=== design 1 ===
==> design_1/cell_density.png <==
Scale: 3 px per um. 10 x 10 tiles, from dark purple (low) to yellow (high), 0 to 100% covered.
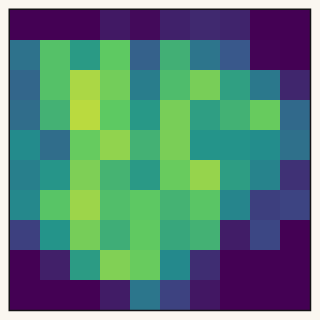

**config.mk**
```make
export PLATFORM = sky130hd
export DESIGN_NAME = sum_bcd_display
export DESIGN_NICKNAME = d
export VERILOG_FILES = /design/src/rtl/sum_bcd_display_pkg.sv /design/src/rtl/sum_bcd_display_seg7.sv /design/src/rtl/sum_bcd_display.sv
export SDC_FILE = /design/constraint.sdc
export NUM_CORES = 1
export LEC_CHECK = 0
export ABC_AREA = 1
export CAP_MARGIN = 20
export CORE_MARGIN = 3
export CORE_UTILIZATION = 40
export DETAILED_ROUTE_END_ITERATION = 10
export PLACE_DENSITY = 0.72
export SYNTH_ARGS = -nofsm -noshare
export SYNTH_HDL_FRONTEND = slang
export SYNTH_SLANG_ARGS = --single-unit
```
**constraint.sdc**
```tcl
create_clock -name Clock -period 4.9 [get_ports Clock]
set_input_delay 0.735 -clock Clock [delete_from_list [all_inputs] [get_ports Clock]]
set_output_delay 0.735 -clock Clock [all_outputs]
set_load 0.05 [all_outputs]
```
**src/rtl/sum_bcd_display_pkg.sv**
```systemverilog
// Shared types and seven-segment constants for the sum-to-BCD display block.
// Segment codes are active-low, bit 6 = g ... bit 0 = a.
package sum_bcd_display_pkg;

    typedef enum logic [1:0] {
        ST_IDLE  = 2'd0,
        ST_SHIFT = 2'd1,
        ST_DONE  = 2'd2
    } state_t;

    localparam logic [6:0] SEG_BLANK = 7'h7F;
    localparam logic [6:0] SEG_F     = 7'b0001110;

    // Index n holds the code for digit n (index 9 is the leftmost entry).
    localparam logic [9:0][6:0] SEG_DIGITS = {
        7'b0010000, 7'b0000000, 7'b1111000, 7'b0000010, 7'b0010010,
        7'b0011001, 7'b0110000, 7'b0100100, 7'b1111001, 7'b1000000
    };

    function automatic logic [6:0] seg7_encode(input logic [3:0] digit);
        logic [6:0] seg;
        case (digit)
            4'd0, 4'd1, 4'd2, 4'd3, 4'd4,
            4'd5, 4'd6, 4'd7, 4'd8, 4'd9: seg = SEG_DIGITS[digit];
            default:                      seg = SEG_BLANK;
        endcase
        return seg;
    endfunction

    function automatic logic [3:0] dd_adjust(input logic [3:0] digit);
        logic [3:0] res;
        if (digit >= 4'd5) begin
            res = digit + 4'd3;
        end else begin
            res = digit;
        end
        return res;
    endfunction

endpackage

```
**src/rtl/sum_bcd_display_seg7.sv**
```systemverilog
// Combinational BCD digit to active-low seven-segment decoder with a blank override.
module seg7_digit
    import sum_bcd_display_pkg::*;
(
    input  logic [3:0] digit,
    input  logic       blank,
    output logic [6:0] seg
);

    // Decode one digit, forcing all segments off when blanked.
    always_comb begin
        seg = SEG_BLANK;
        if (blank) begin
            seg = SEG_BLANK;
        end else begin
            seg = seg7_encode(digit);
        end
    end

endmodule

```
**src/rtl/sum_bcd_display.sv**
```systemverilog
// Converts the accumulator value {carry,sum} to three BCD digits by double dabble,
// one iteration per clock, and drives four seven-segment displays.
module sum_bcd_display
    import sum_bcd_display_pkg::*;
#(
    parameter bit BLANK_LEAD = 1'b1,
    parameter int ITER       = 9
) (
    input  logic        Clock,
    input  logic        Resetn,
    input  logic        start,
    input  logic [7:0]  sum,
    input  logic        carry,
    input  logic        overflow,
    output logic        busy,
    output logic        done,
    output logic [11:0] bcd,
    output logic [6:0]  HEX3,
    output logic [6:0]  HEX2,
    output logic [6:0]  HEX1,
    output logic [6:0]  HEX0
);

    localparam int             CW       = $clog2(ITER + 1);
    localparam logic [CW-1:0]  LAST_CNT = CW'(ITER - 1);
    localparam logic [6:0]     LEAD_RST = BLANK_LEAD ? SEG_BLANK : SEG_DIGITS[0];

    state_t            state_r;
    state_t            state_nxt_s;
    logic [CW-1:0]     cnt_r;
    logic [ITER-1:0]   val_r;
    logic [11:0]       scratch_r;
    logic              ovf_r;
    logic [11:0]       adj_s;
    logic [11:0]       scratch_nxt_s;
    logic              capture_s;
    logic              load_s;
    logic              busy_nxt_s;
    logic              blank2_s;
    logic              blank1_s;
    logic [6:0]        seg2_s;
    logic [6:0]        seg1_s;
    logic [6:0]        seg0_s;
    logic              busy_r;
    logic              done_r;
    logic [11:0]       bcd_r;
    logic [6:0]        hex3_r;
    logic [6:0]        hex2_r;
    logic [6:0]        hex1_r;
    logic [6:0]        hex0_r;

    // One double-dabble step: add-3 correction, then shift in the next value bit.
    always_comb begin
        adj_s = {dd_adjust(scratch_r[11:8]), dd_adjust(scratch_r[7:4]), dd_adjust(scratch_r[3:0])};
        scratch_nxt_s = 12'({adj_s, val_r[ITER-1]});
    end

    // Next-state and control decode.
    always_comb begin
        state_nxt_s = state_r;
        capture_s   = 1'b0;
        load_s      = 1'b0;
        busy_nxt_s  = 1'b0;
        case (state_r)
            ST_IDLE: begin
                if (start) begin
                    state_nxt_s = ST_SHIFT;
                    capture_s   = 1'b1;
                    busy_nxt_s  = 1'b1;
                end else begin
                    state_nxt_s = ST_IDLE;
                end
            end
            ST_SHIFT: begin
                // The last shift result goes straight to the outputs so done and digits align.
                if (cnt_r == LAST_CNT) begin
                    state_nxt_s = ST_DONE;
                    load_s      = 1'b1;
                end else begin
                    state_nxt_s = ST_SHIFT;
                    busy_nxt_s  = 1'b1;
                end
            end
            ST_DONE: begin
                state_nxt_s = ST_IDLE;
            end
            default: begin
                state_nxt_s = ST_IDLE;
            end
        endcase
    end

    // Leading-zero blanking computed on the digits about to be loaded.
    always_comb begin
        blank2_s = BLANK_LEAD && (scratch_nxt_s[11:8] == 4'd0);
        blank1_s = blank2_s && (scratch_nxt_s[7:4] == 4'd0);
    end

    seg7_digit u_seg2 (.digit(scratch_nxt_s[11:8]), .blank(blank2_s), .seg(seg2_s));
    seg7_digit u_seg1 (.digit(scratch_nxt_s[7:4]),  .blank(blank1_s), .seg(seg1_s));
    seg7_digit u_seg0 (.digit(scratch_nxt_s[3:0]),  .blank(1'b0),     .seg(seg0_s));

    // FSM state register.
    always_ff @(posedge Clock or negedge Resetn) begin
        if (!Resetn) begin
            state_r <= ST_IDLE;
        end else begin
            state_r <= state_nxt_s;
        end
    end

    // Capture and shift datapath.
    always_ff @(posedge Clock or negedge Resetn) begin
        if (!Resetn) begin
            cnt_r     <= '0;
            val_r     <= '0;
            scratch_r <= 12'h000;
            ovf_r     <= 1'b0;
        end else if (capture_s) begin
            cnt_r     <= '0;
            val_r     <= ITER'({carry, sum});
            scratch_r <= 12'h000;
            ovf_r     <= overflow;
        end else if (state_r == ST_SHIFT) begin
            cnt_r     <= cnt_r + CW'(1);
            val_r     <= val_r << 1;
            scratch_r <= scratch_nxt_s;
        end
    end

    // Registered status and display outputs; digits change only when a result completes.
    always_ff @(posedge Clock or negedge Resetn) begin
        if (!Resetn) begin
            busy_r <= 1'b0;
            done_r <= 1'b0;
            bcd_r  <= 12'h000;
            hex3_r <= SEG_BLANK;
            hex2_r <= LEAD_RST;
            hex1_r <= LEAD_RST;
            hex0_r <= SEG_DIGITS[0];
        end else begin
            busy_r <= busy_nxt_s;
            done_r <= load_s;
            if (load_s) begin
                bcd_r  <= scratch_nxt_s;
                hex3_r <= ovf_r ? SEG_F : SEG_BLANK;
                hex2_r <= seg2_s;
                hex1_r <= seg1_s;
                hex0_r <= seg0_s;
            end
        end
    end

    assign busy = busy_r;
    assign done = done_r;
    assign bcd  = bcd_r;
    assign HEX3 = hex3_r;
    assign HEX2 = hex2_r;
    assign HEX1 = hex1_r;
    assign HEX0 = hex0_r;

endmodule

```
=== design 2 ===
[config.mk]
export PLATFORM = sky130hd
export DESIGN_NAME = uart_rx
export DESIGN_NICKNAME = d
export VERILOG_FILES = /design/src/rtl/uart_rx.sv
export SDC_FILE = /design/constraint.sdc
export NUM_CORES = 1
export LEC_CHECK = 0
export ABC_AREA = 1
export CORE_UTILIZATION = 35
export CTS_CLUSTER_SIZE = 40
export DETAILED_ROUTE_END_ITERATION = 10
export PLACE_DENSITY = 0.56
export SYNTH_ARGS = -nofsm -noshare
export SYNTH_HDL_FRONTEND = slang
export SYNTH_SLANG_ARGS = --single-unit
[constraint.sdc]
create_clock -name clk -period 1.6 [get_ports clk]
set_input_delay 0.48 -clock clk [delete_from_list [all_inputs] [get_ports clk]]
set_output_delay 0.48 -clock clk [all_outputs]
set_load 0.05 [all_outputs]
[src/rtl/uart_rx.sv]
// rtl/uart_rx.sv - 8N1 UART receiver with 2-flop input synchronizer and single mid-bit sampling
module uart_rx #(
  parameter int CLKS_PER_BIT = 8
) (
  input  logic       clk,
  input  logic       reset_n,
  input  logic       rx,
  output logic [7:0] data_out,
  output logic       data_valid,
  output logic       framing_error,
  output logic       busy
);

  localparam int CW = $clog2(CLKS_PER_BIT);
  localparam logic [CW-1:0] LP_FULL = CW'(CLKS_PER_BIT - 1);
  localparam logic [CW-1:0] LP_HALF = CW'(CLKS_PER_BIT / 2 - 1);

  typedef enum logic [2:0] {
    S_IDLE,
    S_START,
    S_DATA,
    S_STOP,
    S_WAIT_HIGH
  } state_t;

  state_t          r_state;
  state_t          w_next_state;
  logic            r_rx_meta;
  logic            r_rx_sync;
  logic [CW-1:0]   r_clk_cnt;
  logic [2:0]      r_bit_idx;
  logic [7:0]      r_shift;
  logic [7:0]      r_data_out;
  logic            r_data_valid;
  logic            r_framing_error;
  logic            w_cnt_full;
  logic            w_cnt_half;

  assign w_cnt_full = (r_clk_cnt == LP_FULL);
  assign w_cnt_half = (r_clk_cnt == LP_HALF);

  // Idle-high line: both flops reset to 1 so reset release never looks like a start bit.
  always_ff @(posedge clk or negedge reset_n) begin
    if (!reset_n) begin
      r_rx_meta <= 1'b1;
      r_rx_sync <= 1'b1;
    end else begin
      r_rx_meta <= rx;
      r_rx_sync <= r_rx_meta;
    end
  end

  always_ff @(posedge clk or negedge reset_n) begin
    if (!reset_n) begin
      r_state <= S_IDLE;
    end else begin
      r_state <= w_next_state;
    end
  end

  always_comb begin
    w_next_state = r_state;
    case (r_state)
      S_IDLE:      if (!r_rx_sync) w_next_state = S_START;
      S_START:     if (w_cnt_half) w_next_state = r_rx_sync ? S_IDLE : S_DATA;
      S_DATA:      if (w_cnt_full && (r_bit_idx == 3'd7)) w_next_state = S_STOP;
      S_STOP:      if (w_cnt_full) w_next_state = r_rx_sync ? S_IDLE : S_WAIT_HIGH;
      S_WAIT_HIGH: if (r_rx_sync) w_next_state = S_IDLE;
      default:     w_next_state = S_IDLE;
    endcase
  end

  always_ff @(posedge clk or negedge reset_n) begin
    if (!reset_n) begin
      r_clk_cnt       <= '0;
      r_bit_idx       <= 3'd0;
      r_shift         <= 8'h00;
      r_data_out      <= 8'h00;
      r_data_valid    <= 1'b0;
      r_framing_error <= 1'b0;
    end else begin
      r_data_valid    <= 1'b0;
      r_framing_error <= 1'b0;
      case (r_state)
        S_START: begin
          if (w_cnt_half) begin
            r_clk_cnt <= '0;
            r_bit_idx <= 3'd0;
          end else begin
            r_clk_cnt <= r_clk_cnt + 1'b1;
          end
        end
        S_DATA: begin
          if (w_cnt_full) begin
            r_clk_cnt          <= '0;
            r_shift[r_bit_idx] <= r_rx_sync;
            r_bit_idx          <= r_bit_idx + 3'd1;
          end else begin
            r_clk_cnt <= r_clk_cnt + 1'b1;
          end
        end
        S_STOP: begin
          if (w_cnt_full) begin
            r_clk_cnt <= '0;
            if (r_rx_sync) begin
              r_data_out   <= r_shift;
              r_data_valid <= 1'b1;
            end else begin
              r_framing_error <= 1'b1;
            end
          end else begin
            r_clk_cnt <= r_clk_cnt + 1'b1;
          end
        end
        default: begin
          r_clk_cnt <= '0;
          r_bit_idx <= 3'd0;
        end
      endcase
    end
  end

  always_comb begin
    busy          = (r_state != S_IDLE);
    data_out      = r_data_out;
    data_valid    = r_data_valid;
    framing_error = r_framing_error;
  end

endmodule

=== design 3 ===
$ cat src/rtl/approx_dot_accumulator.sv
// Accumulates VEC_LEN signed products into one saturating or wrapping dot-product result.
// Latency: the result is valid on the edge that accepts the last product of a vector.
// Backpressure: while a result is held, prod_ready is low until res_ready drains it, leaving a one-cycle bubble.
module approx_dot_accumulator #(
    parameter int PROD_W  = 32,
    parameter int ACC_W   = 40,
    parameter int VEC_LEN = 16,
    parameter int SAT_EN  = 1
) (
    input  logic              clk,
    input  logic              rst,
    input  logic              flush,
    input  logic              prod_valid,
    input  logic [PROD_W-1:0] prod_data,
    output logic              prod_ready,
    output logic              res_valid,
    input  logic              res_ready,
    output logic [ACC_W-1:0]  res_data,
    output logic              res_ovf,
    output logic              busy
);

    localparam int CNT_W = $clog2(VEC_LEN + 1);

    typedef enum logic [1:0] {
        IDLE = 2'd0,
        ACC  = 2'd1,
        HOLD = 2'd2
    } state_t;

    state_t             state_q, state_d;
    logic [ACC_W-1:0]   acc_q, acc_d;
    logic [CNT_W-1:0]   cnt_q, cnt_d;
    logic               ovf_q, ovf_d;
    logic               res_valid_q, res_valid_d;
    logic [ACC_W-1:0]   res_data_q, res_data_d;
    logic               res_ovf_q, res_ovf_d;

    logic               accept;
    logic [ACC_W-1:0]   prod_sext;
    logic [ACC_W:0]     sum_wide;
    logic               add_ovf;
    logic [ACC_W-1:0]   sum_next;
    logic               last_prod;

    localparam logic [ACC_W-1:0] ACC_MAX = {1'b0, {(ACC_W-1){1'b1}}};
    localparam logic [ACC_W-1:0] ACC_MIN = {1'b1, {(ACC_W-1){1'b0}}};

    // Ready depends only on registered state, so there is no path from res_ready.
    assign prod_ready = (state_q != HOLD);
    assign accept     = prod_valid & prod_ready;
    assign busy       = (state_q == ACC);
    assign res_valid  = res_valid_q;
    assign res_data   = res_data_q;
    assign res_ovf    = res_ovf_q;
    assign last_prod  = (cnt_q == CNT_W'(VEC_LEN - 1));

    // Add one bit of headroom; overflow shows as disagreement of the two top sum bits.
    always_comb begin
        prod_sext = {{(ACC_W-PROD_W){prod_data[PROD_W-1]}}, prod_data};
        sum_wide  = {acc_q[ACC_W-1], acc_q} + {prod_sext[ACC_W-1], prod_sext};
        add_ovf   = sum_wide[ACC_W] ^ sum_wide[ACC_W-1];
        sum_next  = sum_wide[ACC_W-1:0];
        if (add_ovf && (SAT_EN != 0)) begin
            sum_next = sum_wide[ACC_W] ? ACC_MIN : ACC_MAX;
        end
    end

    // Next-state and datapath updates; flush outranks every other event.
    always_comb begin
        state_d     = state_q;
        acc_d       = acc_q;
        cnt_d       = cnt_q;
        ovf_d       = ovf_q;
        res_valid_d = res_valid_q;
        res_data_d  = res_data_q;
        res_ovf_d   = res_ovf_q;
        if (flush) begin
            state_d     = IDLE;
            acc_d       = '0;
            cnt_d       = '0;
            ovf_d       = 1'b0;
            res_valid_d = 1'b0;
        end else begin
            case (state_q)
                IDLE: begin
                    if (accept) begin
                        acc_d = prod_sext;
                        cnt_d = CNT_W'(1);
                        ovf_d = 1'b0;
                        if (VEC_LEN == 1) begin
                            state_d     = HOLD;
                            res_valid_d = 1'b1;
                            res_data_d  = prod_sext;
                            res_ovf_d   = 1'b0;
                        end else begin
                            state_d = ACC;
                        end
                    end
                end
                ACC: begin
                    if (accept) begin
                        acc_d = sum_next;
                        cnt_d = cnt_q + CNT_W'(1);
                        ovf_d = ovf_q | add_ovf;
                        if (last_prod) begin
                            state_d     = HOLD;
                            res_valid_d = 1'b1;
                            res_data_d  = sum_next;
                            res_ovf_d   = ovf_q | add_ovf;
                        end
                    end
                end
                HOLD: begin
                    if (res_ready) begin
                        state_d     = IDLE;
                        res_valid_d = 1'b0;
                    end
                end
                default: begin
                    state_d = IDLE;
                end
            endcase
        end
    end

    // State register with synchronous active-high reset.
    always_ff @(posedge clk) begin
        if (rst) begin
            state_q     <= IDLE;
            acc_q       <= '0;
            cnt_q       <= '0;
            ovf_q       <= 1'b0;
            res_valid_q <= 1'b0;
            res_data_q  <= '0;
            res_ovf_q   <= 1'b0;
        end else begin
            state_q     <= state_d;
            acc_q       <= acc_d;
            cnt_q       <= cnt_d;
            ovf_q       <= ovf_d;
            res_valid_q <= res_valid_d;
            res_data_q  <= res_data_d;
            res_ovf_q   <= res_ovf_d;
        end
    end

endmodule

$ cat config.mk
export PLATFORM = sky130hd
export DESIGN_NAME = approx_dot_accumulator
export DESIGN_NICKNAME = d
export VERILOG_FILES = /design/src/rtl/approx_dot_accumulator.sv
export SDC_FILE = /design/constraint.sdc
export NUM_CORES = 1
export LEC_CHECK = 0
export CORE_MARGIN = 4
export CORE_UTILIZATION = 53
export CTS_CLUSTER_DIAMETER = 80
export CTS_CLUSTER_SIZE = 16
export DETAILED_ROUTE_END_ITERATION = 12
export PLACE_DENSITY_LB_ADDON = 0.3
export REMOVE_ABC_BUFFERS = 1
export SYNTH_ARGS = -nofsm -noshare
export SYNTH_HDL_FRONTEND = slang
export SYNTH_SLANG_ARGS = --single-unit
$ cat constraint.sdc
create_clock -name clk -period 3.65 [get_ports clk]
set_input_delay 0.73 -clock clk [delete_from_list [all_inputs] [get_ports clk]]
set_output_delay 0.73 -clock clk [all_outputs]
set_load 0.01 [all_outputs]
=== design 4 ===
### src/rtl/fir_decim_sink_if.sv
// fir_decim_sink_if: the sample stream from the FIR, plus the decimated output
// stream and its status/control signals.
//   x_t/x_valid                 : FIR sample stream (no backpressure)
//   dout/dout_valid/dout_ready  : decimated output, valid/ready handshake
//   count                       : FIFO occupancy, 0..DEPTH
//   ovf/clear_ovf               : sticky drop flag and its synchronous clear
// slave  = the decimator side; master = the FIR/downstream environment side.
interface fir_decim_sink_if #(
  parameter int DEPTH = 4
);
  logic signed [15:0]       x_t;
  logic                     x_valid;
  logic signed [15:0]       dout;
  logic                     dout_valid;
  logic                     dout_ready;
  logic [$clog2(DEPTH):0]   count;
  logic                     ovf;
  logic                     clear_ovf;

  modport slave (
    input  x_t, x_valid, dout_ready, clear_ovf,
    output dout, dout_valid, count, ovf
  );

  modport master (
    output x_t, x_valid, dout_ready, clear_ovf,
    input  dout, dout_valid, count, ovf
  );
endinterface

### src/rtl/fir_decim_sink.sv
// fir_decim_sink: boxcar-averaging decimator on the FIR output stream.
// Every DECIM valid samples are summed and divided by DECIM (arithmetic shift,
// rounding toward -inf). The result is pushed into a DEPTH-entry FIFO that is
// drained over a valid/ready handshake. A result that finds the FIFO full
// (and no pop on the same edge) is dropped and sets the sticky ovf flag.
//   system1000       : clock, rising edge
//   system1000_rstn  : asynchronous active-low reset
//   bus              : fir_decim_sink_if.slave (stream in, stream out, status)
module fir_decim_sink #(
  parameter int DECIM      = 4,
  parameter int LOG2_DECIM = 2,
  parameter int DEPTH      = 4
)(
  input  logic             system1000,
  input  logic             system1000_rstn,
  fir_decim_sink_if.slave  bus
);
  localparam int AW = $clog2(DEPTH);
  localparam int CW = AW + 1;
  localparam int SW = 16 + LOG2_DECIM;

  logic [LOG2_DECIM-1:0] ph;
  logic signed [SW-1:0]  acc;
  logic signed [SW-1:0]  sum;
  logic signed [15:0]    result;
  logic signed [15:0]    mem [DEPTH];
  logic [AW-1:0]         rd_ptr, wr_ptr;
  logic [CW-1:0]         cnt;
  logic                  ovf_q;
  logic                  blk_end, pop, push, drop, full, not_empty;

  always_comb begin
    sum       = acc + {{LOG2_DECIM{bus.x_t[15]}}, bus.x_t};
    // Dropping the low LOG2_DECIM bits of the two's-complement sum is the
    // arithmetic right shift; the sum of DECIM 16-bit samples always fits
    // in SW bits, so the upper 16 bits are the exact floor average.
    result    = sum[SW-1:LOG2_DECIM];
    blk_end   = bus.x_valid && (ph == LOG2_DECIM'(DECIM - 1));
    not_empty = (cnt != '0);
    full      = (cnt == CW'(DEPTH));
    pop       = not_empty && bus.dout_ready;
    // A pop on the same edge frees a slot, so a full FIFO still accepts.
    push      = blk_end && (!full || pop);
    drop      = blk_end && !push;
  end

  always_ff @(posedge system1000 or negedge system1000_rstn) begin
    if (!system1000_rstn) begin
      ph     <= '0;
      acc    <= '0;
      rd_ptr <= '0;
      wr_ptr <= '0;
      cnt    <= '0;
      ovf_q  <= 1'b0;
    end else begin
      if (bus.x_valid) begin
        if (blk_end) begin
          ph  <= '0;
          acc <= '0;
        end else begin
          ph  <= ph + 1'b1;
          acc <= sum;
        end
      end
      if (pop)  rd_ptr <= rd_ptr + 1'b1;
      if (push) wr_ptr <= wr_ptr + 1'b1;
      case ({push, pop})
        2'b10:   cnt <= cnt + 1'b1;
        2'b01:   cnt <= cnt - 1'b1;
        default: ;
      endcase
      // Setting wins over a same-cycle clear so no drop is ever lost.
      if (drop)               ovf_q <= 1'b1;
      else if (bus.clear_ovf) ovf_q <= 1'b0;
    end
  end

  // Storage needs no reset: the head is masked to 0 while the FIFO is empty.
  always_ff @(posedge system1000) begin
    if (push) mem[wr_ptr] <= result;
  end

  assign bus.dout_valid = not_empty;
  assign bus.dout       = not_empty ? mem[rd_ptr] : '0;
  assign bus.count      = cnt;
  assign bus.ovf        = ovf_q;
endmodule

### src/flat_wrapper.sv
// flat-port wrapper written by rule: the top's interface ports become plain ports
module fir_decim_sink_flat 
#(
  parameter int DECIM      = 4,
  parameter int LOG2_DECIM = 2,
  parameter int DEPTH      = 4
)
  (system1000, system1000_rstn, bus_x_t, bus_x_valid, bus_dout_ready, bus_clear_ovf, bus_dout, bus_dout_valid, bus_count, bus_ovf);
  fir_decim_sink_if #(.DEPTH(DEPTH)) bus_i ();
  input  logic system1000;
  input  logic system1000_rstn;
  input wire logic [$bits(bus_i.x_t)-1:0] bus_x_t;
  input wire logic [$bits(bus_i.x_valid)-1:0] bus_x_valid;
  input wire logic [$bits(bus_i.dout_ready)-1:0] bus_dout_ready;
  input wire logic [$bits(bus_i.clear_ovf)-1:0] bus_clear_ovf;
  output wire logic [$bits(bus_i.dout)-1:0] bus_dout;
  output wire logic [$bits(bus_i.dout_valid)-1:0] bus_dout_valid;
  output wire logic [$bits(bus_i.count)-1:0] bus_count;
  output wire logic [$bits(bus_i.ovf)-1:0] bus_ovf;
  assign bus_i.x_t = bus_x_t;
  assign bus_i.x_valid = bus_x_valid;
  assign bus_i.dout_ready = bus_dout_ready;
  assign bus_i.clear_ovf = bus_clear_ovf;
  assign bus_dout = bus_i.dout;
  assign bus_dout_valid = bus_i.dout_valid;
  assign bus_count = bus_i.count;
  assign bus_ovf = bus_i.ovf;
  fir_decim_sink #(.DECIM(DECIM), .LOG2_DECIM(LOG2_DECIM), .DEPTH(DEPTH)) u_core (.system1000(system1000), .system1000_rstn(system1000_rstn), .bus(bus_i));
endmodule
### config.mk
export PLATFORM = sky130hd
export DESIGN_NAME = fir_decim_sink_flat
export DESIGN_NICKNAME = d
export VERILOG_FILES = /design/src/rtl/fir_decim_sink_if.sv /design/src/rtl/fir_decim_sink.sv /design/src/flat_wrapper.sv
export SDC_FILE = /design/constraint.sdc
export NUM_CORES = 1
export LEC_CHECK = 0
export CAP_MARGIN = 20
export CORE_UTILIZATION = 40
export CTS_CLUSTER_DIAMETER = 120
export DETAILED_ROUTE_END_ITERATION = 6
export SYNTH_ARGS = -nofsm -noshare
export SYNTH_HDL_FRONTEND = slang
export SYNTH_SLANG_ARGS = --single-unit
### constraint.sdc
create_clock -name system1000 -period 2.6 [get_ports system1000]
set_clock_uncertainty 0.1 [all_clocks]
set_input_delay 0.26 -clock system1000 [delete_from_list [all_inputs] [get_ports system1000]]
set_output_delay 0.26 -clock system1000 [all_outputs]
set_load 0.005 [all_outputs]
=== design 5 ===
**src/rtl/core_port_edge.sv**
```systemverilog
// core_port_edge: synchronised, optionally debounced input port with per-pin edge interrupt flags.
// Optional debounce filter enabled by defining CORE_PORT_EDGE_DEBOUNCE_EN.
module core_port_edge #(
  parameter int WIDTH        = 8,
  parameter int DEBOUNCE_DIV = 16,
  parameter int DEBOUNCE_CNT = 3
) (
  input  logic             wb_clk,
  input  logic             wb_rst_n,
  input  logic [WIDTH-1:0] pin_i,
  input  logic [WIDTH-1:0] ddr_i,
  input  logic [WIDTH-1:0] imr_i,
  input  logic [WIDTH-1:0] edge_sel_i,
  input  logic [WIDTH-1:0] ifr_clr_i,
  output logic [WIDTH-1:0] pin_o,
  output logic [WIDTH-1:0] ifr_o,
  output logic             irq_o
);

  if (DEBOUNCE_DIV < 2 || DEBOUNCE_DIV > 65535 || DEBOUNCE_CNT < 1 || DEBOUNCE_CNT > 15) begin : g_bad_cfg
    $error("core_port_edge: debounce parameters out of range");
  end

  logic [WIDTH-1:0] r_sync1, r_sync2, r_stable, r_prev, r_ifr;
  logic [WIDTH-1:0] w_stable_nxt, w_rise, w_fall, w_set;
  logic [1:0]       r_arm_cnt;
  logic             w_arm, w_load, w_live;

  // arm goes high on the 2nd edge after reset; the load happens in that first armed cycle,
  // so the synchroniser has already been filled with the real pin levels
  assign w_arm  = r_arm_cnt[1];
  assign w_load = (r_arm_cnt == 2'd2);
  assign w_live = (r_arm_cnt == 2'd3);

  // two-flop synchroniser for the asynchronous pins
  always_ff @(posedge wb_clk or negedge wb_rst_n) begin
    if (!wb_rst_n) begin
      r_sync1 <= '0;
      r_sync2 <= '0;
    end else begin
      r_sync1 <= pin_i;
      r_sync2 <= r_sync1;
    end
  end

  // arm sequencer, saturates once the stable level has been loaded
  always_ff @(posedge wb_clk or negedge wb_rst_n) begin
    if (!wb_rst_n)
      r_arm_cnt <= 2'd0;
    else if (!w_live)
      r_arm_cnt <= r_arm_cnt + 2'd1;
  end

`ifdef CORE_PORT_EDGE_DEBOUNCE_EN
  logic [15:0] r_div;
  logic        w_tick;
  logic [3:0]  r_cnt [WIDTH];
  logic [3:0]  w_cnt_nxt [WIDTH];

  assign w_tick = (r_div == 16'(DEBOUNCE_DIV - 1));

  // free-running prescaler producing one tick per DEBOUNCE_DIV cycles
  always_ff @(posedge wb_clk or negedge wb_rst_n) begin
    if (!wb_rst_n)
      r_div <= '0;
    else
      r_div <= w_tick ? 16'd0 : r_div + 16'd1;
  end

  // per-pin filter: a new level is accepted only after DEBOUNCE_CNT ticks of disagreement
  always_comb begin
    w_stable_nxt = r_stable;
    for (int i = 0; i < WIDTH; i++) begin
      w_cnt_nxt[i] = 4'd0;
      if (r_sync2[i] != r_stable[i]) begin
        if (!w_tick)
          w_cnt_nxt[i] = r_cnt[i];
        else if (r_cnt[i] == 4'(DEBOUNCE_CNT - 1))
          w_stable_nxt[i] = r_sync2[i];
        else
          w_cnt_nxt[i] = r_cnt[i] + 4'd1;
      end
    end
  end

  // debounce counters only run once the stable level is established
  always_ff @(posedge wb_clk or negedge wb_rst_n) begin
    if (!wb_rst_n) begin
      for (int i = 0; i < WIDTH; i++) r_cnt[i] <= 4'd0;
    end else if (w_live) begin
      for (int i = 0; i < WIDTH; i++) r_cnt[i] <= w_cnt_nxt[i];
    end
  end
`else
  assign w_stable_nxt = r_sync2;
`endif

  // stable level and previous level; initial load produces no edge
  always_ff @(posedge wb_clk or negedge wb_rst_n) begin
    if (!wb_rst_n) begin
      r_stable <= '0;
      r_prev   <= '0;
    end else if (w_load) begin
      r_stable <= r_sync2;
      r_prev   <= r_sync2;
    end else if (w_live) begin
      r_stable <= w_stable_nxt;
      r_prev   <= r_stable;
    end
  end

  assign w_rise = ~r_prev & r_stable;
  assign w_fall = r_prev & ~r_stable;
  assign w_set  = ((w_rise & ~edge_sel_i) | (w_fall & edge_sel_i)) & imr_i & ~ddr_i & {WIDTH{w_arm & w_live}};

  // interrupt flags: write-1-to-clear, a simultaneous new edge wins
  always_ff @(posedge wb_clk or negedge wb_rst_n) begin
    if (!wb_rst_n)
      r_ifr <= '0;
    else
      r_ifr <= (r_ifr & ~ifr_clr_i) | w_set;
  end

  assign pin_o = r_stable;
  assign ifr_o = r_ifr;
  assign irq_o = |r_ifr;

endmodule
```
**config.mk**
```make
export PLATFORM = sky130hd
export DESIGN_NAME = core_port_edge
export DESIGN_NICKNAME = d
export VERILOG_FILES = /design/src/rtl/core_port_edge.sv
export SDC_FILE = /design/constraint.sdc
export NUM_CORES = 1
export LEC_CHECK = 0
export CAP_MARGIN = 30
export CORE_AREA = 2 2 83 53
export CTS_CLUSTER_DIAMETER = 150
export DETAILED_ROUTE_END_ITERATION = 8
export DIE_AREA = 0 0 85 55
export PLACE_DENSITY_LB_ADDON = 0.25
export SLEW_MARGIN = 20
export SYNTH_ARGS = -nofsm -noshare
export SYNTH_HDL_FRONTEND = slang
export SYNTH_SLANG_ARGS = --single-unit
```
**constraint.sdc**
```tcl
create_clock -name wb_clk -period 2.1 [get_ports wb_clk]
set_clock_uncertainty 0.05 [all_clocks]
set_input_delay 0.42 -clock wb_clk [delete_from_list [all_inputs] [get_ports wb_clk]]
set_output_delay 0.42 -clock wb_clk [all_outputs]
set_load 0.01 [all_outputs]
```
==> design_2/cell_density.png <==
Scale: 4 px per um. 7 x 7 tiles, from dark purple (low) to yellow (high), 0 to 100% covered.
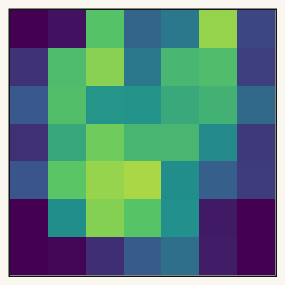
- mean over tiles: 42%
- emptiest ninth of the die: south-east
- nearly empty tiles: 12%
- densest ninth of the die: center
- tiles over 75% full: 12%
- fullest tile: 87%

==> design_2/io_fan.png <==
Scale: 6 px per um.
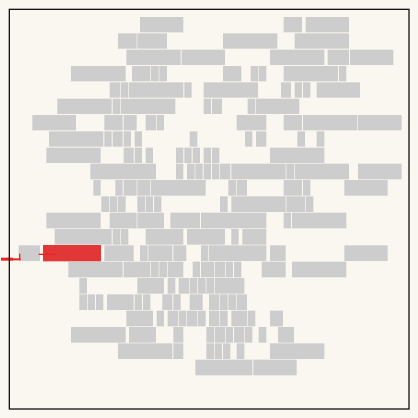
- red: rx (bits 1; direction input; edge west; end cells 1; buffers 1; wire 4.80 um)

==> run summary, design 2 <==
impl run done, here's what came out: status finished, final reports clean, Post-CTS Hold Buffers 0, grt met2 use roughly a fifth, CP Launch Type flop, Vias/cell 4.466, gr usage total a little over an eighth, worst path bufs/invs 1, # Post-CTS Setup Buffers 1, Tightest Hold Check Type flop to flop, max-cap viol count 0, met1 usage approximately 17%, vias in the first global route approximately 1,000, DRT iter0 DRCs approximately 42, Synth Flop Type dfrtp_1, CTS Buffer Depth 2, M3 GR Usage under 10%, root buffer cell clkbuf_8, Worst setup startpoint r_state[2], top cells, area dfrtp_1 47%, nand2_1 10%, ha_1 6.0%, clk cell area share 7.063%, Least-Margin Pin Slew 0.2951 ns, Yosys warnings 0
==> design_5/sizes.png <==
Scale: 6 px per um.
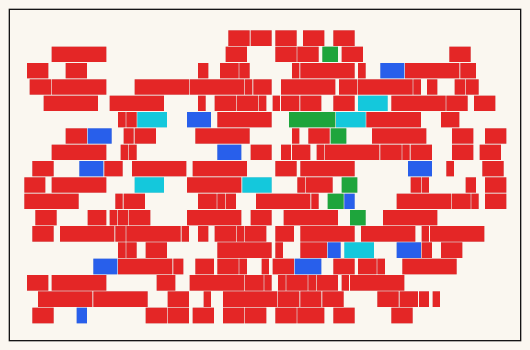
- blue: _2 cells (cells 12; share 5.9%)
- green: _3 and _4 cells (cells 6; share 3.0%)
- cyan: _6 and larger (cells 6; share 3.0%)
- red: _0 and _1 cells (cells 179; share 88%)
Area Growth Syn to Fin: 45.45%
Non-clock buffers: 63

==> design_5/logic_types.png <==
Scale: 6 px per um.
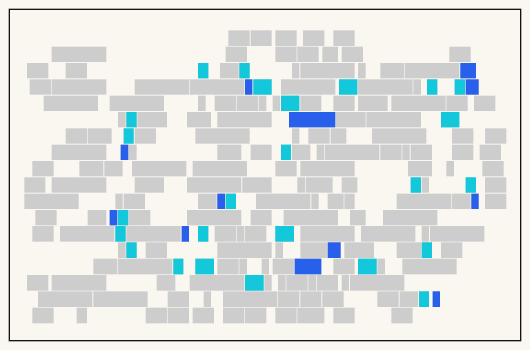
- cyan: inverting AOI/OAI gates (cells 25; most used o21ai_0)
- blue: NOR gates (cells 12; most used nor2_1)

==> run summary, design 5 <==
impl run done, here's what came out: post-synthesis adder-cell area fraction 1.503%, Met1 Wirelength approximately 1700 um, Ports ~59, fin cells 253, Clock Pin Slew Worst Setup and Hold Paths approximately 0.080 ns, OpenROAD warnings 27, Hold WS around 0.036 ns, DRT Pass-1 Iters 4, placed instance count approximately 240, CP Launch Type flop, status finished, final reports clean, Critical Path Sink ifr_o[4], worst-path fanout max 3, Dominant comb cell simple AND/OR/NAND/NOR gates, register area share after synthesis around 63%
==> design_1/io_fan.png <==
Scale: 4 px per um.
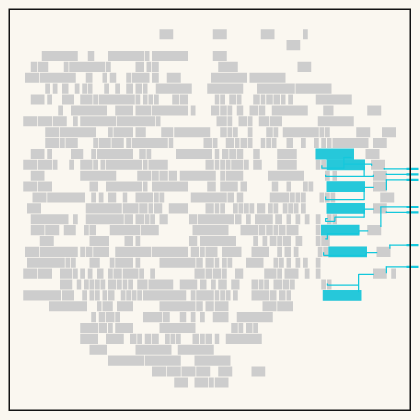
- cyan: HEX1 (bits 7; direction output; edge east; end cells 7; buffers 7; wire 158 um)
Port Buf Inserts: 51
Ports: 55

Notes on design_1/cell_density.png above:
- densest ninth of the die: center
- fullest tile: 90%
- emptiest ninth of the die: south-east

==> run summary, design 1 <==
impl run done, here's what came out: status finished, final reports clean, RSZ-0062 raised after global routing false, # Post-CTS Setup Buffers 0, DRT iter0 DRCs 193, Worst R2R Start scratch_r[5], top sig layer met4, Die X around 100 um, CTS buffer count 9, Least-Margin Pin Slew a little over 0.9 ns, crit path cell chain inv_1, ha_1, inv_1, o21ai_0, o21ai_0, inv_1, ha_1, or2_2, nand2_1, nand2_2, nand2_2, nand2_4, a21oi_1, Antenna Nets Post-Route 0, Dominant comb cell simple AND/OR/NAND/NOR gates, Hold Path Depth 2, total die area 9981 sq um, Max-slew headroom about two fifths, critical path type flop to flop, fin cells between 500 and 600, Final Critical Period approximately 2.9 ns, worst-path fanout max 6, Clock Pin Slew Worst Setup and Hold Paths around 0.070 ns, Core Region 8382 sq um, dominant logic cell type in the layout nand2_1, Post-Syn Area per Cell roughly 8.4 sq um, final hold violations 0
==> design_3/logic_types.png <==
Scale: 4 px per um.
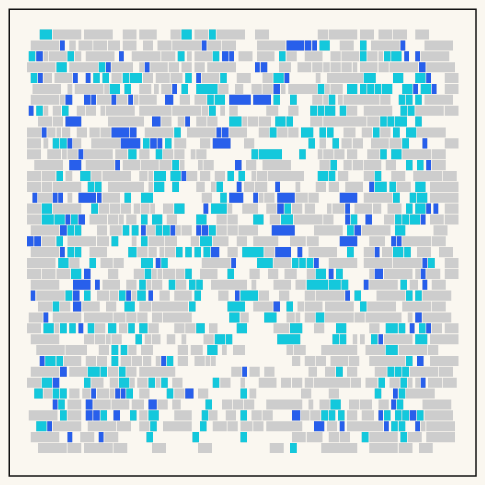
- cyan: inverting AOI/OAI gates (cells 277; most used a21oi_1; where all over the die)
- blue: NOR gates (cells 150; most used nor2_1; where all over the die)
dominant logic cell type in the layout: buf_4
combinational share of cell area: 49.69%

==> design_3/io_fan.png <==
Scale: 3 px per um.
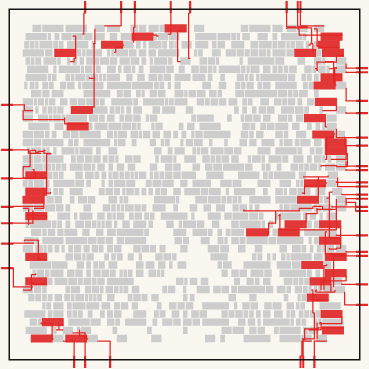
- red: res_data (bits 40; direction output; edge 19 east, 8 north, 7 west, 6 south; end cells 40; buffers 40; wire 960 um)

==> run summary, design 3 <==
impl run done, here's what came out: status finished, final reports clean, delay-heaviest family, CP AND-OR/OR-AND gates, first-pass GRT wire length approximately 35,000 um, R2R cell count 17, fin crit share around 100%, worst slack, placed -0.5733 ns, Critical Path Sink acc_q[37], M3 GR Usage under 10%, Worst setup startpoint prod_data[12], Compound Share, Synth between 30% and 40%, grt total ovfl 0, diode count 0, met3 WL post-DR roughly 1600 um, buffering overhead between 20% and 30%
==> design_4/logic_types.png <==
Scale: 4 px per um.
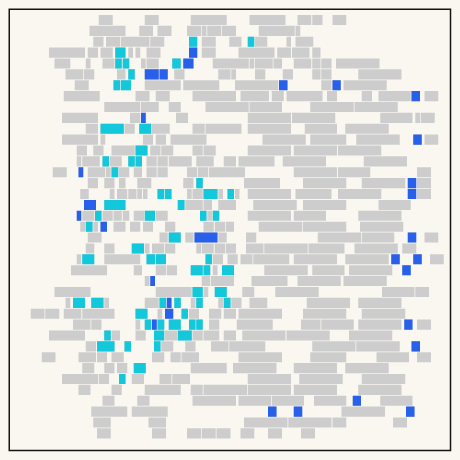
- cyan: inverting AOI/OAI gates (cells 60; most used a21oi_1)
- blue: NOR gates (cells 30; most used nor2b_1; where all over the die)
dominant logic cell type in the layout: edfxtp_1
combinational share of cell area: 32.74%
fin cells: 583

==> run summary, design 4 <==
impl run done, here's what came out: root buffer cell clkbuf_16, Antenna Nets Post-Route 0, DP Area 5610 sq um, invs w/o clock 11, Largest register FFs around 64, Tightest Hold Check Type input pin to asynchronous set/reset pin, DRT Pass-1 Iters 4, metal2 WL roughly 4600 um, multi-input gates between 200 and 250, setup_tns 0 ns, Core Region 11,370 sq um, status finished, final reports clean, tap cells roughly 140, total die area about 12,000 sq um

==> gallery <==
The clock network.
(a)
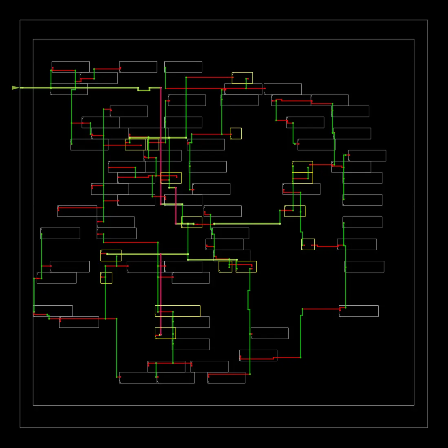
(b)
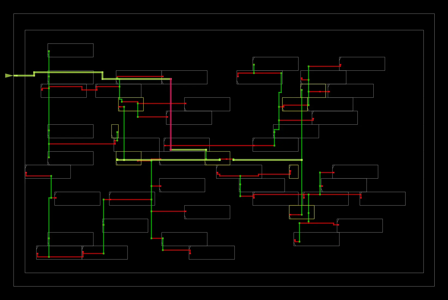
(c)
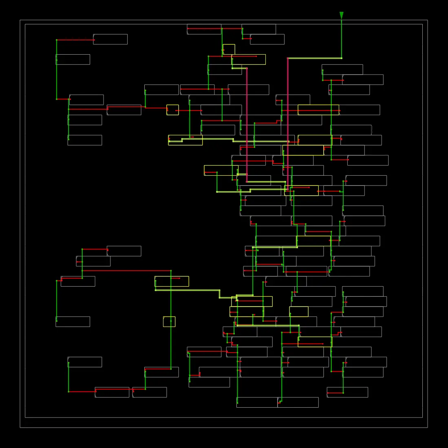
(d)
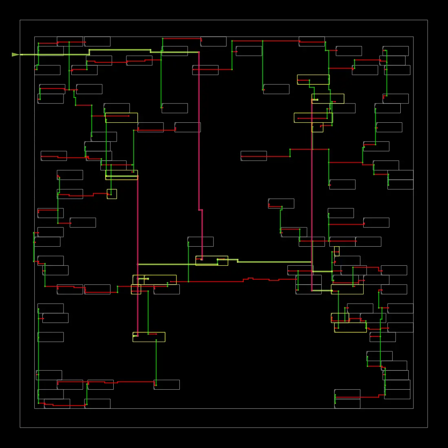
(e)
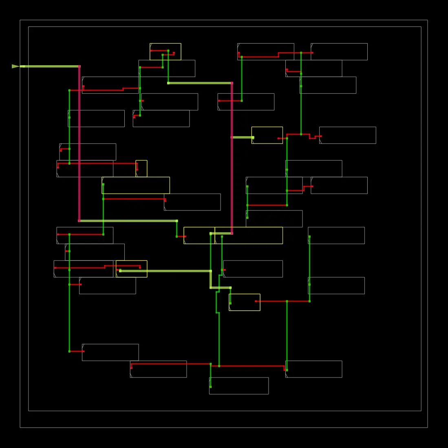
| from | picture |
|---|---|
| design 1 | (a) |
| design 3 | (d) |
| design 2 | (e) |
| design 5 | (b) |
| design 4 | (c) |
- fewest sequential cells: (e)


=== design 6 ===
$ cat config.mk
export PLATFORM = sky130hd
export DESIGN_NAME = bridge_sequencer
export DESIGN_NICKNAME = d
export VERILOG_FILES = /design/src/rtl/bridge_sequencer.sv
export SDC_FILE = /design/constraint.sdc
export NUM_CORES = 1
export LEC_CHECK = 0
export CAP_MARGIN = 10
export CORE_MARGIN = 10
export CORE_UTILIZATION = 50
export DETAILED_ROUTE_END_ITERATION = 10
export PLACE_DENSITY = 0.69
export SYNTH_ARGS = -nofsm -noshare
export SYNTH_HDL_FRONTEND = slang
export SYNTH_SLANG_ARGS = --single-unit
$ cat constraint.sdc
create_clock -name clk -period 3.15 [get_ports clk]
set_input_delay 0.945 -clock clk [delete_from_list [all_inputs] [get_ports clk]]
set_output_delay 0.945 -clock clk [all_outputs]
set_load 0.1 [all_outputs]
$ cat src/rtl/bridge_sequencer.sv
// bridge_sequencer: power-up, run, discharge and fault sequencing for an
// H-bridge with precharge relay, main contactor and gate dead-time control.
module bridge_sequencer #(
    parameter int unsigned FREQ      = 50000000,
    parameter int unsigned CHARGE_MS = 15000,
    parameter int unsigned SETTLE_MS = 1000,
    parameter int unsigned DEAD_CYC  = 50,
    parameter int unsigned NERR      = 6,
    parameter int unsigned FILT_CYC  = 4
) (
    input  logic            clk,
    input  logic            rst,
    input  logic            cmd_strobe,
    input  logic [2:0]      cmd,
    input  logic [NERR-1:0] err_n,
    input  logic            stop_n,
    output logic [3:0]      top,
    output logic [3:0]      bot,
    output logic            plus,
    output logic            minus,
    output logic            pause_p,
    output logic            pause_n,
    output logic            fan,
    output logic            ch,
    output logic            st,
    output logic            fault,
    output logic [NERR:0]   fault_src,
    output logic            ready
);

    localparam int unsigned TICK = (FREQ / 1000 > 0) ? FREQ / 1000 : 1;
    localparam int unsigned FW   = $clog2(FILT_CYC + 1);
    localparam int unsigned DW   = $clog2(DEAD_CYC + 1);

    typedef enum logic [2:0] {
        S_OFF, S_CHARGE, S_SETTLE, S_RUN, S_DISCH, S_FAULT
    } state_t;

    typedef enum logic [2:0] {
        C_PAUSE = 3'd0, C_PLUS = 3'd1, C_MINUS = 3'd2, C_BALP = 3'd3,
        C_BALN  = 3'd4, C_START = 3'd5, C_STOP = 3'd6, C_ARM = 3'd7
    } cmd_t;

    // synchroniser stages
    logic [1:0]      strb_sync;
    logic            strb_d;
    logic [2:0]      cmd_m, cmd_s;
    logic [NERR-1:0] err_m, err_s;
    logic            stop_m, stop_s;

    // fault filter
    logic [FW-1:0]   filt_cnt [NERR];
    logic [NERR-1:0] err_hit;
    logic [NERR:0]   cause;
    logic            any_cause, all_clear;

    // sequencer state
    state_t          state, state_nx;
    logic [2:0]      seq, seq_nx;
    logic [2:0]      cur, cur_nx, tgt, tgt_nx;
    logic            dead, dead_nx;
    logic [DW-1:0]   dcnt, dcnt_nx;
    logic [31:0]     pre, pre_nx, ms, ms_nx;
    logic [NERR:0]   src_nx;
    logic            accept, tick, gates_on;
    cmd_t            code;

    // 2-FF synchronisers; active-low inputs reset to their idle (high) level
    always_ff @(posedge clk or negedge rst) begin
        if (!rst) begin
            strb_sync <= '0;
            strb_d    <= 1'b0;
            cmd_m     <= '0;
            cmd_s     <= '0;
            err_m     <= '1;
            err_s     <= '1;
            stop_m    <= 1'b1;
            stop_s    <= 1'b1;
        end else begin
            strb_sync <= {strb_sync[0], cmd_strobe};
            strb_d    <= strb_sync[1];
            cmd_m     <= cmd;
            cmd_s     <= cmd_m;
            err_m     <= err_n;
            err_s     <= err_m;
            stop_m    <= stop_n;
            stop_s    <= stop_m;
        end
    end

    assign accept = strb_sync[1] & ~strb_d;
    assign code   = cmd_t'(cmd_s);
    assign tick   = (pre == 32'(TICK - 1));

    // per-input count of consecutive low cycles, saturating one short of the filter length
    always_ff @(posedge clk or negedge rst) begin
        if (!rst) begin
            for (int unsigned i = 0; i < NERR; i++) filt_cnt[i] <= '0;
        end else begin
            for (int unsigned i = 0; i < NERR; i++) begin
                if (err_s[i])
                    filt_cnt[i] <= '0;
                else if (filt_cnt[i] < FW'(FILT_CYC - 1))
                    filt_cnt[i] <= filt_cnt[i] + 1'b1;
            end
        end
    end

    // fault causes: filtered err_n, unfiltered stop_n
    always_comb begin
        err_hit = '0;
        for (int unsigned i = 0; i < NERR; i++)
            err_hit[i] = ~err_s[i] && (filt_cnt[i] >= FW'(FILT_CYC - 1));
        cause     = {~stop_s, err_hit};
        any_cause = |cause;
        all_clear = (&err_s) & stop_s;
    end

    // sequencer register bank
    always_ff @(posedge clk or negedge rst) begin
        if (!rst) begin
            state     <= S_OFF;
            seq       <= '0;
            cur       <= '0;
            tgt       <= '0;
            dead      <= 1'b0;
            dcnt      <= '0;
            pre       <= '0;
            ms        <= '0;
            fault_src <= '0;
        end else begin
            state     <= state_nx;
            seq       <= seq_nx;
            cur       <= cur_nx;
            tgt       <= tgt_nx;
            dead      <= dead_nx;
            dcnt      <= dcnt_nx;
            pre       <= pre_nx;
            ms        <= ms_nx;
            fault_src <= src_nx;
        end
    end

    // next-state: commands, timers, dead-time, discharge arming and fault entry
    always_comb begin
        state_nx = state;
        seq_nx   = seq;
        cur_nx   = cur;
        tgt_nx   = tgt;
        dead_nx  = dead;
        dcnt_nx  = dcnt;
        pre_nx   = pre;
        ms_nx    = ms;
        src_nx   = fault_src;

        if (dead) begin
            if (dcnt == '0) begin
                dead_nx = 1'b0;
                cur_nx  = tgt;
            end else begin
                dcnt_nx = dcnt - 1'b1;
            end
        end

        if (state == S_CHARGE || state == S_SETTLE) begin
            pre_nx = tick ? '0 : pre + 32'd1;
            if (tick && ms != '1) ms_nx = ms + 32'd1;
        end

        case (state)
            S_OFF: begin
                if (accept) begin
                    seq_nx = '0;
                    case (code)
                        C_START: state_nx = S_CHARGE;
                        C_ARM:   if (seq == 3'd0 || seq == 3'd2) seq_nx = seq + 3'd1;
                        C_PAUSE: if (seq == 3'd1 || seq == 3'd3) seq_nx = seq + 3'd1;
                        C_PLUS, C_BALP: begin
                            if (seq == 3'd4) begin
                                state_nx = S_DISCH;
                                dead_nx  = 1'b1;
                                dcnt_nx  = DW'(DEAD_CYC - 1);
                                tgt_nx   = cmd_s;
                            end
                        end
                        default: ;
                    endcase
                end
            end
            S_CHARGE: if (tick && ms == 32'(CHARGE_MS - 1)) state_nx = S_SETTLE;
            S_SETTLE: if (tick && ms == 32'(SETTLE_MS - 1)) state_nx = S_RUN;
            S_RUN: begin
                if (accept && cmd_s <= 3'd4 && (dead || cmd_s != cur)) begin
                    dead_nx = 1'b1;
                    dcnt_nx = DW'(DEAD_CYC - 1);
                    tgt_nx  = cmd_s;
                end
            end
            S_FAULT: begin
                src_nx = fault_src | cause;
                if (accept && code == C_STOP && all_clear) state_nx = S_OFF;
            end
            default: ;
        endcase

        // fault outranks a simultaneous shutdown
        if (state != S_OFF && state != S_FAULT) begin
            if (accept && code == C_STOP) state_nx = S_OFF;
            if (any_cause) begin
                state_nx = S_FAULT;
                src_nx   = fault_src | cause;
            end
        end

        if (state_nx != state) begin
            pre_nx = '0;
            ms_nx  = '0;
            if (state_nx != S_DISCH) begin
                cur_nx  = '0;
                tgt_nx  = '0;
                dead_nx = 1'b0;
                dcnt_nx = '0;
            end
            if (state_nx == S_OFF) src_nx = '0;
        end

        if (state_nx != S_OFF) seq_nx = '0;
    end

    assign gates_on = (state == S_RUN || state == S_DISCH) && !dead;

    // output decode from state and the active gate pattern
    always_comb begin
        top     = '0;
        bot     = '0;
        plus    = 1'b0;
        minus   = 1'b0;
        pause_p = 1'b0;
        pause_n = 1'b0;
        fan     = (state == S_CHARGE || state == S_SETTLE || state == S_RUN || state == S_FAULT);
        ch      = (state == S_CHARGE || state == S_SETTLE);
        st      = (state == S_SETTLE || state == S_RUN);
        fault   = (state == S_FAULT);
        ready   = (state == S_RUN);
        if (gates_on) begin
            case (cur)
                3'd1: begin top = 4'b0001; bot = 4'b0010; plus    = 1'b1; end
                3'd2: begin top = 4'b0010; bot = 4'b0001; minus   = 1'b1; end
                3'd3: begin top = 4'b0100; bot = 4'b1000; pause_p = 1'b1; end
                3'd4: begin top = 4'b1000; bot = 4'b0100; pause_n = 1'b1; end
                default: ;
            endcase
        end
    end

endmodule

=== design 7 ===
`src/rtl/l2_rr_arbiter_if.sv`:
```
// Bus bundle between the L1 clients, the L2 arbiter and the shared L2 cache.
// master = arbiter view, slave = client/L2 environment view.
interface l2_rr_arbiter_if #(
    parameter int unsigned NUM_CLIENTS = 2,
    parameter int unsigned ADDR_WIDTH  = 16,
    parameter int unsigned LINE_WIDTH  = 128
);
    logic [NUM_CLIENTS*ADDR_WIDTH-1:0] cl_address;
    logic [NUM_CLIENTS-1:0]            cl_read;
    logic [NUM_CLIENTS-1:0]            cl_write;
    logic [NUM_CLIENTS*LINE_WIDTH-1:0] cl_wdata;
    logic [LINE_WIDTH-1:0]             cl_rdata;
    logic [NUM_CLIENTS-1:0]            cl_resp;
    logic [ADDR_WIDTH-1:0]             L2_mem_address;
    logic                              L2_mem_read;
    logic                              L2_mem_write;
    logic [LINE_WIDTH-1:0]             L2_mem_wdata;
    logic                              L2_mem_resp;
    logic [LINE_WIDTH-1:0]             L2_mem_rdata;

    modport master (
        input  cl_address, cl_read, cl_write, cl_wdata, L2_mem_resp, L2_mem_rdata,
        output cl_rdata, cl_resp, L2_mem_address, L2_mem_read, L2_mem_write, L2_mem_wdata
    );

    modport slave (
        output cl_address, cl_read, cl_write, cl_wdata, L2_mem_resp, L2_mem_rdata,
        input  cl_rdata, cl_resp, L2_mem_address, L2_mem_read, L2_mem_write, L2_mem_wdata
    );
endinterface

```
`src/rtl/l2_rr_arbiter.sv`:
```
// Round-robin N-client arbiter in front of the shared L2: latches the winner's
// request, holds it to L2 until L2_mem_resp, and returns the response to the winner.
module l2_rr_arbiter #(
    parameter int unsigned  NUM_CLIENTS = 2,
    parameter int unsigned  ADDR_WIDTH  = 16,
    parameter int unsigned  LINE_WIDTH  = 128,
    localparam int unsigned IDX_W       = $clog2(NUM_CLIENTS)
) (
    input  logic             clk,
    input  logic             rst_n,
    l2_rr_arbiter_if.master  bus,
    output logic [IDX_W-1:0] grant_id,
    output logic             busy
);
    typedef enum logic [1:0] {IDLE, BUSY, DRAIN} state_t;

    state_t                 state;
    logic [IDX_W-1:0]       rr_ptr;
    logic [IDX_W-1:0]       winner;
    logic [IDX_W-1:0]       cand;
    logic [IDX_W-1:0]       next_ptr;
    logic                   found;
    logic [NUM_CLIENTS-1:0] req;
    logic                   any_req;
    logic [ADDR_WIDTH-1:0]  addr_q;
    logic [LINE_WIDTH-1:0]  wdata_q;
    logic                   rd_q;
    logic                   wr_q;
    logic [NUM_CLIENTS-1:0] resp_vec;

    assign req     = bus.cl_read | bus.cl_write;
    assign any_req = |req;

    // First requester at or after rr_ptr, scanning modulo NUM_CLIENTS.
    always_comb begin
        winner = '0;
        cand   = '0;
        found  = 1'b0;
        for (int unsigned k = 0; k < NUM_CLIENTS; k++) begin
            cand = IDX_W'((32'(rr_ptr) + k) % NUM_CLIENTS);
            if (!found && req[cand]) begin
                winner = cand;
                found  = 1'b1;
            end
        end
    end

    assign next_ptr = (grant_id == IDX_W'(NUM_CLIENTS - 1)) ? '0 : grant_id + 1'b1;

    always_comb begin
        resp_vec = '0;
        if (state == BUSY && bus.L2_mem_resp)
            resp_vec[grant_id] = 1'b1;
    end

    always_ff @(posedge clk or negedge rst_n) begin
        if (!rst_n) begin
            state    <= IDLE;
            rr_ptr   <= '0;
            grant_id <= '0;
            addr_q   <= '0;
            wdata_q  <= '0;
            rd_q     <= 1'b0;
            wr_q     <= 1'b0;
        end else begin
            case (state)
                IDLE: begin
                    if (any_req) begin
                        grant_id <= winner;
                        addr_q   <= bus.cl_address[winner*ADDR_WIDTH +: ADDR_WIDTH];
                        wdata_q  <= bus.cl_wdata[winner*LINE_WIDTH +: LINE_WIDTH];
                        wr_q     <= bus.cl_write[winner];
                        rd_q     <= ~bus.cl_write[winner];
                        state    <= BUSY;
                    end
                end
                BUSY: begin
                    if (bus.L2_mem_resp) begin
                        rd_q   <= 1'b0;
                        wr_q   <= 1'b0;
                        rr_ptr <= next_ptr;
                        state  <= DRAIN;
                    end
                end
                DRAIN:   state <= IDLE;
                default: state <= IDLE;
            endcase
        end
    end

    assign busy               = (state != IDLE);
    assign bus.cl_resp        = resp_vec;
    assign bus.cl_rdata       = bus.L2_mem_rdata;
    assign bus.L2_mem_address = addr_q;
    assign bus.L2_mem_wdata   = wdata_q;
    assign bus.L2_mem_read    = rd_q;
    assign bus.L2_mem_write   = wr_q;
endmodule

```
`src/flat_wrapper.sv`:
```
// flat-port wrapper written by rule: the top's interface ports become plain ports
module l2_rr_arbiter_flat 
#(
    parameter int unsigned  NUM_CLIENTS = 2,
    parameter int unsigned  ADDR_WIDTH  = 16,
    parameter int unsigned  LINE_WIDTH  = 128,
    localparam int unsigned IDX_W       = $clog2(NUM_CLIENTS)
)
  (clk, rst_n, grant_id, busy, bus_cl_address, bus_cl_read, bus_cl_write, bus_cl_wdata, bus_L2_mem_resp, bus_L2_mem_rdata, bus_cl_rdata, bus_cl_resp, bus_L2_mem_address, bus_L2_mem_read, bus_L2_mem_write, bus_L2_mem_wdata);
  l2_rr_arbiter_if #(.NUM_CLIENTS(NUM_CLIENTS), .ADDR_WIDTH(ADDR_WIDTH), .LINE_WIDTH(LINE_WIDTH)) bus_i ();
  input  logic clk;
  input  logic rst_n;
  output logic [IDX_W-1:0] grant_id;
  output logic busy;
  input wire logic [$bits(bus_i.cl_address)-1:0] bus_cl_address;
  input wire logic [$bits(bus_i.cl_read)-1:0] bus_cl_read;
  input wire logic [$bits(bus_i.cl_write)-1:0] bus_cl_write;
  input wire logic [$bits(bus_i.cl_wdata)-1:0] bus_cl_wdata;
  input wire logic [$bits(bus_i.L2_mem_resp)-1:0] bus_L2_mem_resp;
  input wire logic [$bits(bus_i.L2_mem_rdata)-1:0] bus_L2_mem_rdata;
  output wire logic [$bits(bus_i.cl_rdata)-1:0] bus_cl_rdata;
  output wire logic [$bits(bus_i.cl_resp)-1:0] bus_cl_resp;
  output wire logic [$bits(bus_i.L2_mem_address)-1:0] bus_L2_mem_address;
  output wire logic [$bits(bus_i.L2_mem_read)-1:0] bus_L2_mem_read;
  output wire logic [$bits(bus_i.L2_mem_write)-1:0] bus_L2_mem_write;
  output wire logic [$bits(bus_i.L2_mem_wdata)-1:0] bus_L2_mem_wdata;
  assign bus_i.cl_address = bus_cl_address;
  assign bus_i.cl_read = bus_cl_read;
  assign bus_i.cl_write = bus_cl_write;
  assign bus_i.cl_wdata = bus_cl_wdata;
  assign bus_i.L2_mem_resp = bus_L2_mem_resp;
  assign bus_i.L2_mem_rdata = bus_L2_mem_rdata;
  assign bus_cl_rdata = bus_i.cl_rdata;
  assign bus_cl_resp = bus_i.cl_resp;
  assign bus_L2_mem_address = bus_i.L2_mem_address;
  assign bus_L2_mem_read = bus_i.L2_mem_read;
  assign bus_L2_mem_write = bus_i.L2_mem_write;
  assign bus_L2_mem_wdata = bus_i.L2_mem_wdata;
  l2_rr_arbiter #(.NUM_CLIENTS(NUM_CLIENTS), .ADDR_WIDTH(ADDR_WIDTH), .LINE_WIDTH(LINE_WIDTH)) u_core (.clk(clk), .rst_n(rst_n), .bus(bus_i), .grant_id(grant_id), .busy(busy));
endmodule
```
`config.mk`:
```
export PLATFORM = sky130hd
export DESIGN_NAME = l2_rr_arbiter_flat
export DESIGN_NICKNAME = d
export VERILOG_FILES = /design/src/rtl/l2_rr_arbiter_if.sv /design/src/rtl/l2_rr_arbiter.sv /design/src/flat_wrapper.sv
export SDC_FILE = /design/constraint.sdc
export NUM_CORES = 1
export LEC_CHECK = 0
export CORE_AREA = 3 3 274 276
export DETAILED_ROUTE_END_ITERATION = 12
export DIE_AREA = 0 0 277 279
export GPL_TIMING_DRIVEN = 1
export PLACE_DENSITY_LB_ADDON = 0.08
export SLEW_MARGIN = 10
export SYNTH_ARGS = -nofsm -noshare
export SYNTH_HDL_FRONTEND = slang
export SYNTH_SLANG_ARGS = --single-unit
```
`constraint.sdc`:
```
create_clock -name clk -period 2.4 [get_ports clk]
set_input_delay 0.48 -clock clk [delete_from_list [all_inputs] [get_ports clk]]
set_output_delay 0.48 -clock clk [all_outputs]
set_load 0.02 [all_outputs]
```
=== design 8 ===
--- src/rtl/buf_alloc_ctrl.sv ---
// buf_alloc_ctrl: 4-entry tagged buffer allocator.
//   A client request (req_vld_i/req_tag_i, accepted while req_rdy_o) is looked
//   up against the 4 entries. On a hit the entry is granted. On a miss the tag
//   is written into the lowest invalid entry. If all entries are valid, a victim
//   is requested from the LFU stage (new_buf_req_o) and taken from
//   buf_num_replc_i. Every grant is a one-cycle pulse on grant_vld_o, mirrored
//   to the LFU stage as a reference report (ref_vld_o/ref_buf_numbr_o).
//   inv_vld_i/inv_buf_i clears one entry's valid bit in any state.
// Ports:
//   clk, rst            clock, async active-high reset
//   req_vld_i/req_tag_i request in,  req_rdy_o accept
//   inv_vld_i/inv_buf_i invalidate one entry
//   grant_vld_o/grant_buf_o/grant_hit_o  grant out
//   new_buf_req_o / buf_num_replc_i      victim handshake with LFU stage
//   ref_vld_o/ref_buf_numbr_o            reference report to LFU stage
module buf_alloc_ctrl #(
  parameter int TAG_W  = 8,
  parameter int FF_DLY = 1
) (
  input  logic             clk,
  input  logic             rst,
  input  logic             req_vld_i,
  input  logic [TAG_W-1:0] req_tag_i,
  output logic             req_rdy_o,
  input  logic             inv_vld_i,
  input  logic [1:0]       inv_buf_i,
  output logic             grant_vld_o,
  output logic [1:0]       grant_buf_o,
  output logic             grant_hit_o,
  output logic             new_buf_req_o,
  input  logic [1:0]       buf_num_replc_i,
  output logic             ref_vld_o,
  output logic [1:0]       ref_buf_numbr_o
);

  // The register update delay is a simulation-only notion; this RTL is
  // zero-delay, so the parameter is kept only for interface compatibility.
  logic unused_ff_dly;
  assign unused_ff_dly = ^FF_DLY;

  typedef enum logic [2:0] {
    S_IDLE, S_LOOK, S_VREQ, S_VWAIT, S_GRANT
  } state_e;

  state_e                     state_q;
  logic [3:0][TAG_W-1:0]      tag_q;
  logic [3:0]                 valid_q;
  logic [TAG_W-1:0]           cur_tag_q;
  logic                       grant_vld_q, grant_hit_q, ref_vld_q, new_buf_req_q;
  logic [1:0]                 grant_buf_q, ref_buf_q;

  // Lookup of the captured tag against the current entries
  logic       hit, free;
  logic [1:0] hit_idx, free_idx;

  always_comb begin
    hit      = 1'b0;
    hit_idx  = 2'd0;
    free     = 1'b0;
    free_idx = 2'd0;
    for (int i = 0; i < 4; i++) begin
      if (valid_q[i] && tag_q[i] == cur_tag_q) begin
        hit     = 1'b1;
        hit_idx = 2'(i);
      end
    end
    // Scan downward so the last match is the lowest invalid index
    for (int i = 3; i >= 0; i--) begin
      if (!valid_q[i]) begin
        free     = 1'b1;
        free_idx = 2'(i);
      end
    end
  end

  always_ff @(posedge clk or posedge rst) begin
    if (rst) begin
      state_q       <= S_IDLE;
      tag_q         <= '0;
      valid_q       <= '0;
      cur_tag_q     <= '0;
      grant_vld_q   <= 1'b0;
      grant_buf_q   <= 2'd0;
      grant_hit_q   <= 1'b0;
      ref_vld_q     <= 1'b0;
      ref_buf_q     <= 2'd0;
      new_buf_req_q <= 1'b0;
    end else begin
      grant_vld_q   <= 1'b0;
      ref_vld_q     <= 1'b0;
      new_buf_req_q <= 1'b0;
      // Invalidate first; a fill to the same entry below overrides it
      if (inv_vld_i) valid_q[inv_buf_i] <= 1'b0;
      case (state_q)
        S_IDLE: begin
          if (req_vld_i) begin
            cur_tag_q <= req_tag_i;
            state_q   <= S_LOOK;
          end
        end
        S_LOOK: begin
          if (hit) begin
            state_q     <= S_GRANT;
            grant_vld_q <= 1'b1;
            grant_buf_q <= hit_idx;
            grant_hit_q <= 1'b1;
            ref_vld_q   <= 1'b1;
            ref_buf_q   <= hit_idx;
          end else if (free) begin
            tag_q[free_idx]   <= cur_tag_q;
            valid_q[free_idx] <= 1'b1;
            state_q     <= S_GRANT;
            grant_vld_q <= 1'b1;
            grant_buf_q <= free_idx;
            grant_hit_q <= 1'b0;
            ref_vld_q   <= 1'b1;
            ref_buf_q   <= free_idx;
          end else begin
            state_q       <= S_VREQ;
            new_buf_req_q <= 1'b1;
          end
        end
        S_VREQ: state_q <= S_VWAIT;
        S_VWAIT: begin
          tag_q[buf_num_replc_i]   <= cur_tag_q;
          valid_q[buf_num_replc_i] <= 1'b1;
          state_q     <= S_GRANT;
          grant_vld_q <= 1'b1;
          grant_buf_q <= buf_num_replc_i;
          grant_hit_q <= 1'b0;
          ref_vld_q   <= 1'b1;
          ref_buf_q   <= buf_num_replc_i;
        end
        S_GRANT: state_q <= S_IDLE;
        default: state_q <= S_IDLE;
      endcase
    end
  end

  assign req_rdy_o       = (state_q == S_IDLE);
  assign grant_vld_o     = grant_vld_q;
  assign grant_buf_o     = grant_buf_q;
  assign grant_hit_o     = grant_hit_q;
  assign ref_vld_o       = ref_vld_q;
  assign ref_buf_numbr_o = ref_buf_q;
  assign new_buf_req_o   = new_buf_req_q;

endmodule

--- config.mk ---
export PLATFORM = sky130hd
export DESIGN_NAME = buf_alloc_ctrl
export DESIGN_NICKNAME = d
export VERILOG_FILES = /design/src/rtl/buf_alloc_ctrl.sv
export SDC_FILE = /design/constraint.sdc
export NUM_CORES = 1
export LEC_CHECK = 0
export CAP_MARGIN = 20
export CORE_AREA = 2 2 88 99
export CTS_CLUSTER_DIAMETER = 100
export DETAILED_ROUTE_END_ITERATION = 16
export DIE_AREA = 0 0 90 101
export PLACE_DENSITY_LB_ADDON = 0.05
export SYNTH_ARGS = -nofsm -noshare
export SYNTH_HDL_FRONTEND = slang
export SYNTH_SLANG_ARGS = --single-unit
--- constraint.sdc ---
create_clock -name clk -period 2.5 [get_ports clk]
set_input_delay 0.75 -clock clk [delete_from_list [all_inputs] [get_ports clk]]
set_output_delay 0.75 -clock clk [all_outputs]
set_load 0.01 [all_outputs]

==> gallery <==
Logic cells by family.
panel A
Scale: 1.5 px per um.
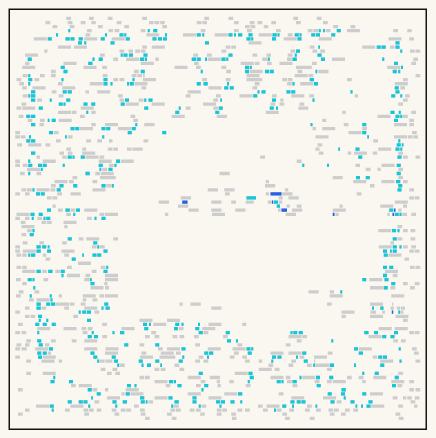
panel B
Scale: 3 px per um.
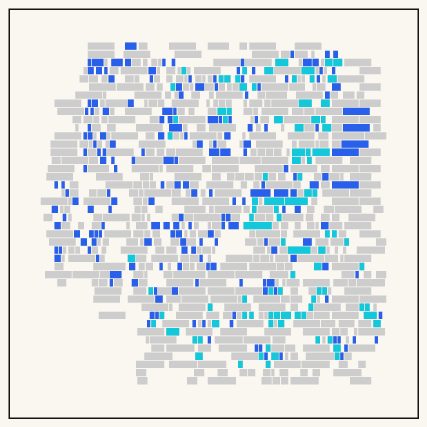
panel C
Scale: 4 px per um.
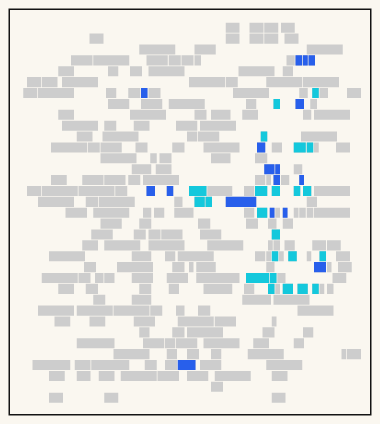
The one with the largest die is panel A.
The one with the fewest cells is panel C.
Design 8 is panel C.
Design 7 is panel A.
Design 6 is panel B.

Key to panel C:
- blue: NOR gates (cells 17)
- cyan: inverting AOI/OAI gates (cells 23; most used o21ai_0; where east)

==> design_7/io_fan.png <==
Scale: 1.5 px per um.
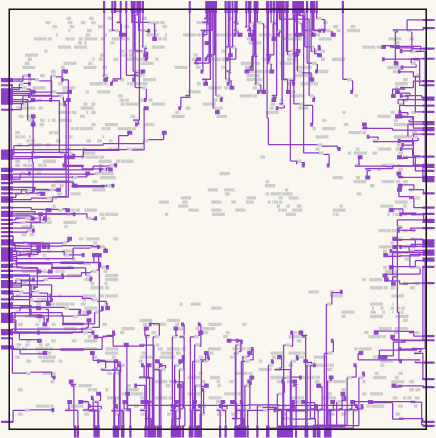
- purple: bus_cl_wdata (bits 256; direction input; edge 76 south, 75 west, 59 north, 46 east; end cells 256; buffers 256; wire 11,500 um)
Ports: 701
Port Buf Inserts: 444

==> run summary, design 7 <==
impl run done, here's what came out: status finished, final reports clean, Synth cell types 28, Met1 Wirelength approximately 22,000 um, worst slack, placed -0.07121 ns, logic area 3445 sq um, Register Area approximately 3800 sq um, Combinational Power Share between 50% and 60%, Synth top area share 43.25%, Non-clock buffers between 500 and 600, Die X 277 um, Critical Path Sink grant_id, R2R cell count 5, Resize count post-CTS 2, Fill cells ~8,000, initial antenna violation count 15, net switching power 7.720 mW, vias in the first global route between 9,000 and 10,000, gr usage total a little over an eighth, CP Capture Type output pin, met1 usage 15.61%, invs w/o clock 1, Clock Pin Slew Worst Setup and Hold Paths ~0.08 ns, Pwr Total around 18 mW, largest power group combinational logic, Nets between 1,500 and 2,000, reg2reg end u_core.bus.L2_mem_address[6], fraction of registers with async set/reset 100.0%, most frequent cells after synthesis 150 x dfrtp_1, 144 x a2bb2oi_1, 144 x a311oi_1
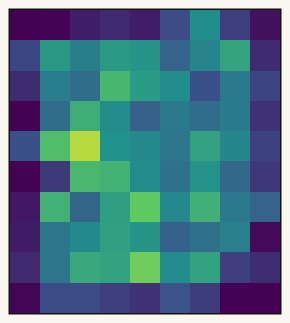
(design_8/cell_density.png)
Scale: 3 px per um. 9 x 10 tiles, from dark purple (low) to yellow (high), 0 to 100% covered.
- mean over tiles: 35%
- tiles over 75% full: 3.3%
- densest ninth of the die: center
- fullest tile: 89%
- nearly empty tiles: 7.8%
Final Core Density: 41.06%
fp_density: 33.90%
Core Region: 8145 sq um

==> run summary, design 8 <==
impl run done, here's what came out: fmax ~420 MHz, buffering overhead 13.09%, Combinational Power Share around 45%, Synth Area in XOR/XNOR between 10% and 20%, Ports 25, post-synthesis adder-cell area fraction 0%, Hold WS roughly 0.50 ns, flop share of the area between 30% and 40%, crit path cell chain nor3_1, clkdlybuf4s50_1, status finished, final reports clean, fraction of registers with async set/reset 100.0%, largest power group combinational logic, diode count 0, Hold Path Depth 1, CP Data Required Time ~1.8 ns, met1 usage roughly 18%, Reg power frac between 40 and 50%, Synth flops 52
==> design_6/cell_density.png <==
Scale: 2 px per um. 14 x 14 tiles, from dark purple (low) to yellow (high), 0 to 100% covered.
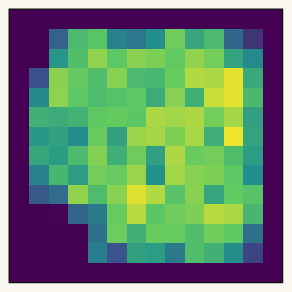
- nearly empty tiles: 32%
- emptiest ninth of the die: south-west
- fullest tile: 98%
- tiles over 75% full: 29%

==> run summary, design 6 <==
impl run done, here's what came out: DIE HEIGHT roughly 140 um, fmax approximately 320 MHz, worst slack, placed -0.08978 ns, Post-Syn Area per Cell between 9 and 10 sq um, CP peak stage delay roughly 0.55 ns, final hold violations 0, status complete, but fails checks, post-route setup slack -0.01300 ns, post-synthesis cell area 6706 sq um, most frequent cells after synthesis 121 x nor2_1, 117 x dfrtp_1, 48 x a21oi_1, CTS tree done, Synth top area share between 40% and 50%, root buffer cell clkbuf_16, logic area around 3500 sq um, failing checks setup timing, # setup viols final 7

=== design 9 ===
==> design_9/io_fan.png <==
Scale: 4 px per um.
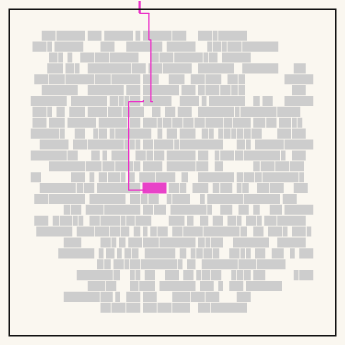

==> src/rtl/data_mem_dma_if.sv <==
// Bus bundle between the core/launch side, the copy sequencer and the data memory ports.
// The slave modport is the sequencer's view; the master modport is the surrounding system.
interface data_mem_dma_if #(
  parameter int W = 8,
  parameter int A = 8
);
  logic         CpuReq;
  logic         CpuWriteEn;
  logic [A-1:0] CpuAddress;
  logic [W-1:0] CpuDataIn;
  logic [W-1:0] CpuDataOut;
  logic         Start;
  logic [A-1:0] SrcAddr;
  logic [A-1:0] DstAddr;
  logic [A-1:0] Length;
  logic         Busy;
  logic         Done;
  logic         MemWriteEn;
  logic [A-1:0] MemAddress;
  logic [W-1:0] MemDataIn;
  logic [W-1:0] MemDataOut;

  modport slave (
    input  CpuReq, CpuWriteEn, CpuAddress, CpuDataIn,
    input  Start, SrcAddr, DstAddr, Length,
    input  MemDataOut,
    output CpuDataOut, Busy, Done,
    output MemWriteEn, MemAddress, MemDataIn
  );

  modport master (
    output CpuReq, CpuWriteEn, CpuAddress, CpuDataIn,
    output Start, SrcAddr, DstAddr, Length,
    output MemDataOut,
    input  CpuDataOut, Busy, Done,
    input  MemWriteEn, MemAddress, MemDataIn
  );
endinterface

==> src/rtl/data_mem_dma.sv <==
// Block-copy sequencer and port arbiter for the single-port data memory.
// The core owns the memory whenever it requests it; the copy engine uses the idle cycles.
//
//   state | meaning
//   IDLE  | no copy running, memory port follows the core
//   RD    | read the byte at src into the buffer
//   WR    | write the buffer to dst, advance pointers, decrement count
module data_mem_dma #(
  parameter int W = 8,
  parameter int A = 8
) (
  input logic          Clk,
  input logic          Reset,
  data_mem_dma_if.slave bus
);

  typedef enum logic [1:0] {IDLE = 2'd0, RD = 2'd1, WR = 2'd2} state_t;

  state_t       state_q, state_d;
  logic [A-1:0] src_q, dst_q, count_q;
  logic [W-1:0] data_buf_q;
  logic         busy_q, done_q;
  logic         launch, zero_start, last_write, engine_go;
  logic         mem_we;
  logic [A-1:0] mem_addr;
  logic [W-1:0] mem_din;

  assign engine_go = ~bus.CpuReq;

  always_ff @(posedge Clk or posedge Reset) begin
    if (Reset) state_q <= IDLE;
    else       state_q <= state_d;
  end

  always_comb begin
    state_d    = state_q;
    launch     = 1'b0;
    zero_start = 1'b0;
    last_write = 1'b0;
    case (state_q)
      IDLE: begin
        if (bus.Start) begin
          if (bus.Length != '0) begin
            launch  = 1'b1;
            state_d = RD;
          end else begin
            zero_start = 1'b1;
          end
        end
      end
      RD: if (engine_go) state_d = WR;
      WR: begin
        if (engine_go) begin
          if (count_q == A'(1)) begin
            last_write = 1'b1;
            state_d    = IDLE;
          end else begin
            state_d = RD;
          end
        end
      end
      default: state_d = IDLE;
    endcase
  end

  always_ff @(posedge Clk or posedge Reset) begin
    if (Reset) begin
      src_q      <= '0;
      dst_q      <= '0;
      count_q    <= '0;
      data_buf_q <= '0;
      busy_q     <= 1'b0;
      done_q     <= 1'b0;
    end else begin
      busy_q <= (state_d != IDLE);
      done_q <= zero_start | last_write;
      if (launch) begin
        src_q   <= bus.SrcAddr;
        dst_q   <= bus.DstAddr;
        count_q <= bus.Length;
      end
      if (state_q == RD && engine_go) data_buf_q <= bus.MemDataOut;
      // Pointers wrap naturally at 2**A.
      if (state_q == WR && engine_go) begin
        src_q   <= src_q + A'(1);
        dst_q   <= dst_q + A'(1);
        count_q <= count_q - A'(1);
      end
    end
  end

  always_comb begin
    mem_addr = bus.CpuAddress;
    mem_din  = bus.CpuDataIn;
    mem_we   = bus.CpuReq & bus.CpuWriteEn;
    if (engine_go) begin
      case (state_q)
        RD: mem_addr = src_q;
        WR: begin
          mem_addr = dst_q;
          mem_din  = data_buf_q;
          mem_we   = 1'b1;
        end
        default: ;
      endcase
    end
  end

  assign bus.MemAddress = mem_addr;
  assign bus.MemDataIn  = mem_din;
  assign bus.MemWriteEn = mem_we & ~Reset;
  assign bus.CpuDataOut = bus.MemDataOut;
  assign bus.Busy       = busy_q;
  assign bus.Done       = done_q;

endmodule

==> src/flat_wrapper.sv <==
// flat-port wrapper written by rule: the top's interface ports become plain ports
module data_mem_dma_flat 
#(
  parameter int W = 8,
  parameter int A = 8
)
  (Clk, Reset, bus_CpuReq, bus_CpuWriteEn, bus_CpuAddress, bus_CpuDataIn, bus_Start, bus_SrcAddr, bus_DstAddr, bus_Length, bus_MemDataOut, bus_CpuDataOut, bus_Busy, bus_Done, bus_MemWriteEn, bus_MemAddress, bus_MemDataIn);
  data_mem_dma_if #(.W(W), .A(A)) bus_i ();
  input logic Clk;
  input logic Reset;
  input wire logic [$bits(bus_i.CpuReq)-1:0] bus_CpuReq;
  input wire logic [$bits(bus_i.CpuWriteEn)-1:0] bus_CpuWriteEn;
  input wire logic [$bits(bus_i.CpuAddress)-1:0] bus_CpuAddress;
  input wire logic [$bits(bus_i.CpuDataIn)-1:0] bus_CpuDataIn;
  input wire logic [$bits(bus_i.Start)-1:0] bus_Start;
  input wire logic [$bits(bus_i.SrcAddr)-1:0] bus_SrcAddr;
  input wire logic [$bits(bus_i.DstAddr)-1:0] bus_DstAddr;
  input wire logic [$bits(bus_i.Length)-1:0] bus_Length;
  input wire logic [$bits(bus_i.MemDataOut)-1:0] bus_MemDataOut;
  output wire logic [$bits(bus_i.CpuDataOut)-1:0] bus_CpuDataOut;
  output wire logic [$bits(bus_i.Busy)-1:0] bus_Busy;
  output wire logic [$bits(bus_i.Done)-1:0] bus_Done;
  output wire logic [$bits(bus_i.MemWriteEn)-1:0] bus_MemWriteEn;
  output wire logic [$bits(bus_i.MemAddress)-1:0] bus_MemAddress;
  output wire logic [$bits(bus_i.MemDataIn)-1:0] bus_MemDataIn;
  assign bus_i.CpuReq = bus_CpuReq;
  assign bus_i.CpuWriteEn = bus_CpuWriteEn;
  assign bus_i.CpuAddress = bus_CpuAddress;
  assign bus_i.CpuDataIn = bus_CpuDataIn;
  assign bus_i.Start = bus_Start;
  assign bus_i.SrcAddr = bus_SrcAddr;
  assign bus_i.DstAddr = bus_DstAddr;
  assign bus_i.Length = bus_Length;
  assign bus_i.MemDataOut = bus_MemDataOut;
  assign bus_CpuDataOut = bus_i.CpuDataOut;
  assign bus_Busy = bus_i.Busy;
  assign bus_Done = bus_i.Done;
  assign bus_MemWriteEn = bus_i.MemWriteEn;
  assign bus_MemAddress = bus_i.MemAddress;
  assign bus_MemDataIn = bus_i.MemDataIn;
  data_mem_dma #(.W(W), .A(A)) u_core (.Clk(Clk), .Reset(Reset), .bus(bus_i));
endmodule
==> config.mk <==
export PLATFORM = sky130hd
export DESIGN_NAME = data_mem_dma_flat
export DESIGN_NICKNAME = d
export VERILOG_FILES = /design/src/rtl/data_mem_dma_if.sv /design/src/rtl/data_mem_dma.sv /design/src/flat_wrapper.sv
export SDC_FILE = /design/constraint.sdc
export NUM_CORES = 1
export LEC_CHECK = 0
export CORE_MARGIN = 5
export CORE_UTILIZATION = 45
export DETAILED_ROUTE_END_ITERATION = 12
export PLACE_DENSITY = 0.8
export SYNTH_ARGS = -nofsm -noshare
export SYNTH_HDL_FRONTEND = slang
export SYNTH_SLANG_ARGS = --single-unit
==> constraint.sdc <==
create_clock -name Clk -period 2 [get_ports Clk]
set_input_delay 0.2 -clock Clk [delete_from_list [all_inputs] [get_ports Clk]]
set_output_delay 0.2 -clock Clk [all_outputs]
set_load 0.1 [all_outputs]
=== design 10 ===
<file path="config.mk">
export PLATFORM = sky130hd
export DESIGN_NAME = main_fsm
export DESIGN_NICKNAME = d
export VERILOG_FILES = /design/src/rtl/main_fsm.sv
export SDC_FILE = /design/constraint.sdc
export NUM_CORES = 1
export LEC_CHECK = 0
export CAP_MARGIN = 10
export CORE_MARGIN = 3
export CORE_UTILIZATION = 40
export CTS_CLUSTER_DIAMETER = 60
export DETAILED_ROUTE_END_ITERATION = 10
export GPL_TIMING_DRIVEN = 0
export PLACE_DENSITY = 0.88
export SETUP_SLACK_MARGIN = 0.2
export SYNTH_ARGS = -nofsm -noshare
export SYNTH_HDL_FRONTEND = slang
export SYNTH_SLANG_ARGS = --single-unit
</file>
<file path="constraint.sdc">
create_clock -name clk -period 2.2 [get_ports clk]
set_clock_uncertainty 0.1 [all_clocks]
set_input_delay 0.44 -clock clk [delete_from_list [all_inputs] [get_ports clk]]
set_output_delay 0.44 -clock clk [all_outputs]
set_load 0.005 [all_outputs]
</file>
<file path="src/rtl/main_fsm.sv">
`default_nettype none
// ============================================================================
// Module  : main_fsm
// Brief   : Multicycle RV32I main control FSM (Moore, memory-ready stall,
//           sticky illegal-instruction trap).
// Revision: 1.0 - initial release
// ============================================================================
module main_fsm #(
    parameter logic [3:0] RESET_STATE = 4'd0
) (
    input  logic       clk,
    input  logic       reset_n,
    input  logic [6:0] op,
    input  logic       mem_ready,
    output logic       AdrSrc,
    output logic       IRWrite,
    output logic [1:0] ALUSrcA,
    output logic [1:0] ALUSrcB,
    output logic [1:0] ALUOp,
    output logic [1:0] ResultSrc,
    output logic       PCUpdate,
    output logic       Branch,
    output logic       RegWrite,
    output logic       MemWrite,
    output logic       illegal,
    output logic [3:0] state
);

    typedef enum logic [3:0] {
        S_FETCH    = 4'd0,
        S_DECODE   = 4'd1,
        S_MEMADR   = 4'd2,
        S_MEMREAD  = 4'd3,
        S_MEMWB    = 4'd4,
        S_MEMWRITE = 4'd5,
        S_EXECR    = 4'd6,
        S_ALUWB    = 4'd7,
        S_EXECI    = 4'd8,
        S_JAL      = 4'd9,
        S_BEQ      = 4'd10,
        S_TRAP     = 4'd11
    } state_t;

    localparam logic [6:0] c_OP_LW   = 7'b0000011;
    localparam logic [6:0] c_OP_SW   = 7'b0100011;
    localparam logic [6:0] c_OP_R    = 7'b0110011;
    localparam logic [6:0] c_OP_I    = 7'b0010011;
    localparam logic [6:0] c_OP_JAL  = 7'b1101111;
    localparam logic [6:0] c_OP_BEQ  = 7'b1100011;

    state_t r_state;
    state_t w_next;
    logic   r_illegal;

    always_ff @(posedge clk or negedge reset_n) begin
        if (!reset_n) begin
            r_state   <= state_t'(RESET_STATE);
            r_illegal <= 1'b0;
        end else begin
            r_state   <= w_next;
            r_illegal <= r_illegal | (w_next == S_TRAP);
        end
    end

    always_comb begin
        w_next = r_state;
        case (r_state)
            S_FETCH:    w_next = mem_ready ? S_DECODE : S_FETCH;
            S_DECODE: begin
                case (op)
                    c_OP_LW, c_OP_SW: w_next = S_MEMADR;
                    c_OP_R:           w_next = S_EXECR;
                    c_OP_I:           w_next = S_EXECI;
                    c_OP_JAL:         w_next = S_JAL;
                    c_OP_BEQ:         w_next = S_BEQ;
                    default:          w_next = S_TRAP;
                endcase
            end
            S_MEMADR:   w_next = (op == c_OP_LW) ? S_MEMREAD : S_MEMWRITE;
            S_MEMREAD:  w_next = mem_ready ? S_MEMWB : S_MEMREAD;
            S_MEMWB:    w_next = S_FETCH;
            S_MEMWRITE: w_next = mem_ready ? S_FETCH : S_MEMWRITE;
            S_EXECR:    w_next = S_ALUWB;
            S_EXECI:    w_next = S_ALUWB;
            S_JAL:      w_next = S_ALUWB;
            S_ALUWB:    w_next = S_FETCH;
            S_BEQ:      w_next = S_FETCH;
            S_TRAP:     w_next = S_TRAP;
            // Encodings 12..15 can only appear through an upset; park in trap.
            default:    w_next = S_TRAP;
        endcase
    end

    always_comb begin
        AdrSrc    = 1'b0;
        IRWrite   = 1'b0;
        ALUSrcA   = 2'b00;
        ALUSrcB   = 2'b00;
        ALUOp     = 2'b00;
        ResultSrc = 2'b00;
        PCUpdate  = 1'b0;
        Branch    = 1'b0;
        RegWrite  = 1'b0;
        MemWrite  = 1'b0;
        case (r_state)
            S_FETCH: begin
                ALUSrcB   = 2'b10;
                ResultSrc = 2'b10;
                IRWrite   = mem_ready;
                PCUpdate  = mem_ready;
            end
            S_DECODE: begin
                ALUSrcA = 2'b01;
                ALUSrcB = 2'b01;
            end
            S_MEMADR: begin
                ALUSrcA = 2'b10;
                ALUSrcB = 2'b01;
            end
            S_MEMREAD:  AdrSrc = 1'b1;
            S_MEMWB: begin
                ResultSrc = 2'b01;
                RegWrite  = 1'b1;
            end
            S_MEMWRITE: begin
                AdrSrc   = 1'b1;
                MemWrite = 1'b1;
            end
            S_EXECR: begin
                ALUSrcA = 2'b10;
                ALUOp   = 2'b10;
            end
            S_ALUWB:    RegWrite = 1'b1;
            S_EXECI: begin
                ALUSrcA = 2'b10;
                ALUSrcB = 2'b01;
                ALUOp   = 2'b10;
            end
            S_JAL: begin
                ALUSrcA  = 2'b01;
                ALUSrcB  = 2'b10;
                PCUpdate = 1'b1;
            end
            S_BEQ: begin
                ALUSrcA = 2'b10;
                ALUOp   = 2'b01;
                Branch  = 1'b1;
            end
            default: ;
        endcase
        // Reset gates write enables immediately, even before the state register settles.
        if (!reset_n) begin
            IRWrite  = 1'b0;
            PCUpdate = 1'b0;
            RegWrite = 1'b0;
            MemWrite = 1'b0;
        end
    end

    assign illegal = r_illegal;
    assign state   = r_state;

endmodule
`default_nettype wire

</file>
==> design_9/clocks.png <==
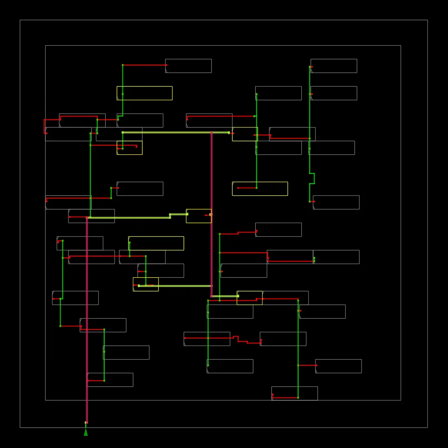
CTS buffer count: 5
clk_skew: 0.01455 ns
flip-flops: 36

==> design_9/flops_by_reg.png <==
Scale: 4 px per um. Other sequential cells in the stronger gray, the rest of the logic in the fainter gray.
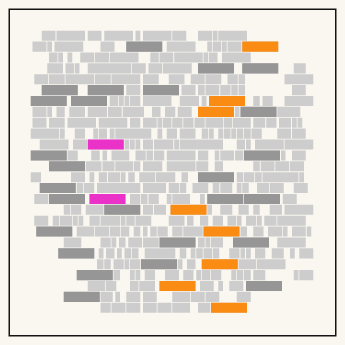
- orange: u_core.src_q (placed flops 8)
- magenta: u_core.state_q (placed flops 2)

## Picture notes: design_9/io_fan.png
- magenta: bus_MemWriteEn (bits 1; direction output; edge north; end cells 1; buffers 1; wire 56.2 um)

==> run summary, design 9 <==
impl run done, here's what came out: status finished, final reports clean, Clock power frac ~16%, cell count after synthesis 258, combinational share of cell area between 30% and 40%, crit path cell chain inv_2, ha_2, nor2b_4, buf_6, nand2_1, nand2_2, buf_12, Comb group between 3 and 4 mW, DP Area around 3600 sq um, Slowest cell on crit path dfrtp_1, multi-input gates between 150 and 200, gr usage total a little over a fifth, # setup viols final 0, Synth Net Count 319, Ports approximately 80, Synth cell types around 48, Site Rows 26, worst slack, placed -0.02031 ns, fin crit share 98.23%, post-synthesis adder-cell area fraction 4.384%, number of synthesized flops with an enable pin 0, clk cell area share ~4.2%, initial antenna violation count 0
==> design_10/logic_types.png <==
Scale: 10 px per um.
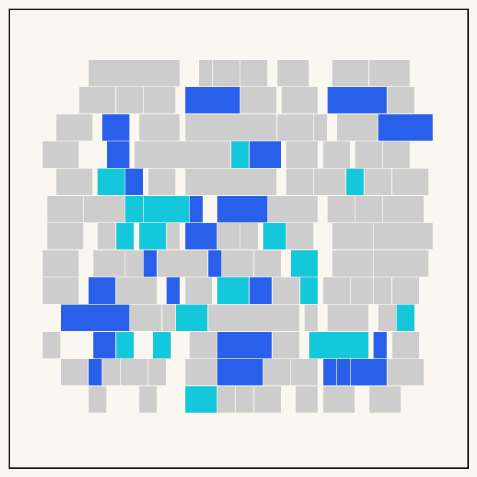
- cyan: inverting AOI/OAI gates (cells 17; most used a21oi_1)
- blue: NOR gates (cells 24; most used nor2_1)
dominant logic cell type in the layout: buf_4
combinational share of cell area: 45.17%
fin cells: 144

==> design_10/clocks.png <==
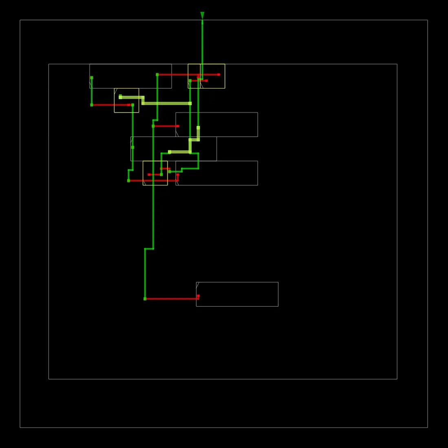
clock tree sinks: 5
clk latency of the worst-skew pair: 0.25 ns

==> run summary, design 10 <==
impl run done, here's what came out: met1 usage 30.84%, Clock net power between 100 and 150 uW, largest net degree at the start of global routing 11, leading area contributor after synthesis dfrtp_1, CP Launch Type flop, fmax around 470 MHz, Reg power frac around 39%, sw frac between 20% and 30%, Leading cell kind combinational gates, final hold violations 0, layout cells sized above 1 between 40% and 50%, fraction of registers with async set/reset 100.0%, multi-input gates 64, fin crit share about 96%, Largest register FFs 4, top cells, area dfrtp_1 20%, nor2_1 5.3%, nor3b_1 4.8%, critical path type flop to output pin, sequential power 92.2 uW, Critical Path Sink ALUSrcB[0], post-route setup slack ~0.09 ns, status finished, final reports clean

=== design 11 ===
==> design_11/flops_by_reg.png <==
Scale: 2 px per um. Other sequential cells in the stronger gray, the rest of the logic in the fainter gray.
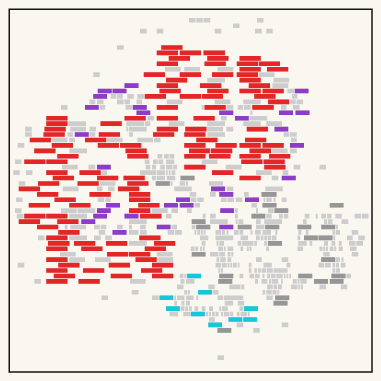

### config.mk
export PLATFORM = sky130hd
export DESIGN_NAME = golden_nonce_uart_tx_flat
export DESIGN_NICKNAME = d
export VERILOG_FILES = /design/src/rtl/golden_nonce_uart_tx_if.sv /design/src/rtl/golden_nonce_uart_tx.sv /design/src/flat_wrapper.sv
export SDC_FILE = /design/constraint.sdc
export NUM_CORES = 1
export LEC_CHECK = 0
export ABC_AREA = 0
export CORE_UTILIZATION = 25
export CTS_CLUSTER_SIZE = 16
export DETAILED_ROUTE_END_ITERATION = 6
export PLACE_DENSITY = 0.5
export SETUP_SLACK_MARGIN = 0.1
export SYNTH_ARGS = -nofsm -noshare
export SYNTH_HDL_FRONTEND = slang
export SYNTH_SLANG_ARGS = --single-unit
### constraint.sdc
create_clock -name hash_clk -period 2.99 [get_ports hash_clk]
set_input_delay 0.299 -clock hash_clk [delete_from_list [all_inputs] [get_ports hash_clk]]
set_output_delay 0.299 -clock hash_clk [all_outputs]
set_load 0.02 [all_outputs]
### src/rtl/golden_nonce_uart_tx_if.sv
// Signal bundle between the hash core (master) and the golden-nonce UART transmitter (slave).
// The master drives the nonce/strobe pair; the slave drives the serial line and status.
interface golden_nonce_uart_tx_if #(
  parameter int FIFO_AW = 2
);
  logic [31:0]      golden_nonce;
  logic             golden_nonce_match;
  logic             txd;
  logic             busy;
  logic [FIFO_AW:0] fifo_level;
  logic [7:0]       overflow_count;

  modport master (
    output golden_nonce,
    output golden_nonce_match,
    input  txd,
    input  busy,
    input  fifo_level,
    input  overflow_count
  );

  modport slave (
    input  golden_nonce,
    input  golden_nonce_match,
    output txd,
    output busy,
    output fifo_level,
    output overflow_count
  );
endinterface

### src/rtl/golden_nonce_uart_tx.sv
// FIFO-buffered 8N1 UART serialiser sending each golden nonce as a little-endian frame.
// Define NONCE_FRAME_CHECKSUM_EN to append an XOR checksum byte after nonce[31:24].
module golden_nonce_uart_tx #(
  parameter int CLKS_PER_BIT = 434,
  parameter int FIFO_AW      = 2
) (
  input  logic                  hash_clk,
  input  logic                  reset_n,
  golden_nonce_uart_tx_if.slave bus
);

  localparam int DEPTH = 1 << FIFO_AW;
  localparam int CW    = $clog2(CLKS_PER_BIT);
`ifdef NONCE_FRAME_CHECKSUM_EN
  localparam int SW     = 40;
  localparam int NBYTES = 5;
`else
  localparam int SW     = 32;
  localparam int NBYTES = 4;
`endif

  localparam logic [CW-1:0]      CNT_MAX   = CW'(CLKS_PER_BIT - 1);
  localparam logic [CW-1:0]      CNT_ONE   = CW'(1);
  localparam logic [FIFO_AW-1:0] PTR_ONE   = FIFO_AW'(1);
  localparam logic [FIFO_AW:0]   LVL_ONE   = (FIFO_AW + 1)'(1);
  localparam logic [FIFO_AW:0]   LVL_FULL  = (FIFO_AW + 1)'(DEPTH);
  localparam logic [2:0]         LAST_BYTE = 3'(NBYTES - 1);

  typedef enum logic [1:0] {IDLE, START, DATA, STOP} state_t;

  state_t           r_state;
  state_t           w_state_nxt;
  logic [CW-1:0]    r_clk_cnt;
  logic [CW-1:0]    w_clk_cnt_nxt;
  logic [2:0]       r_bit_cnt;
  logic [2:0]       w_bit_cnt_nxt;
  logic [2:0]       r_byte_cnt;
  logic [2:0]       w_byte_cnt_nxt;
  logic [SW-1:0]    r_shift;
  logic [SW-1:0]    w_shift_nxt;
  logic             r_txd;
  logic             w_txd_nxt;
  logic             r_busy;

  logic [31:0]      r_mem [DEPTH];
  logic [FIFO_AW-1:0] r_wptr;
  logic [FIFO_AW-1:0] r_rptr;
  logic [FIFO_AW:0] r_level;
  logic [FIFO_AW:0] w_level_nxt;
  logic [7:0]       r_ovf;

  logic             w_pop;
  logic             w_push;
  logic             w_drop;
  logic             w_full;
  logic             w_bit_done;
  logic [31:0]      w_head;
  logic [SW-1:0]    w_load_word;

  assign w_full     = (r_level == LVL_FULL);
  assign w_push     = bus.golden_nonce_match & (~w_full | w_pop);
  assign w_drop     = bus.golden_nonce_match & ~w_push;
  assign w_bit_done = (r_clk_cnt == CNT_MAX);
  assign w_head     = r_mem[r_rptr];

`ifdef NONCE_FRAME_CHECKSUM_EN
  assign w_load_word = {w_head[31:24] ^ w_head[23:16] ^ w_head[15:8] ^ w_head[7:0], w_head};
`else
  assign w_load_word = w_head;
`endif

  always_comb begin
    w_level_nxt = r_level;
    case ({w_push, w_pop})
      2'b10:   w_level_nxt = r_level + LVL_ONE;
      2'b01:   w_level_nxt = r_level - LVL_ONE;
      default: w_level_nxt = r_level;
    endcase
  end

  // The shift word moves right once per data bit, so after eight bits the next byte sits in [7:0].
  always_comb begin
    w_state_nxt    = r_state;
    w_clk_cnt_nxt  = r_clk_cnt;
    w_bit_cnt_nxt  = r_bit_cnt;
    w_byte_cnt_nxt = r_byte_cnt;
    w_shift_nxt    = r_shift;
    w_txd_nxt      = r_txd;
    w_pop          = 1'b0;
    case (r_state)
      IDLE: begin
        w_txd_nxt = 1'b1;
        if (r_level != '0) begin
          w_pop          = 1'b1;
          w_state_nxt    = START;
          w_shift_nxt    = w_load_word;
          w_clk_cnt_nxt  = '0;
          w_byte_cnt_nxt = '0;
          w_txd_nxt      = 1'b0;
        end
      end
      START: begin
        w_clk_cnt_nxt = w_bit_done ? '0 : r_clk_cnt + CNT_ONE;
        if (w_bit_done) begin
          w_state_nxt   = DATA;
          w_bit_cnt_nxt = '0;
          w_txd_nxt     = r_shift[0];
        end
      end
      DATA: begin
        w_clk_cnt_nxt = w_bit_done ? '0 : r_clk_cnt + CNT_ONE;
        if (w_bit_done) begin
          w_shift_nxt = r_shift >> 1;
          if (r_bit_cnt == 3'd7) begin
            w_state_nxt = STOP;
            w_txd_nxt   = 1'b1;
          end else begin
            w_bit_cnt_nxt = r_bit_cnt + 3'd1;
            w_txd_nxt     = r_shift[1];
          end
        end
      end
      STOP: begin
        w_clk_cnt_nxt = w_bit_done ? '0 : r_clk_cnt + CNT_ONE;
        if (w_bit_done) begin
          if (r_byte_cnt == LAST_BYTE) begin
            w_state_nxt = IDLE;
            w_txd_nxt   = 1'b1;
          end else begin
            w_state_nxt    = START;
            w_byte_cnt_nxt = r_byte_cnt + 3'd1;
            w_txd_nxt      = 1'b0;
          end
        end
      end
      default: begin
        w_state_nxt = IDLE;
        w_txd_nxt   = 1'b1;
      end
    endcase
  end

  always_ff @(posedge hash_clk) begin
    if (!reset_n) begin
      r_state    <= IDLE;
      r_clk_cnt  <= '0;
      r_bit_cnt  <= '0;
      r_byte_cnt <= '0;
      r_shift    <= '0;
      r_txd      <= 1'b1;
      r_busy     <= 1'b0;
    end else begin
      r_state    <= w_state_nxt;
      r_clk_cnt  <= w_clk_cnt_nxt;
      r_bit_cnt  <= w_bit_cnt_nxt;
      r_byte_cnt <= w_byte_cnt_nxt;
      r_shift    <= w_shift_nxt;
      r_txd      <= w_txd_nxt;
      r_busy     <= (w_state_nxt != IDLE) | (w_level_nxt != '0);
    end
  end

  // A full FIFO still accepts a write when the head is popped on the same edge.
  always_ff @(posedge hash_clk) begin
    if (!reset_n) begin
      r_wptr  <= '0;
      r_rptr  <= '0;
      r_level <= '0;
      r_ovf   <= '0;
    end else begin
      if (w_push) r_wptr <= r_wptr + PTR_ONE;
      if (w_pop)  r_rptr <= r_rptr + PTR_ONE;
      r_level <= w_level_nxt;
      if (w_drop && (r_ovf != 8'hFF)) r_ovf <= r_ovf + 8'd1;
    end
  end

  always_ff @(posedge hash_clk) begin
    if (w_push) r_mem[r_wptr] <= bus.golden_nonce;
  end

  assign bus.txd            = r_txd;
  assign bus.busy           = r_busy;
  assign bus.fifo_level     = r_level;
  assign bus.overflow_count = r_ovf;

endmodule

### src/flat_wrapper.sv
// flat-port wrapper written by rule: the top's interface ports become plain ports
module golden_nonce_uart_tx_flat 
#(
  parameter int CLKS_PER_BIT = 434,
  parameter int FIFO_AW      = 2
)
  (hash_clk, reset_n, bus_golden_nonce, bus_golden_nonce_match, bus_txd, bus_busy, bus_fifo_level, bus_overflow_count);
  golden_nonce_uart_tx_if #(.FIFO_AW(FIFO_AW)) bus_i ();
  input  logic hash_clk;
  input  logic reset_n;
  input wire logic [$bits(bus_i.golden_nonce)-1:0] bus_golden_nonce;
  input wire logic [$bits(bus_i.golden_nonce_match)-1:0] bus_golden_nonce_match;
  output wire logic [$bits(bus_i.txd)-1:0] bus_txd;
  output wire logic [$bits(bus_i.busy)-1:0] bus_busy;
  output wire logic [$bits(bus_i.fifo_level)-1:0] bus_fifo_level;
  output wire logic [$bits(bus_i.overflow_count)-1:0] bus_overflow_count;
  assign bus_i.golden_nonce = bus_golden_nonce;
  assign bus_i.golden_nonce_match = bus_golden_nonce_match;
  assign bus_txd = bus_i.txd;
  assign bus_busy = bus_i.busy;
  assign bus_fifo_level = bus_i.fifo_level;
  assign bus_overflow_count = bus_i.overflow_count;
  golden_nonce_uart_tx #(.CLKS_PER_BIT(CLKS_PER_BIT), .FIFO_AW(FIFO_AW)) u_core (.hash_clk(hash_clk), .reset_n(reset_n), .bus(bus_i));
endmodule
=== design 12 ===
[config.mk]
export PLATFORM = sky130hd
export DESIGN_NAME = id_ex_stage
export DESIGN_NICKNAME = d
export VERILOG_FILES = /design/src/rtl/id_ex_stage.sv
export SDC_FILE = /design/constraint.sdc
export NUM_CORES = 1
export LEC_CHECK = 0
export ABC_AREA = 1
export CORE_AREA = 3 3 194 196
export DETAILED_ROUTE_END_ITERATION = 16
export DIE_AREA = 0 0 197 199
export PLACE_DENSITY = 0.53
export REMOVE_ABC_BUFFERS = 1
export SETUP_SLACK_MARGIN = 0.2
export SKIP_CTS_REPAIR_TIMING = 1
export SLEW_MARGIN = 20
export SYNTH_ARGS = -nofsm -noshare
export SYNTH_HDL_FRONTEND = slang
export SYNTH_SLANG_ARGS = --single-unit
[constraint.sdc]
create_clock -name CLK -period 3.44 [get_ports CLK]
set_input_delay 0.688 -clock CLK [delete_from_list [all_inputs] [get_ports CLK]]
set_output_delay 0.688 -clock CLK [all_outputs]
set_load 0.05 [all_outputs]
[src/rtl/id_ex_stage.sv]
// rtl/id_ex_stage.sv - ID/EX pipeline register with operand forwarding and load-use bubbles.
// Define IDEX_PERF_EN to add bubble/flush performance counters.
module id_ex_stage #(
    parameter int REGW  = 5,
    parameter int DATAW = 32
) (
    input  logic             CLK,
    input  logic             RST,
`ifdef IDEX_PERF_EN
    input  logic             perf_clr,
    output logic [31:0]      perf_bubbles,
    output logic [31:0]      perf_flushes,
`endif
    input  logic             id_valid,
    input  logic [3:0]       id_aluop,
    input  logic [REGW-1:0]  id_rs,
    input  logic [REGW-1:0]  id_rt,
    input  logic [REGW-1:0]  id_dest,
    input  logic             id_uses_rt,
    input  logic [DATAW-1:0] id_rsdat,
    input  logic [DATAW-1:0] id_rtdat,
    input  logic [DATAW-1:0] id_imm,
    input  logic [4:0]       id_shamt,
    input  logic             id_alusrc,
    input  logic             id_shift,
    input  logic             id_regwr,
    input  logic             id_memrd,
    input  logic             id_memwr,
    input  logic             ex_stall,
    input  logic             flush,
    input  logic             exm_wen,
    input  logic [REGW-1:0]  exm_reg,
    input  logic [DATAW-1:0] exm_dat,
    input  logic             mwb_wen,
    input  logic [REGW-1:0]  mwb_reg,
    input  logic [DATAW-1:0] mwb_dat,
    output logic             id_stall,
    output logic             ex_valid,
    output logic [DATAW-1:0] alu_in1,
    output logic [DATAW-1:0] alu_in2,
    output logic [3:0]       aluop,
    output logic [DATAW-1:0] ex_store_data,
    output logic [REGW-1:0]  ex_dest,
    output logic             ex_regwr,
    output logic             ex_memrd,
    output logic             ex_memwr
);

    typedef struct packed {
        logic             v;
        logic [3:0]       aluop;
        logic [REGW-1:0]  rs;
        logic [REGW-1:0]  rt;
        logic [REGW-1:0]  dest;
        logic [DATAW-1:0] rsdat;
        logic [DATAW-1:0] rtdat;
        logic [DATAW-1:0] imm;
        logic [4:0]       shamt;
        logic             alusrc;
        logic             shift;
        logic             regwr;
        logic             memrd;
        logic             memwr;
    } stage_t;

    stage_t stage_q, stage_d;

    logic [DATAW-1:0] fwd_rs, fwd_rt;
    logic [DATAW-1:0] ld_rsdat, ld_rtdat;
    logic             luh;

    always_comb begin
        fwd_rs = stage_q.rsdat;
        if (exm_wen && exm_reg == stage_q.rs && stage_q.rs != '0)
            fwd_rs = exm_dat;
        else if (mwb_wen && mwb_reg == stage_q.rs && stage_q.rs != '0)
            fwd_rs = mwb_dat;

        fwd_rt = stage_q.rtdat;
        if (exm_wen && exm_reg == stage_q.rt && stage_q.rt != '0)
            fwd_rt = exm_dat;
        else if (mwb_wen && mwb_reg == stage_q.rt && stage_q.rt != '0)
            fwd_rt = mwb_dat;
    end

    // Register file is written on the same edge we capture, so bypass MEM/WB here.
    assign ld_rsdat = (mwb_wen && mwb_reg == id_rs && id_rs != '0) ? mwb_dat : id_rsdat;
    assign ld_rtdat = (mwb_wen && mwb_reg == id_rt && id_rt != '0) ? mwb_dat : id_rtdat;

    assign luh = stage_q.v && stage_q.memrd && stage_q.dest != '0 && id_valid &&
                 (id_rs == stage_q.dest || (id_uses_rt && id_rt == stage_q.dest));

    assign id_stall = ~RST & (ex_stall | (luh & ~flush));

    always_comb begin
        stage_d = stage_q;
        if (flush) begin
            stage_d.v = 1'b0;
        end else if (ex_stall) begin
            stage_d.rsdat = fwd_rs;
            stage_d.rtdat = fwd_rt;
        end else if (luh) begin
            stage_d.v = 1'b0;
        end else begin
            stage_d.v      = id_valid;
            stage_d.aluop  = id_aluop;
            stage_d.rs     = id_rs;
            stage_d.rt     = id_rt;
            stage_d.dest   = id_dest;
            stage_d.rsdat  = ld_rsdat;
            stage_d.rtdat  = ld_rtdat;
            stage_d.imm    = id_imm;
            stage_d.shamt  = id_shamt;
            stage_d.alusrc = id_alusrc;
            stage_d.shift  = id_shift;
            stage_d.regwr  = id_regwr;
            stage_d.memrd  = id_memrd;
            stage_d.memwr  = id_memwr;
        end
    end

    always_ff @(posedge CLK) begin
        if (RST)
            stage_q <= '0;
        else
            stage_q <= stage_d;
    end

    always_comb begin
        ex_valid      = stage_q.v;
        ex_dest       = stage_q.dest;
        alu_in1       = '0;
        alu_in2       = '0;
        aluop         = '0;
        ex_store_data = '0;
        ex_regwr      = 1'b0;
        ex_memrd      = 1'b0;
        ex_memwr      = 1'b0;
        if (stage_q.v) begin
            if (stage_q.shift) begin
                alu_in1 = fwd_rt;
                alu_in2 = {{(DATAW-5){1'b0}}, stage_q.shamt};
            end else begin
                alu_in1 = fwd_rs;
                alu_in2 = stage_q.alusrc ? stage_q.imm : fwd_rt;
            end
            aluop         = stage_q.aluop;
            ex_store_data = fwd_rt;
            ex_regwr      = stage_q.regwr;
            ex_memrd      = stage_q.memrd;
            ex_memwr      = stage_q.memwr;
        end
    end

`ifdef IDEX_PERF_EN
    logic [31:0] perf_bubbles_q, perf_flushes_q;

    always_ff @(posedge CLK) begin
        if (RST || perf_clr) begin
            perf_bubbles_q <= '0;
            perf_flushes_q <= '0;
        end else begin
            if (luh && !flush && !ex_stall)
                perf_bubbles_q <= perf_bubbles_q + 32'd1;
            if (flush && stage_q.v)
                perf_flushes_q <= perf_flushes_q + 32'd1;
        end
    end

    assign perf_bubbles = perf_bubbles_q;
    assign perf_flushes = perf_flushes_q;
`else
`endif

endmodule

=== design 13 ===
$ cat src/rtl/result_reader.sv
// -----------------------------------------------------------------------------
// result_reader
//
// Readback sequencer for the multiplier's result RAM. It snoops the RAM write
// port to keep a bitmap of addresses that hold products. On `start` it sweeps
// addresses 0..DEPTH-1, issues a synchronous RAM read for every written entry,
// and presents each product with its address on a valid/ready stream.
//
// Optional build macro:
//   RESULT_READER_CLEAR_ON_READ_EN - an accepted output word clears its bitmap
//                                    bit, so a repeat sweep with no new writes
//                                    emits nothing. A snooped write to the same
//                                    address in that cycle keeps the bit set.
//
// Parameters:
//   DATA_W  RAM word / product width
//   ADDR_W  RAM address width, DEPTH = 2**ADDR_W
//
// Ports:
//   clk         rising-edge clock
//   rst         asynchronous active-low reset
//   w_ram_en    snooped RAM write enable
//   w_ram_addr  snooped RAM write address
//   clr         clear the written-entry bitmap
//   start       begin a sweep (sampled only while idle)
//   r_ram_en    RAM read enable
//   r_ram_addr  RAM read address
//   r_ram_data  RAM read data, valid the cycle after r_ram_en
//   out_valid   output word valid
//   out_ready   consumer accepts the word
//   out_data    product
//   out_addr    address of the product
//   busy        high in every state except IDLE
//   done        one-cycle pulse at the end of a sweep
//   st_out      state code
// -----------------------------------------------------------------------------
module result_reader #(
  parameter int DATA_W = 16,
  parameter int ADDR_W = 3
) (
  input  logic              clk,
  input  logic              rst,
  input  logic              w_ram_en,
  input  logic [ADDR_W-1:0] w_ram_addr,
  input  logic              clr,
  input  logic              start,
  output logic              r_ram_en,
  output logic [ADDR_W-1:0] r_ram_addr,
  input  logic [DATA_W-1:0] r_ram_data,
  output logic              out_valid,
  input  logic              out_ready,
  output logic [DATA_W-1:0] out_data,
  output logic [ADDR_W-1:0] out_addr,
  output logic              busy,
  output logic              done,
  output logic [2:0]        st_out
);

  localparam int DEPTH = 1 << ADDR_W;
  localparam logic [ADDR_W-1:0] LAST = ADDR_W'(DEPTH - 1);
  localparam logic [ADDR_W-1:0] ONE  = ADDR_W'(1);

  typedef enum logic [2:0] {
    IDLE = 3'b000,
    SCAN = 3'b001,
    READ = 3'b010,
    WAIT = 3'b011,
    SEND = 3'b100,
    DONE = 3'b101
  } state_t;

  state_t            state;
  state_t            state_nxt;
  logic [ADDR_W-1:0] ptr;
  logic [ADDR_W-1:0] ptr_nxt;
  logic [DEPTH-1:0]  vld;
  logic [DEPTH-1:0]  vld_nxt;
  logic              load_out;
  logic              xfer;

  assign xfer = (state == SEND) && out_ready;

  // Bitmap update runs in every state. Order matters: clear first, then the
  // optional clear-on-read, then the snooped write so that a write always wins.
  always_comb begin
    vld_nxt = vld;
    if (clr) begin
      vld_nxt = '0;
    end
`ifdef RESULT_READER_CLEAR_ON_READ_EN
    if (xfer) begin
      vld_nxt[out_addr] = 1'b0;
    end
`else
`endif
    if (w_ram_en) begin
      vld_nxt[w_ram_addr] = 1'b1;
    end
  end

  // Sweep sequencer. The pointer is never incremented past LAST, so a sweep
  // always terminates in DONE without wrapping.
  always_comb begin
    state_nxt = state;
    ptr_nxt   = ptr;
    load_out  = 1'b0;
    case (state)
      IDLE: begin
        if (start) begin
          ptr_nxt   = '0;
          state_nxt = SCAN;
        end
      end
      SCAN: begin
        if (vld[ptr]) begin
          state_nxt = READ;
        end else if (ptr == LAST) begin
          state_nxt = DONE;
        end else begin
          ptr_nxt = ptr + ONE;
        end
      end
      READ: begin
        state_nxt = WAIT;
      end
      WAIT: begin
        load_out  = 1'b1;
        state_nxt = SEND;
      end
      SEND: begin
        if (out_ready) begin
          if (ptr == LAST) begin
            state_nxt = DONE;
          end else begin
            ptr_nxt   = ptr + ONE;
            state_nxt = SCAN;
          end
        end
      end
      DONE: begin
        state_nxt = IDLE;
      end
      default: begin
        state_nxt = IDLE;
      end
    endcase
  end

  always_ff @(posedge clk or negedge rst) begin
    if (!rst) begin
      state    <= IDLE;
      ptr      <= '0;
      vld      <= '0;
      out_data <= '0;
      out_addr <= '0;
    end else begin
      state <= state_nxt;
      ptr   <= ptr_nxt;
      vld   <= vld_nxt;
      // Output word is captured once in WAIT and then held untouched through
      // any amount of back-pressure in SEND.
      if (load_out) begin
        out_data <= r_ram_data;
        out_addr <= ptr;
      end
    end
  end

  // All outputs are decodes of registered state; no input reaches an output
  // combinationally.
  assign r_ram_en   = (state == READ);
  assign r_ram_addr = (state == READ) ? ptr : '0;
  assign out_valid  = (state == SEND);
  assign done       = (state == DONE);
  assign busy       = (state != IDLE);
  assign st_out     = state;

endmodule

$ cat config.mk
export PLATFORM = sky130hd
export DESIGN_NAME = result_reader
export DESIGN_NICKNAME = d
export VERILOG_FILES = /design/src/rtl/result_reader.sv
export SDC_FILE = /design/constraint.sdc
export NUM_CORES = 1
export LEC_CHECK = 0
export CORE_AREA = 4 4 67 69
export DETAILED_ROUTE_END_ITERATION = 10
export DIE_AREA = 0 0 71 73
export GPL_ROUTABILITY_DRIVEN = 0
export PLACE_DENSITY = 0.73
export SYNTH_ARGS = -nofsm -noshare
export SYNTH_HDL_FRONTEND = slang
export SYNTH_SLANG_ARGS = --single-unit
$ cat constraint.sdc
create_clock -name clk -period 1.5 [get_ports clk]
set_clock_uncertainty 0.05 [all_clocks]
set_input_delay 0.15 -clock clk [delete_from_list [all_inputs] [get_ports clk]]
set_output_delay 0.15 -clock clk [all_outputs]
set_load 0.03 [all_outputs]

==> layout pictures side by side <==
Logic cells by family.
shot_01.png
Scale: 2 px per um.
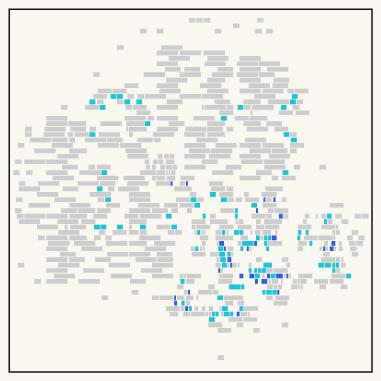
shot_02.png
Scale: 6 px per um.
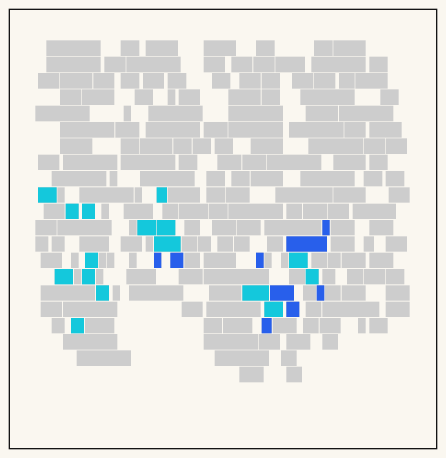
shot_03.png
Scale: 2 px per um.
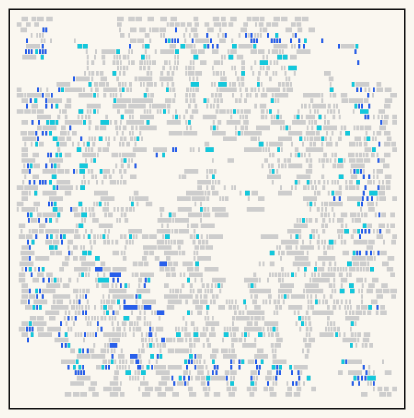
design 13: shot_02.png
design 12: shot_03.png
design 11: shot_01.png
Of these, smallest die: shot_02.png

==> design_12/cell_density.png <==
Scale: 1.5 px per um. 20 x 20 tiles, from dark purple (low) to yellow (high), 0 to 100% covered.
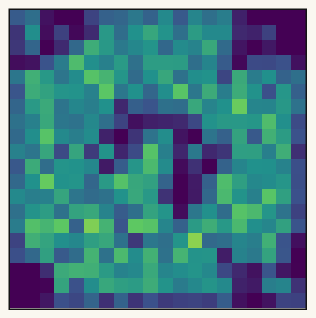
- tiles over 75% full: 1.0%
- fullest tile: 82%
- mean over tiles: 38%
Core Region: 36,260 sq um
fp_density: 29.76%
Final Core Density: 42.58%

==> design_12/clocks.png <==
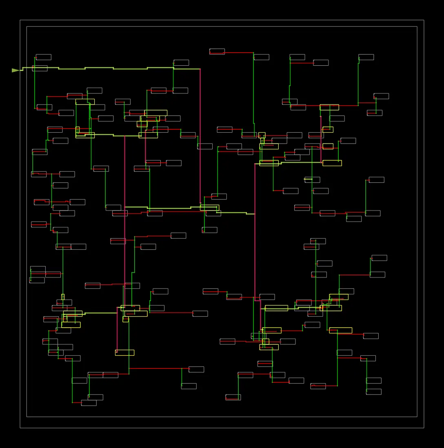
Clock net power: 2.04 mW
clock tree sinks: 126
clk_skew: 0.01203 ns
clk latency of the worst-skew pair: 0.44 ns
clock buf count: 22

==> run summary, design 12 <==
impl run done, here's what came out: status finished, final reports clean, Dominant comb cell simple AND/OR/NAND/NOR gates, register area share after synthesis 23.38%, crit path cell chain clkdlybuf4s50_1, inv_1, nand2_1, nand2_1, nor2_1, nand3_1, nand2_2, a21oi_4, a211oi_1, buf_12, Multiplexer share 0%, invs w/o clock roughly 270, reg2reg end stage_q[40], final wirelength just over 50,000 um, number of synthesized flops with an enable pin 0, dominant logic cell type in the layout nand2_1, diode count 2, crit-path most repeated cell nand2_1, Clock Pin Slew Worst Setup and Hold Paths roughly 0.060 ns, multi-input gates about 1,400, Pint between 3 and 4 mW, Synth Area in XOR/XNOR 0.2435%, Area Growth Syn to Fin 43.10%, count leader, synth nand2_1, layout cells sized above 1 between 10% and 20%, Comb group around 1.4 mW, worst-path fanout max 4, metal2 WL about 24,000 um, net switching power 1.680 mW, Final HPWL DP between 30,000 and 40,000 um, delay-heaviest family, CP buffers and inverters, LEAKAGE around 8.0 nW, Least-Margin Pin Slew 1.053 ns, Synth cell types 33, Yosys warnings 0, first-pass GRT wire length between 70,000 and 80,000 um
==> design_11/clocks.png <==
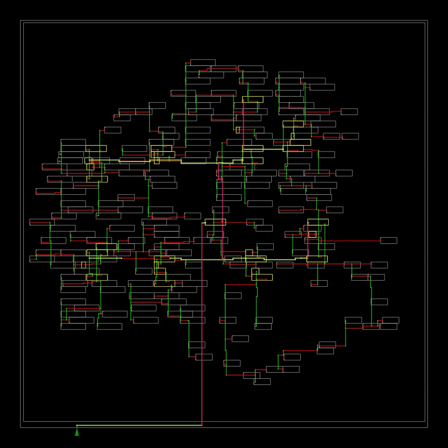
CTS buffer count: 17
clk_skew: 0.01521 ns
clk latency of the worst-skew pair: 0.43 ns
flip-flops: 196

Notes on design_11/flops_by_reg.png above:
- red: u_core.r_mem (placed flops 128)
- purple: u_core.r_shift (placed flops 32)
- cyan: u_core.r_clk_cnt (placed flops 9; where south)
- not colored: 27

==> run summary, design 11 <==
impl run done, here's what came out: Die X 180.6 um, status finished, final reports clean, first-pass GRT wire length approximately 26,000 um, worst slack, placed 0.6856 ns, multi-input gates approximately 280, Post-Syn Area per Cell approximately 15 sq um, final hold violations 0, Non-clock buffers between 60 and 70, YS chip area ~8000 sq um, Slowest cell on crit path dfxtp_1, # Post-CTS Setup Buffers 0, logic area 2590 sq um, routed vias ~4,500, Worst Hold Path EP u_core.r_bit_cnt[2], grt met2 use approximately 17%, number of synthesized flops with an enable pin 128, Site Rows around 65, Hold Path Depth 2, buffering overhead between 6 and 7%, flop share of the area around 55%, R2R cell count 8, placed instance count between 900 and 1,000, post-synthesis cell area approximately 8000 sq um, Critical Path Sink u_core.bus.busy, largest power group sequential cells, combinational share of cell area a little over a quarter, Clock Pin Slew Worst Setup and Hold Paths roughly 0.080 ns
==> design_13/io_fan.png <==
Scale: 4 px per um.
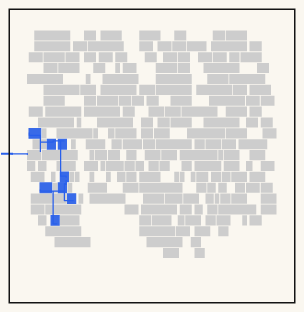
- blue: clr (bits 1; direction input; edge west; end cells 8; buffers 1; wire 52.4 um)
Ports: 54
Port Buf Inserts: 53

==> run summary, design 13 <==
impl run done, here's what came out: diode count 0, post-synthesis cell area about 1500 sq um, DIE HEIGHT 73 um, buffering overhead between 20% and 30%, grt met2 use 29.56%, fraction of registers with async set/reset 100.0%, final slew viol count 0, register area share after synthesis between 50% and 60%, status complete, but fails checks, post-route setup slack -0.1495 ns, largest net degree at the start of global routing 34, clk latency of the worst-skew pair approximately 0.29 ns, failing checks setup timing, # setup viols final 12, # Cells Yosys about 130, CTS buffer count 5


==> notes/layouts.md <==
Pictures saved along the way, in no particular order.

Nets reached from selected ports.
image #1
Scale: 4 px per um.
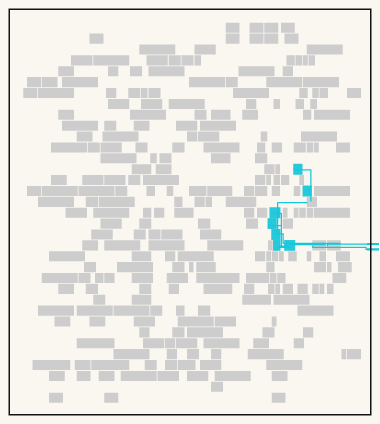
image #2
Scale: 2 px per um.
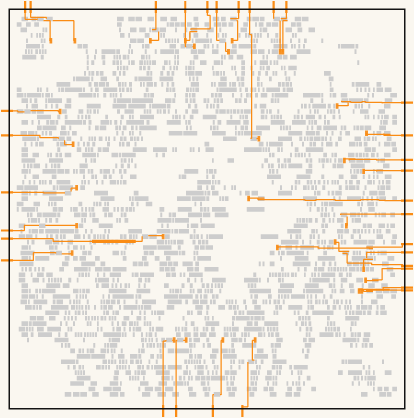
image #3
Scale: 8 px per um.
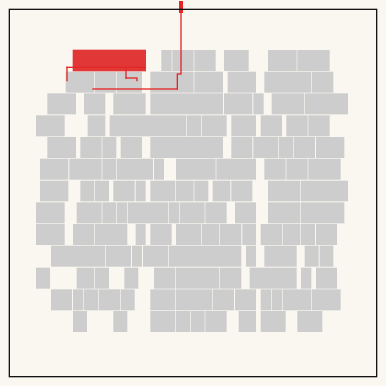
image #4
Scale: 3 px per um.
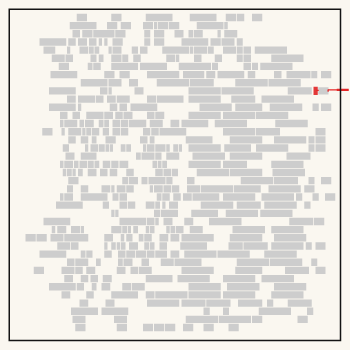
image #5
Scale: 4 px per um.
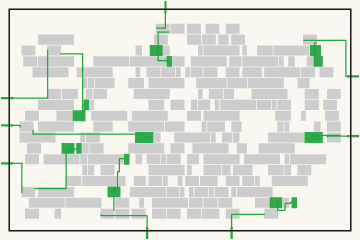
image #6
Scale: 3 px per um.
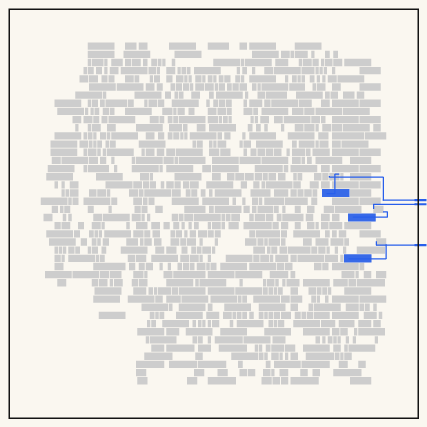
design 8 -> image #1
design 12 -> image #2
design 10 -> image #3
design 5 -> image #5
design 4 -> image #4
design 6 -> image #6


## Gallery

Logic cells by family.
picture 1
Scale: 8 px per um.
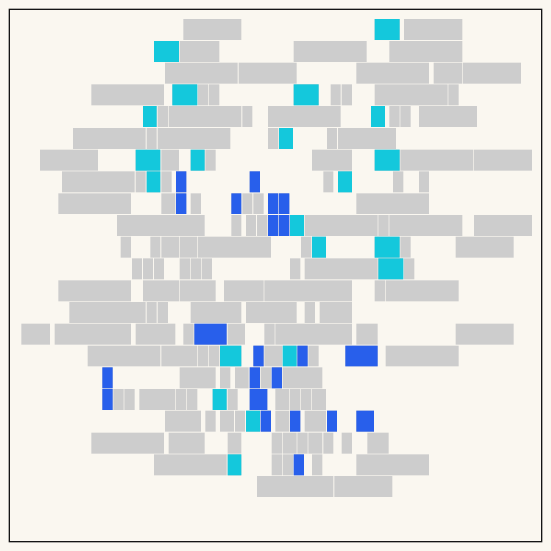
picture 2
Scale: 4 px per um.
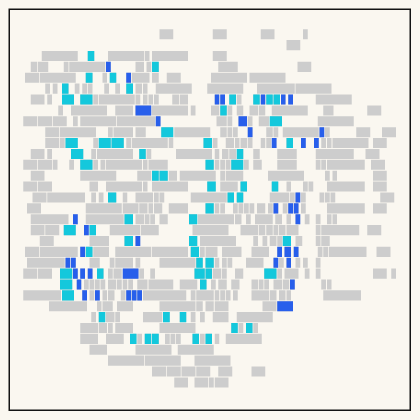
picture 3
Scale: 6 px per um.
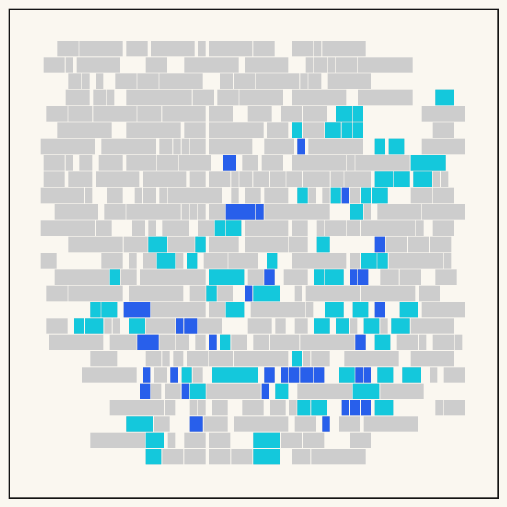
design 1 -> picture 2
design 2 -> picture 1
design 9 -> picture 3
- most cells: picture 2
- smallest die: picture 1

No activity file was given, so power comes from the tool's default toggle rates.
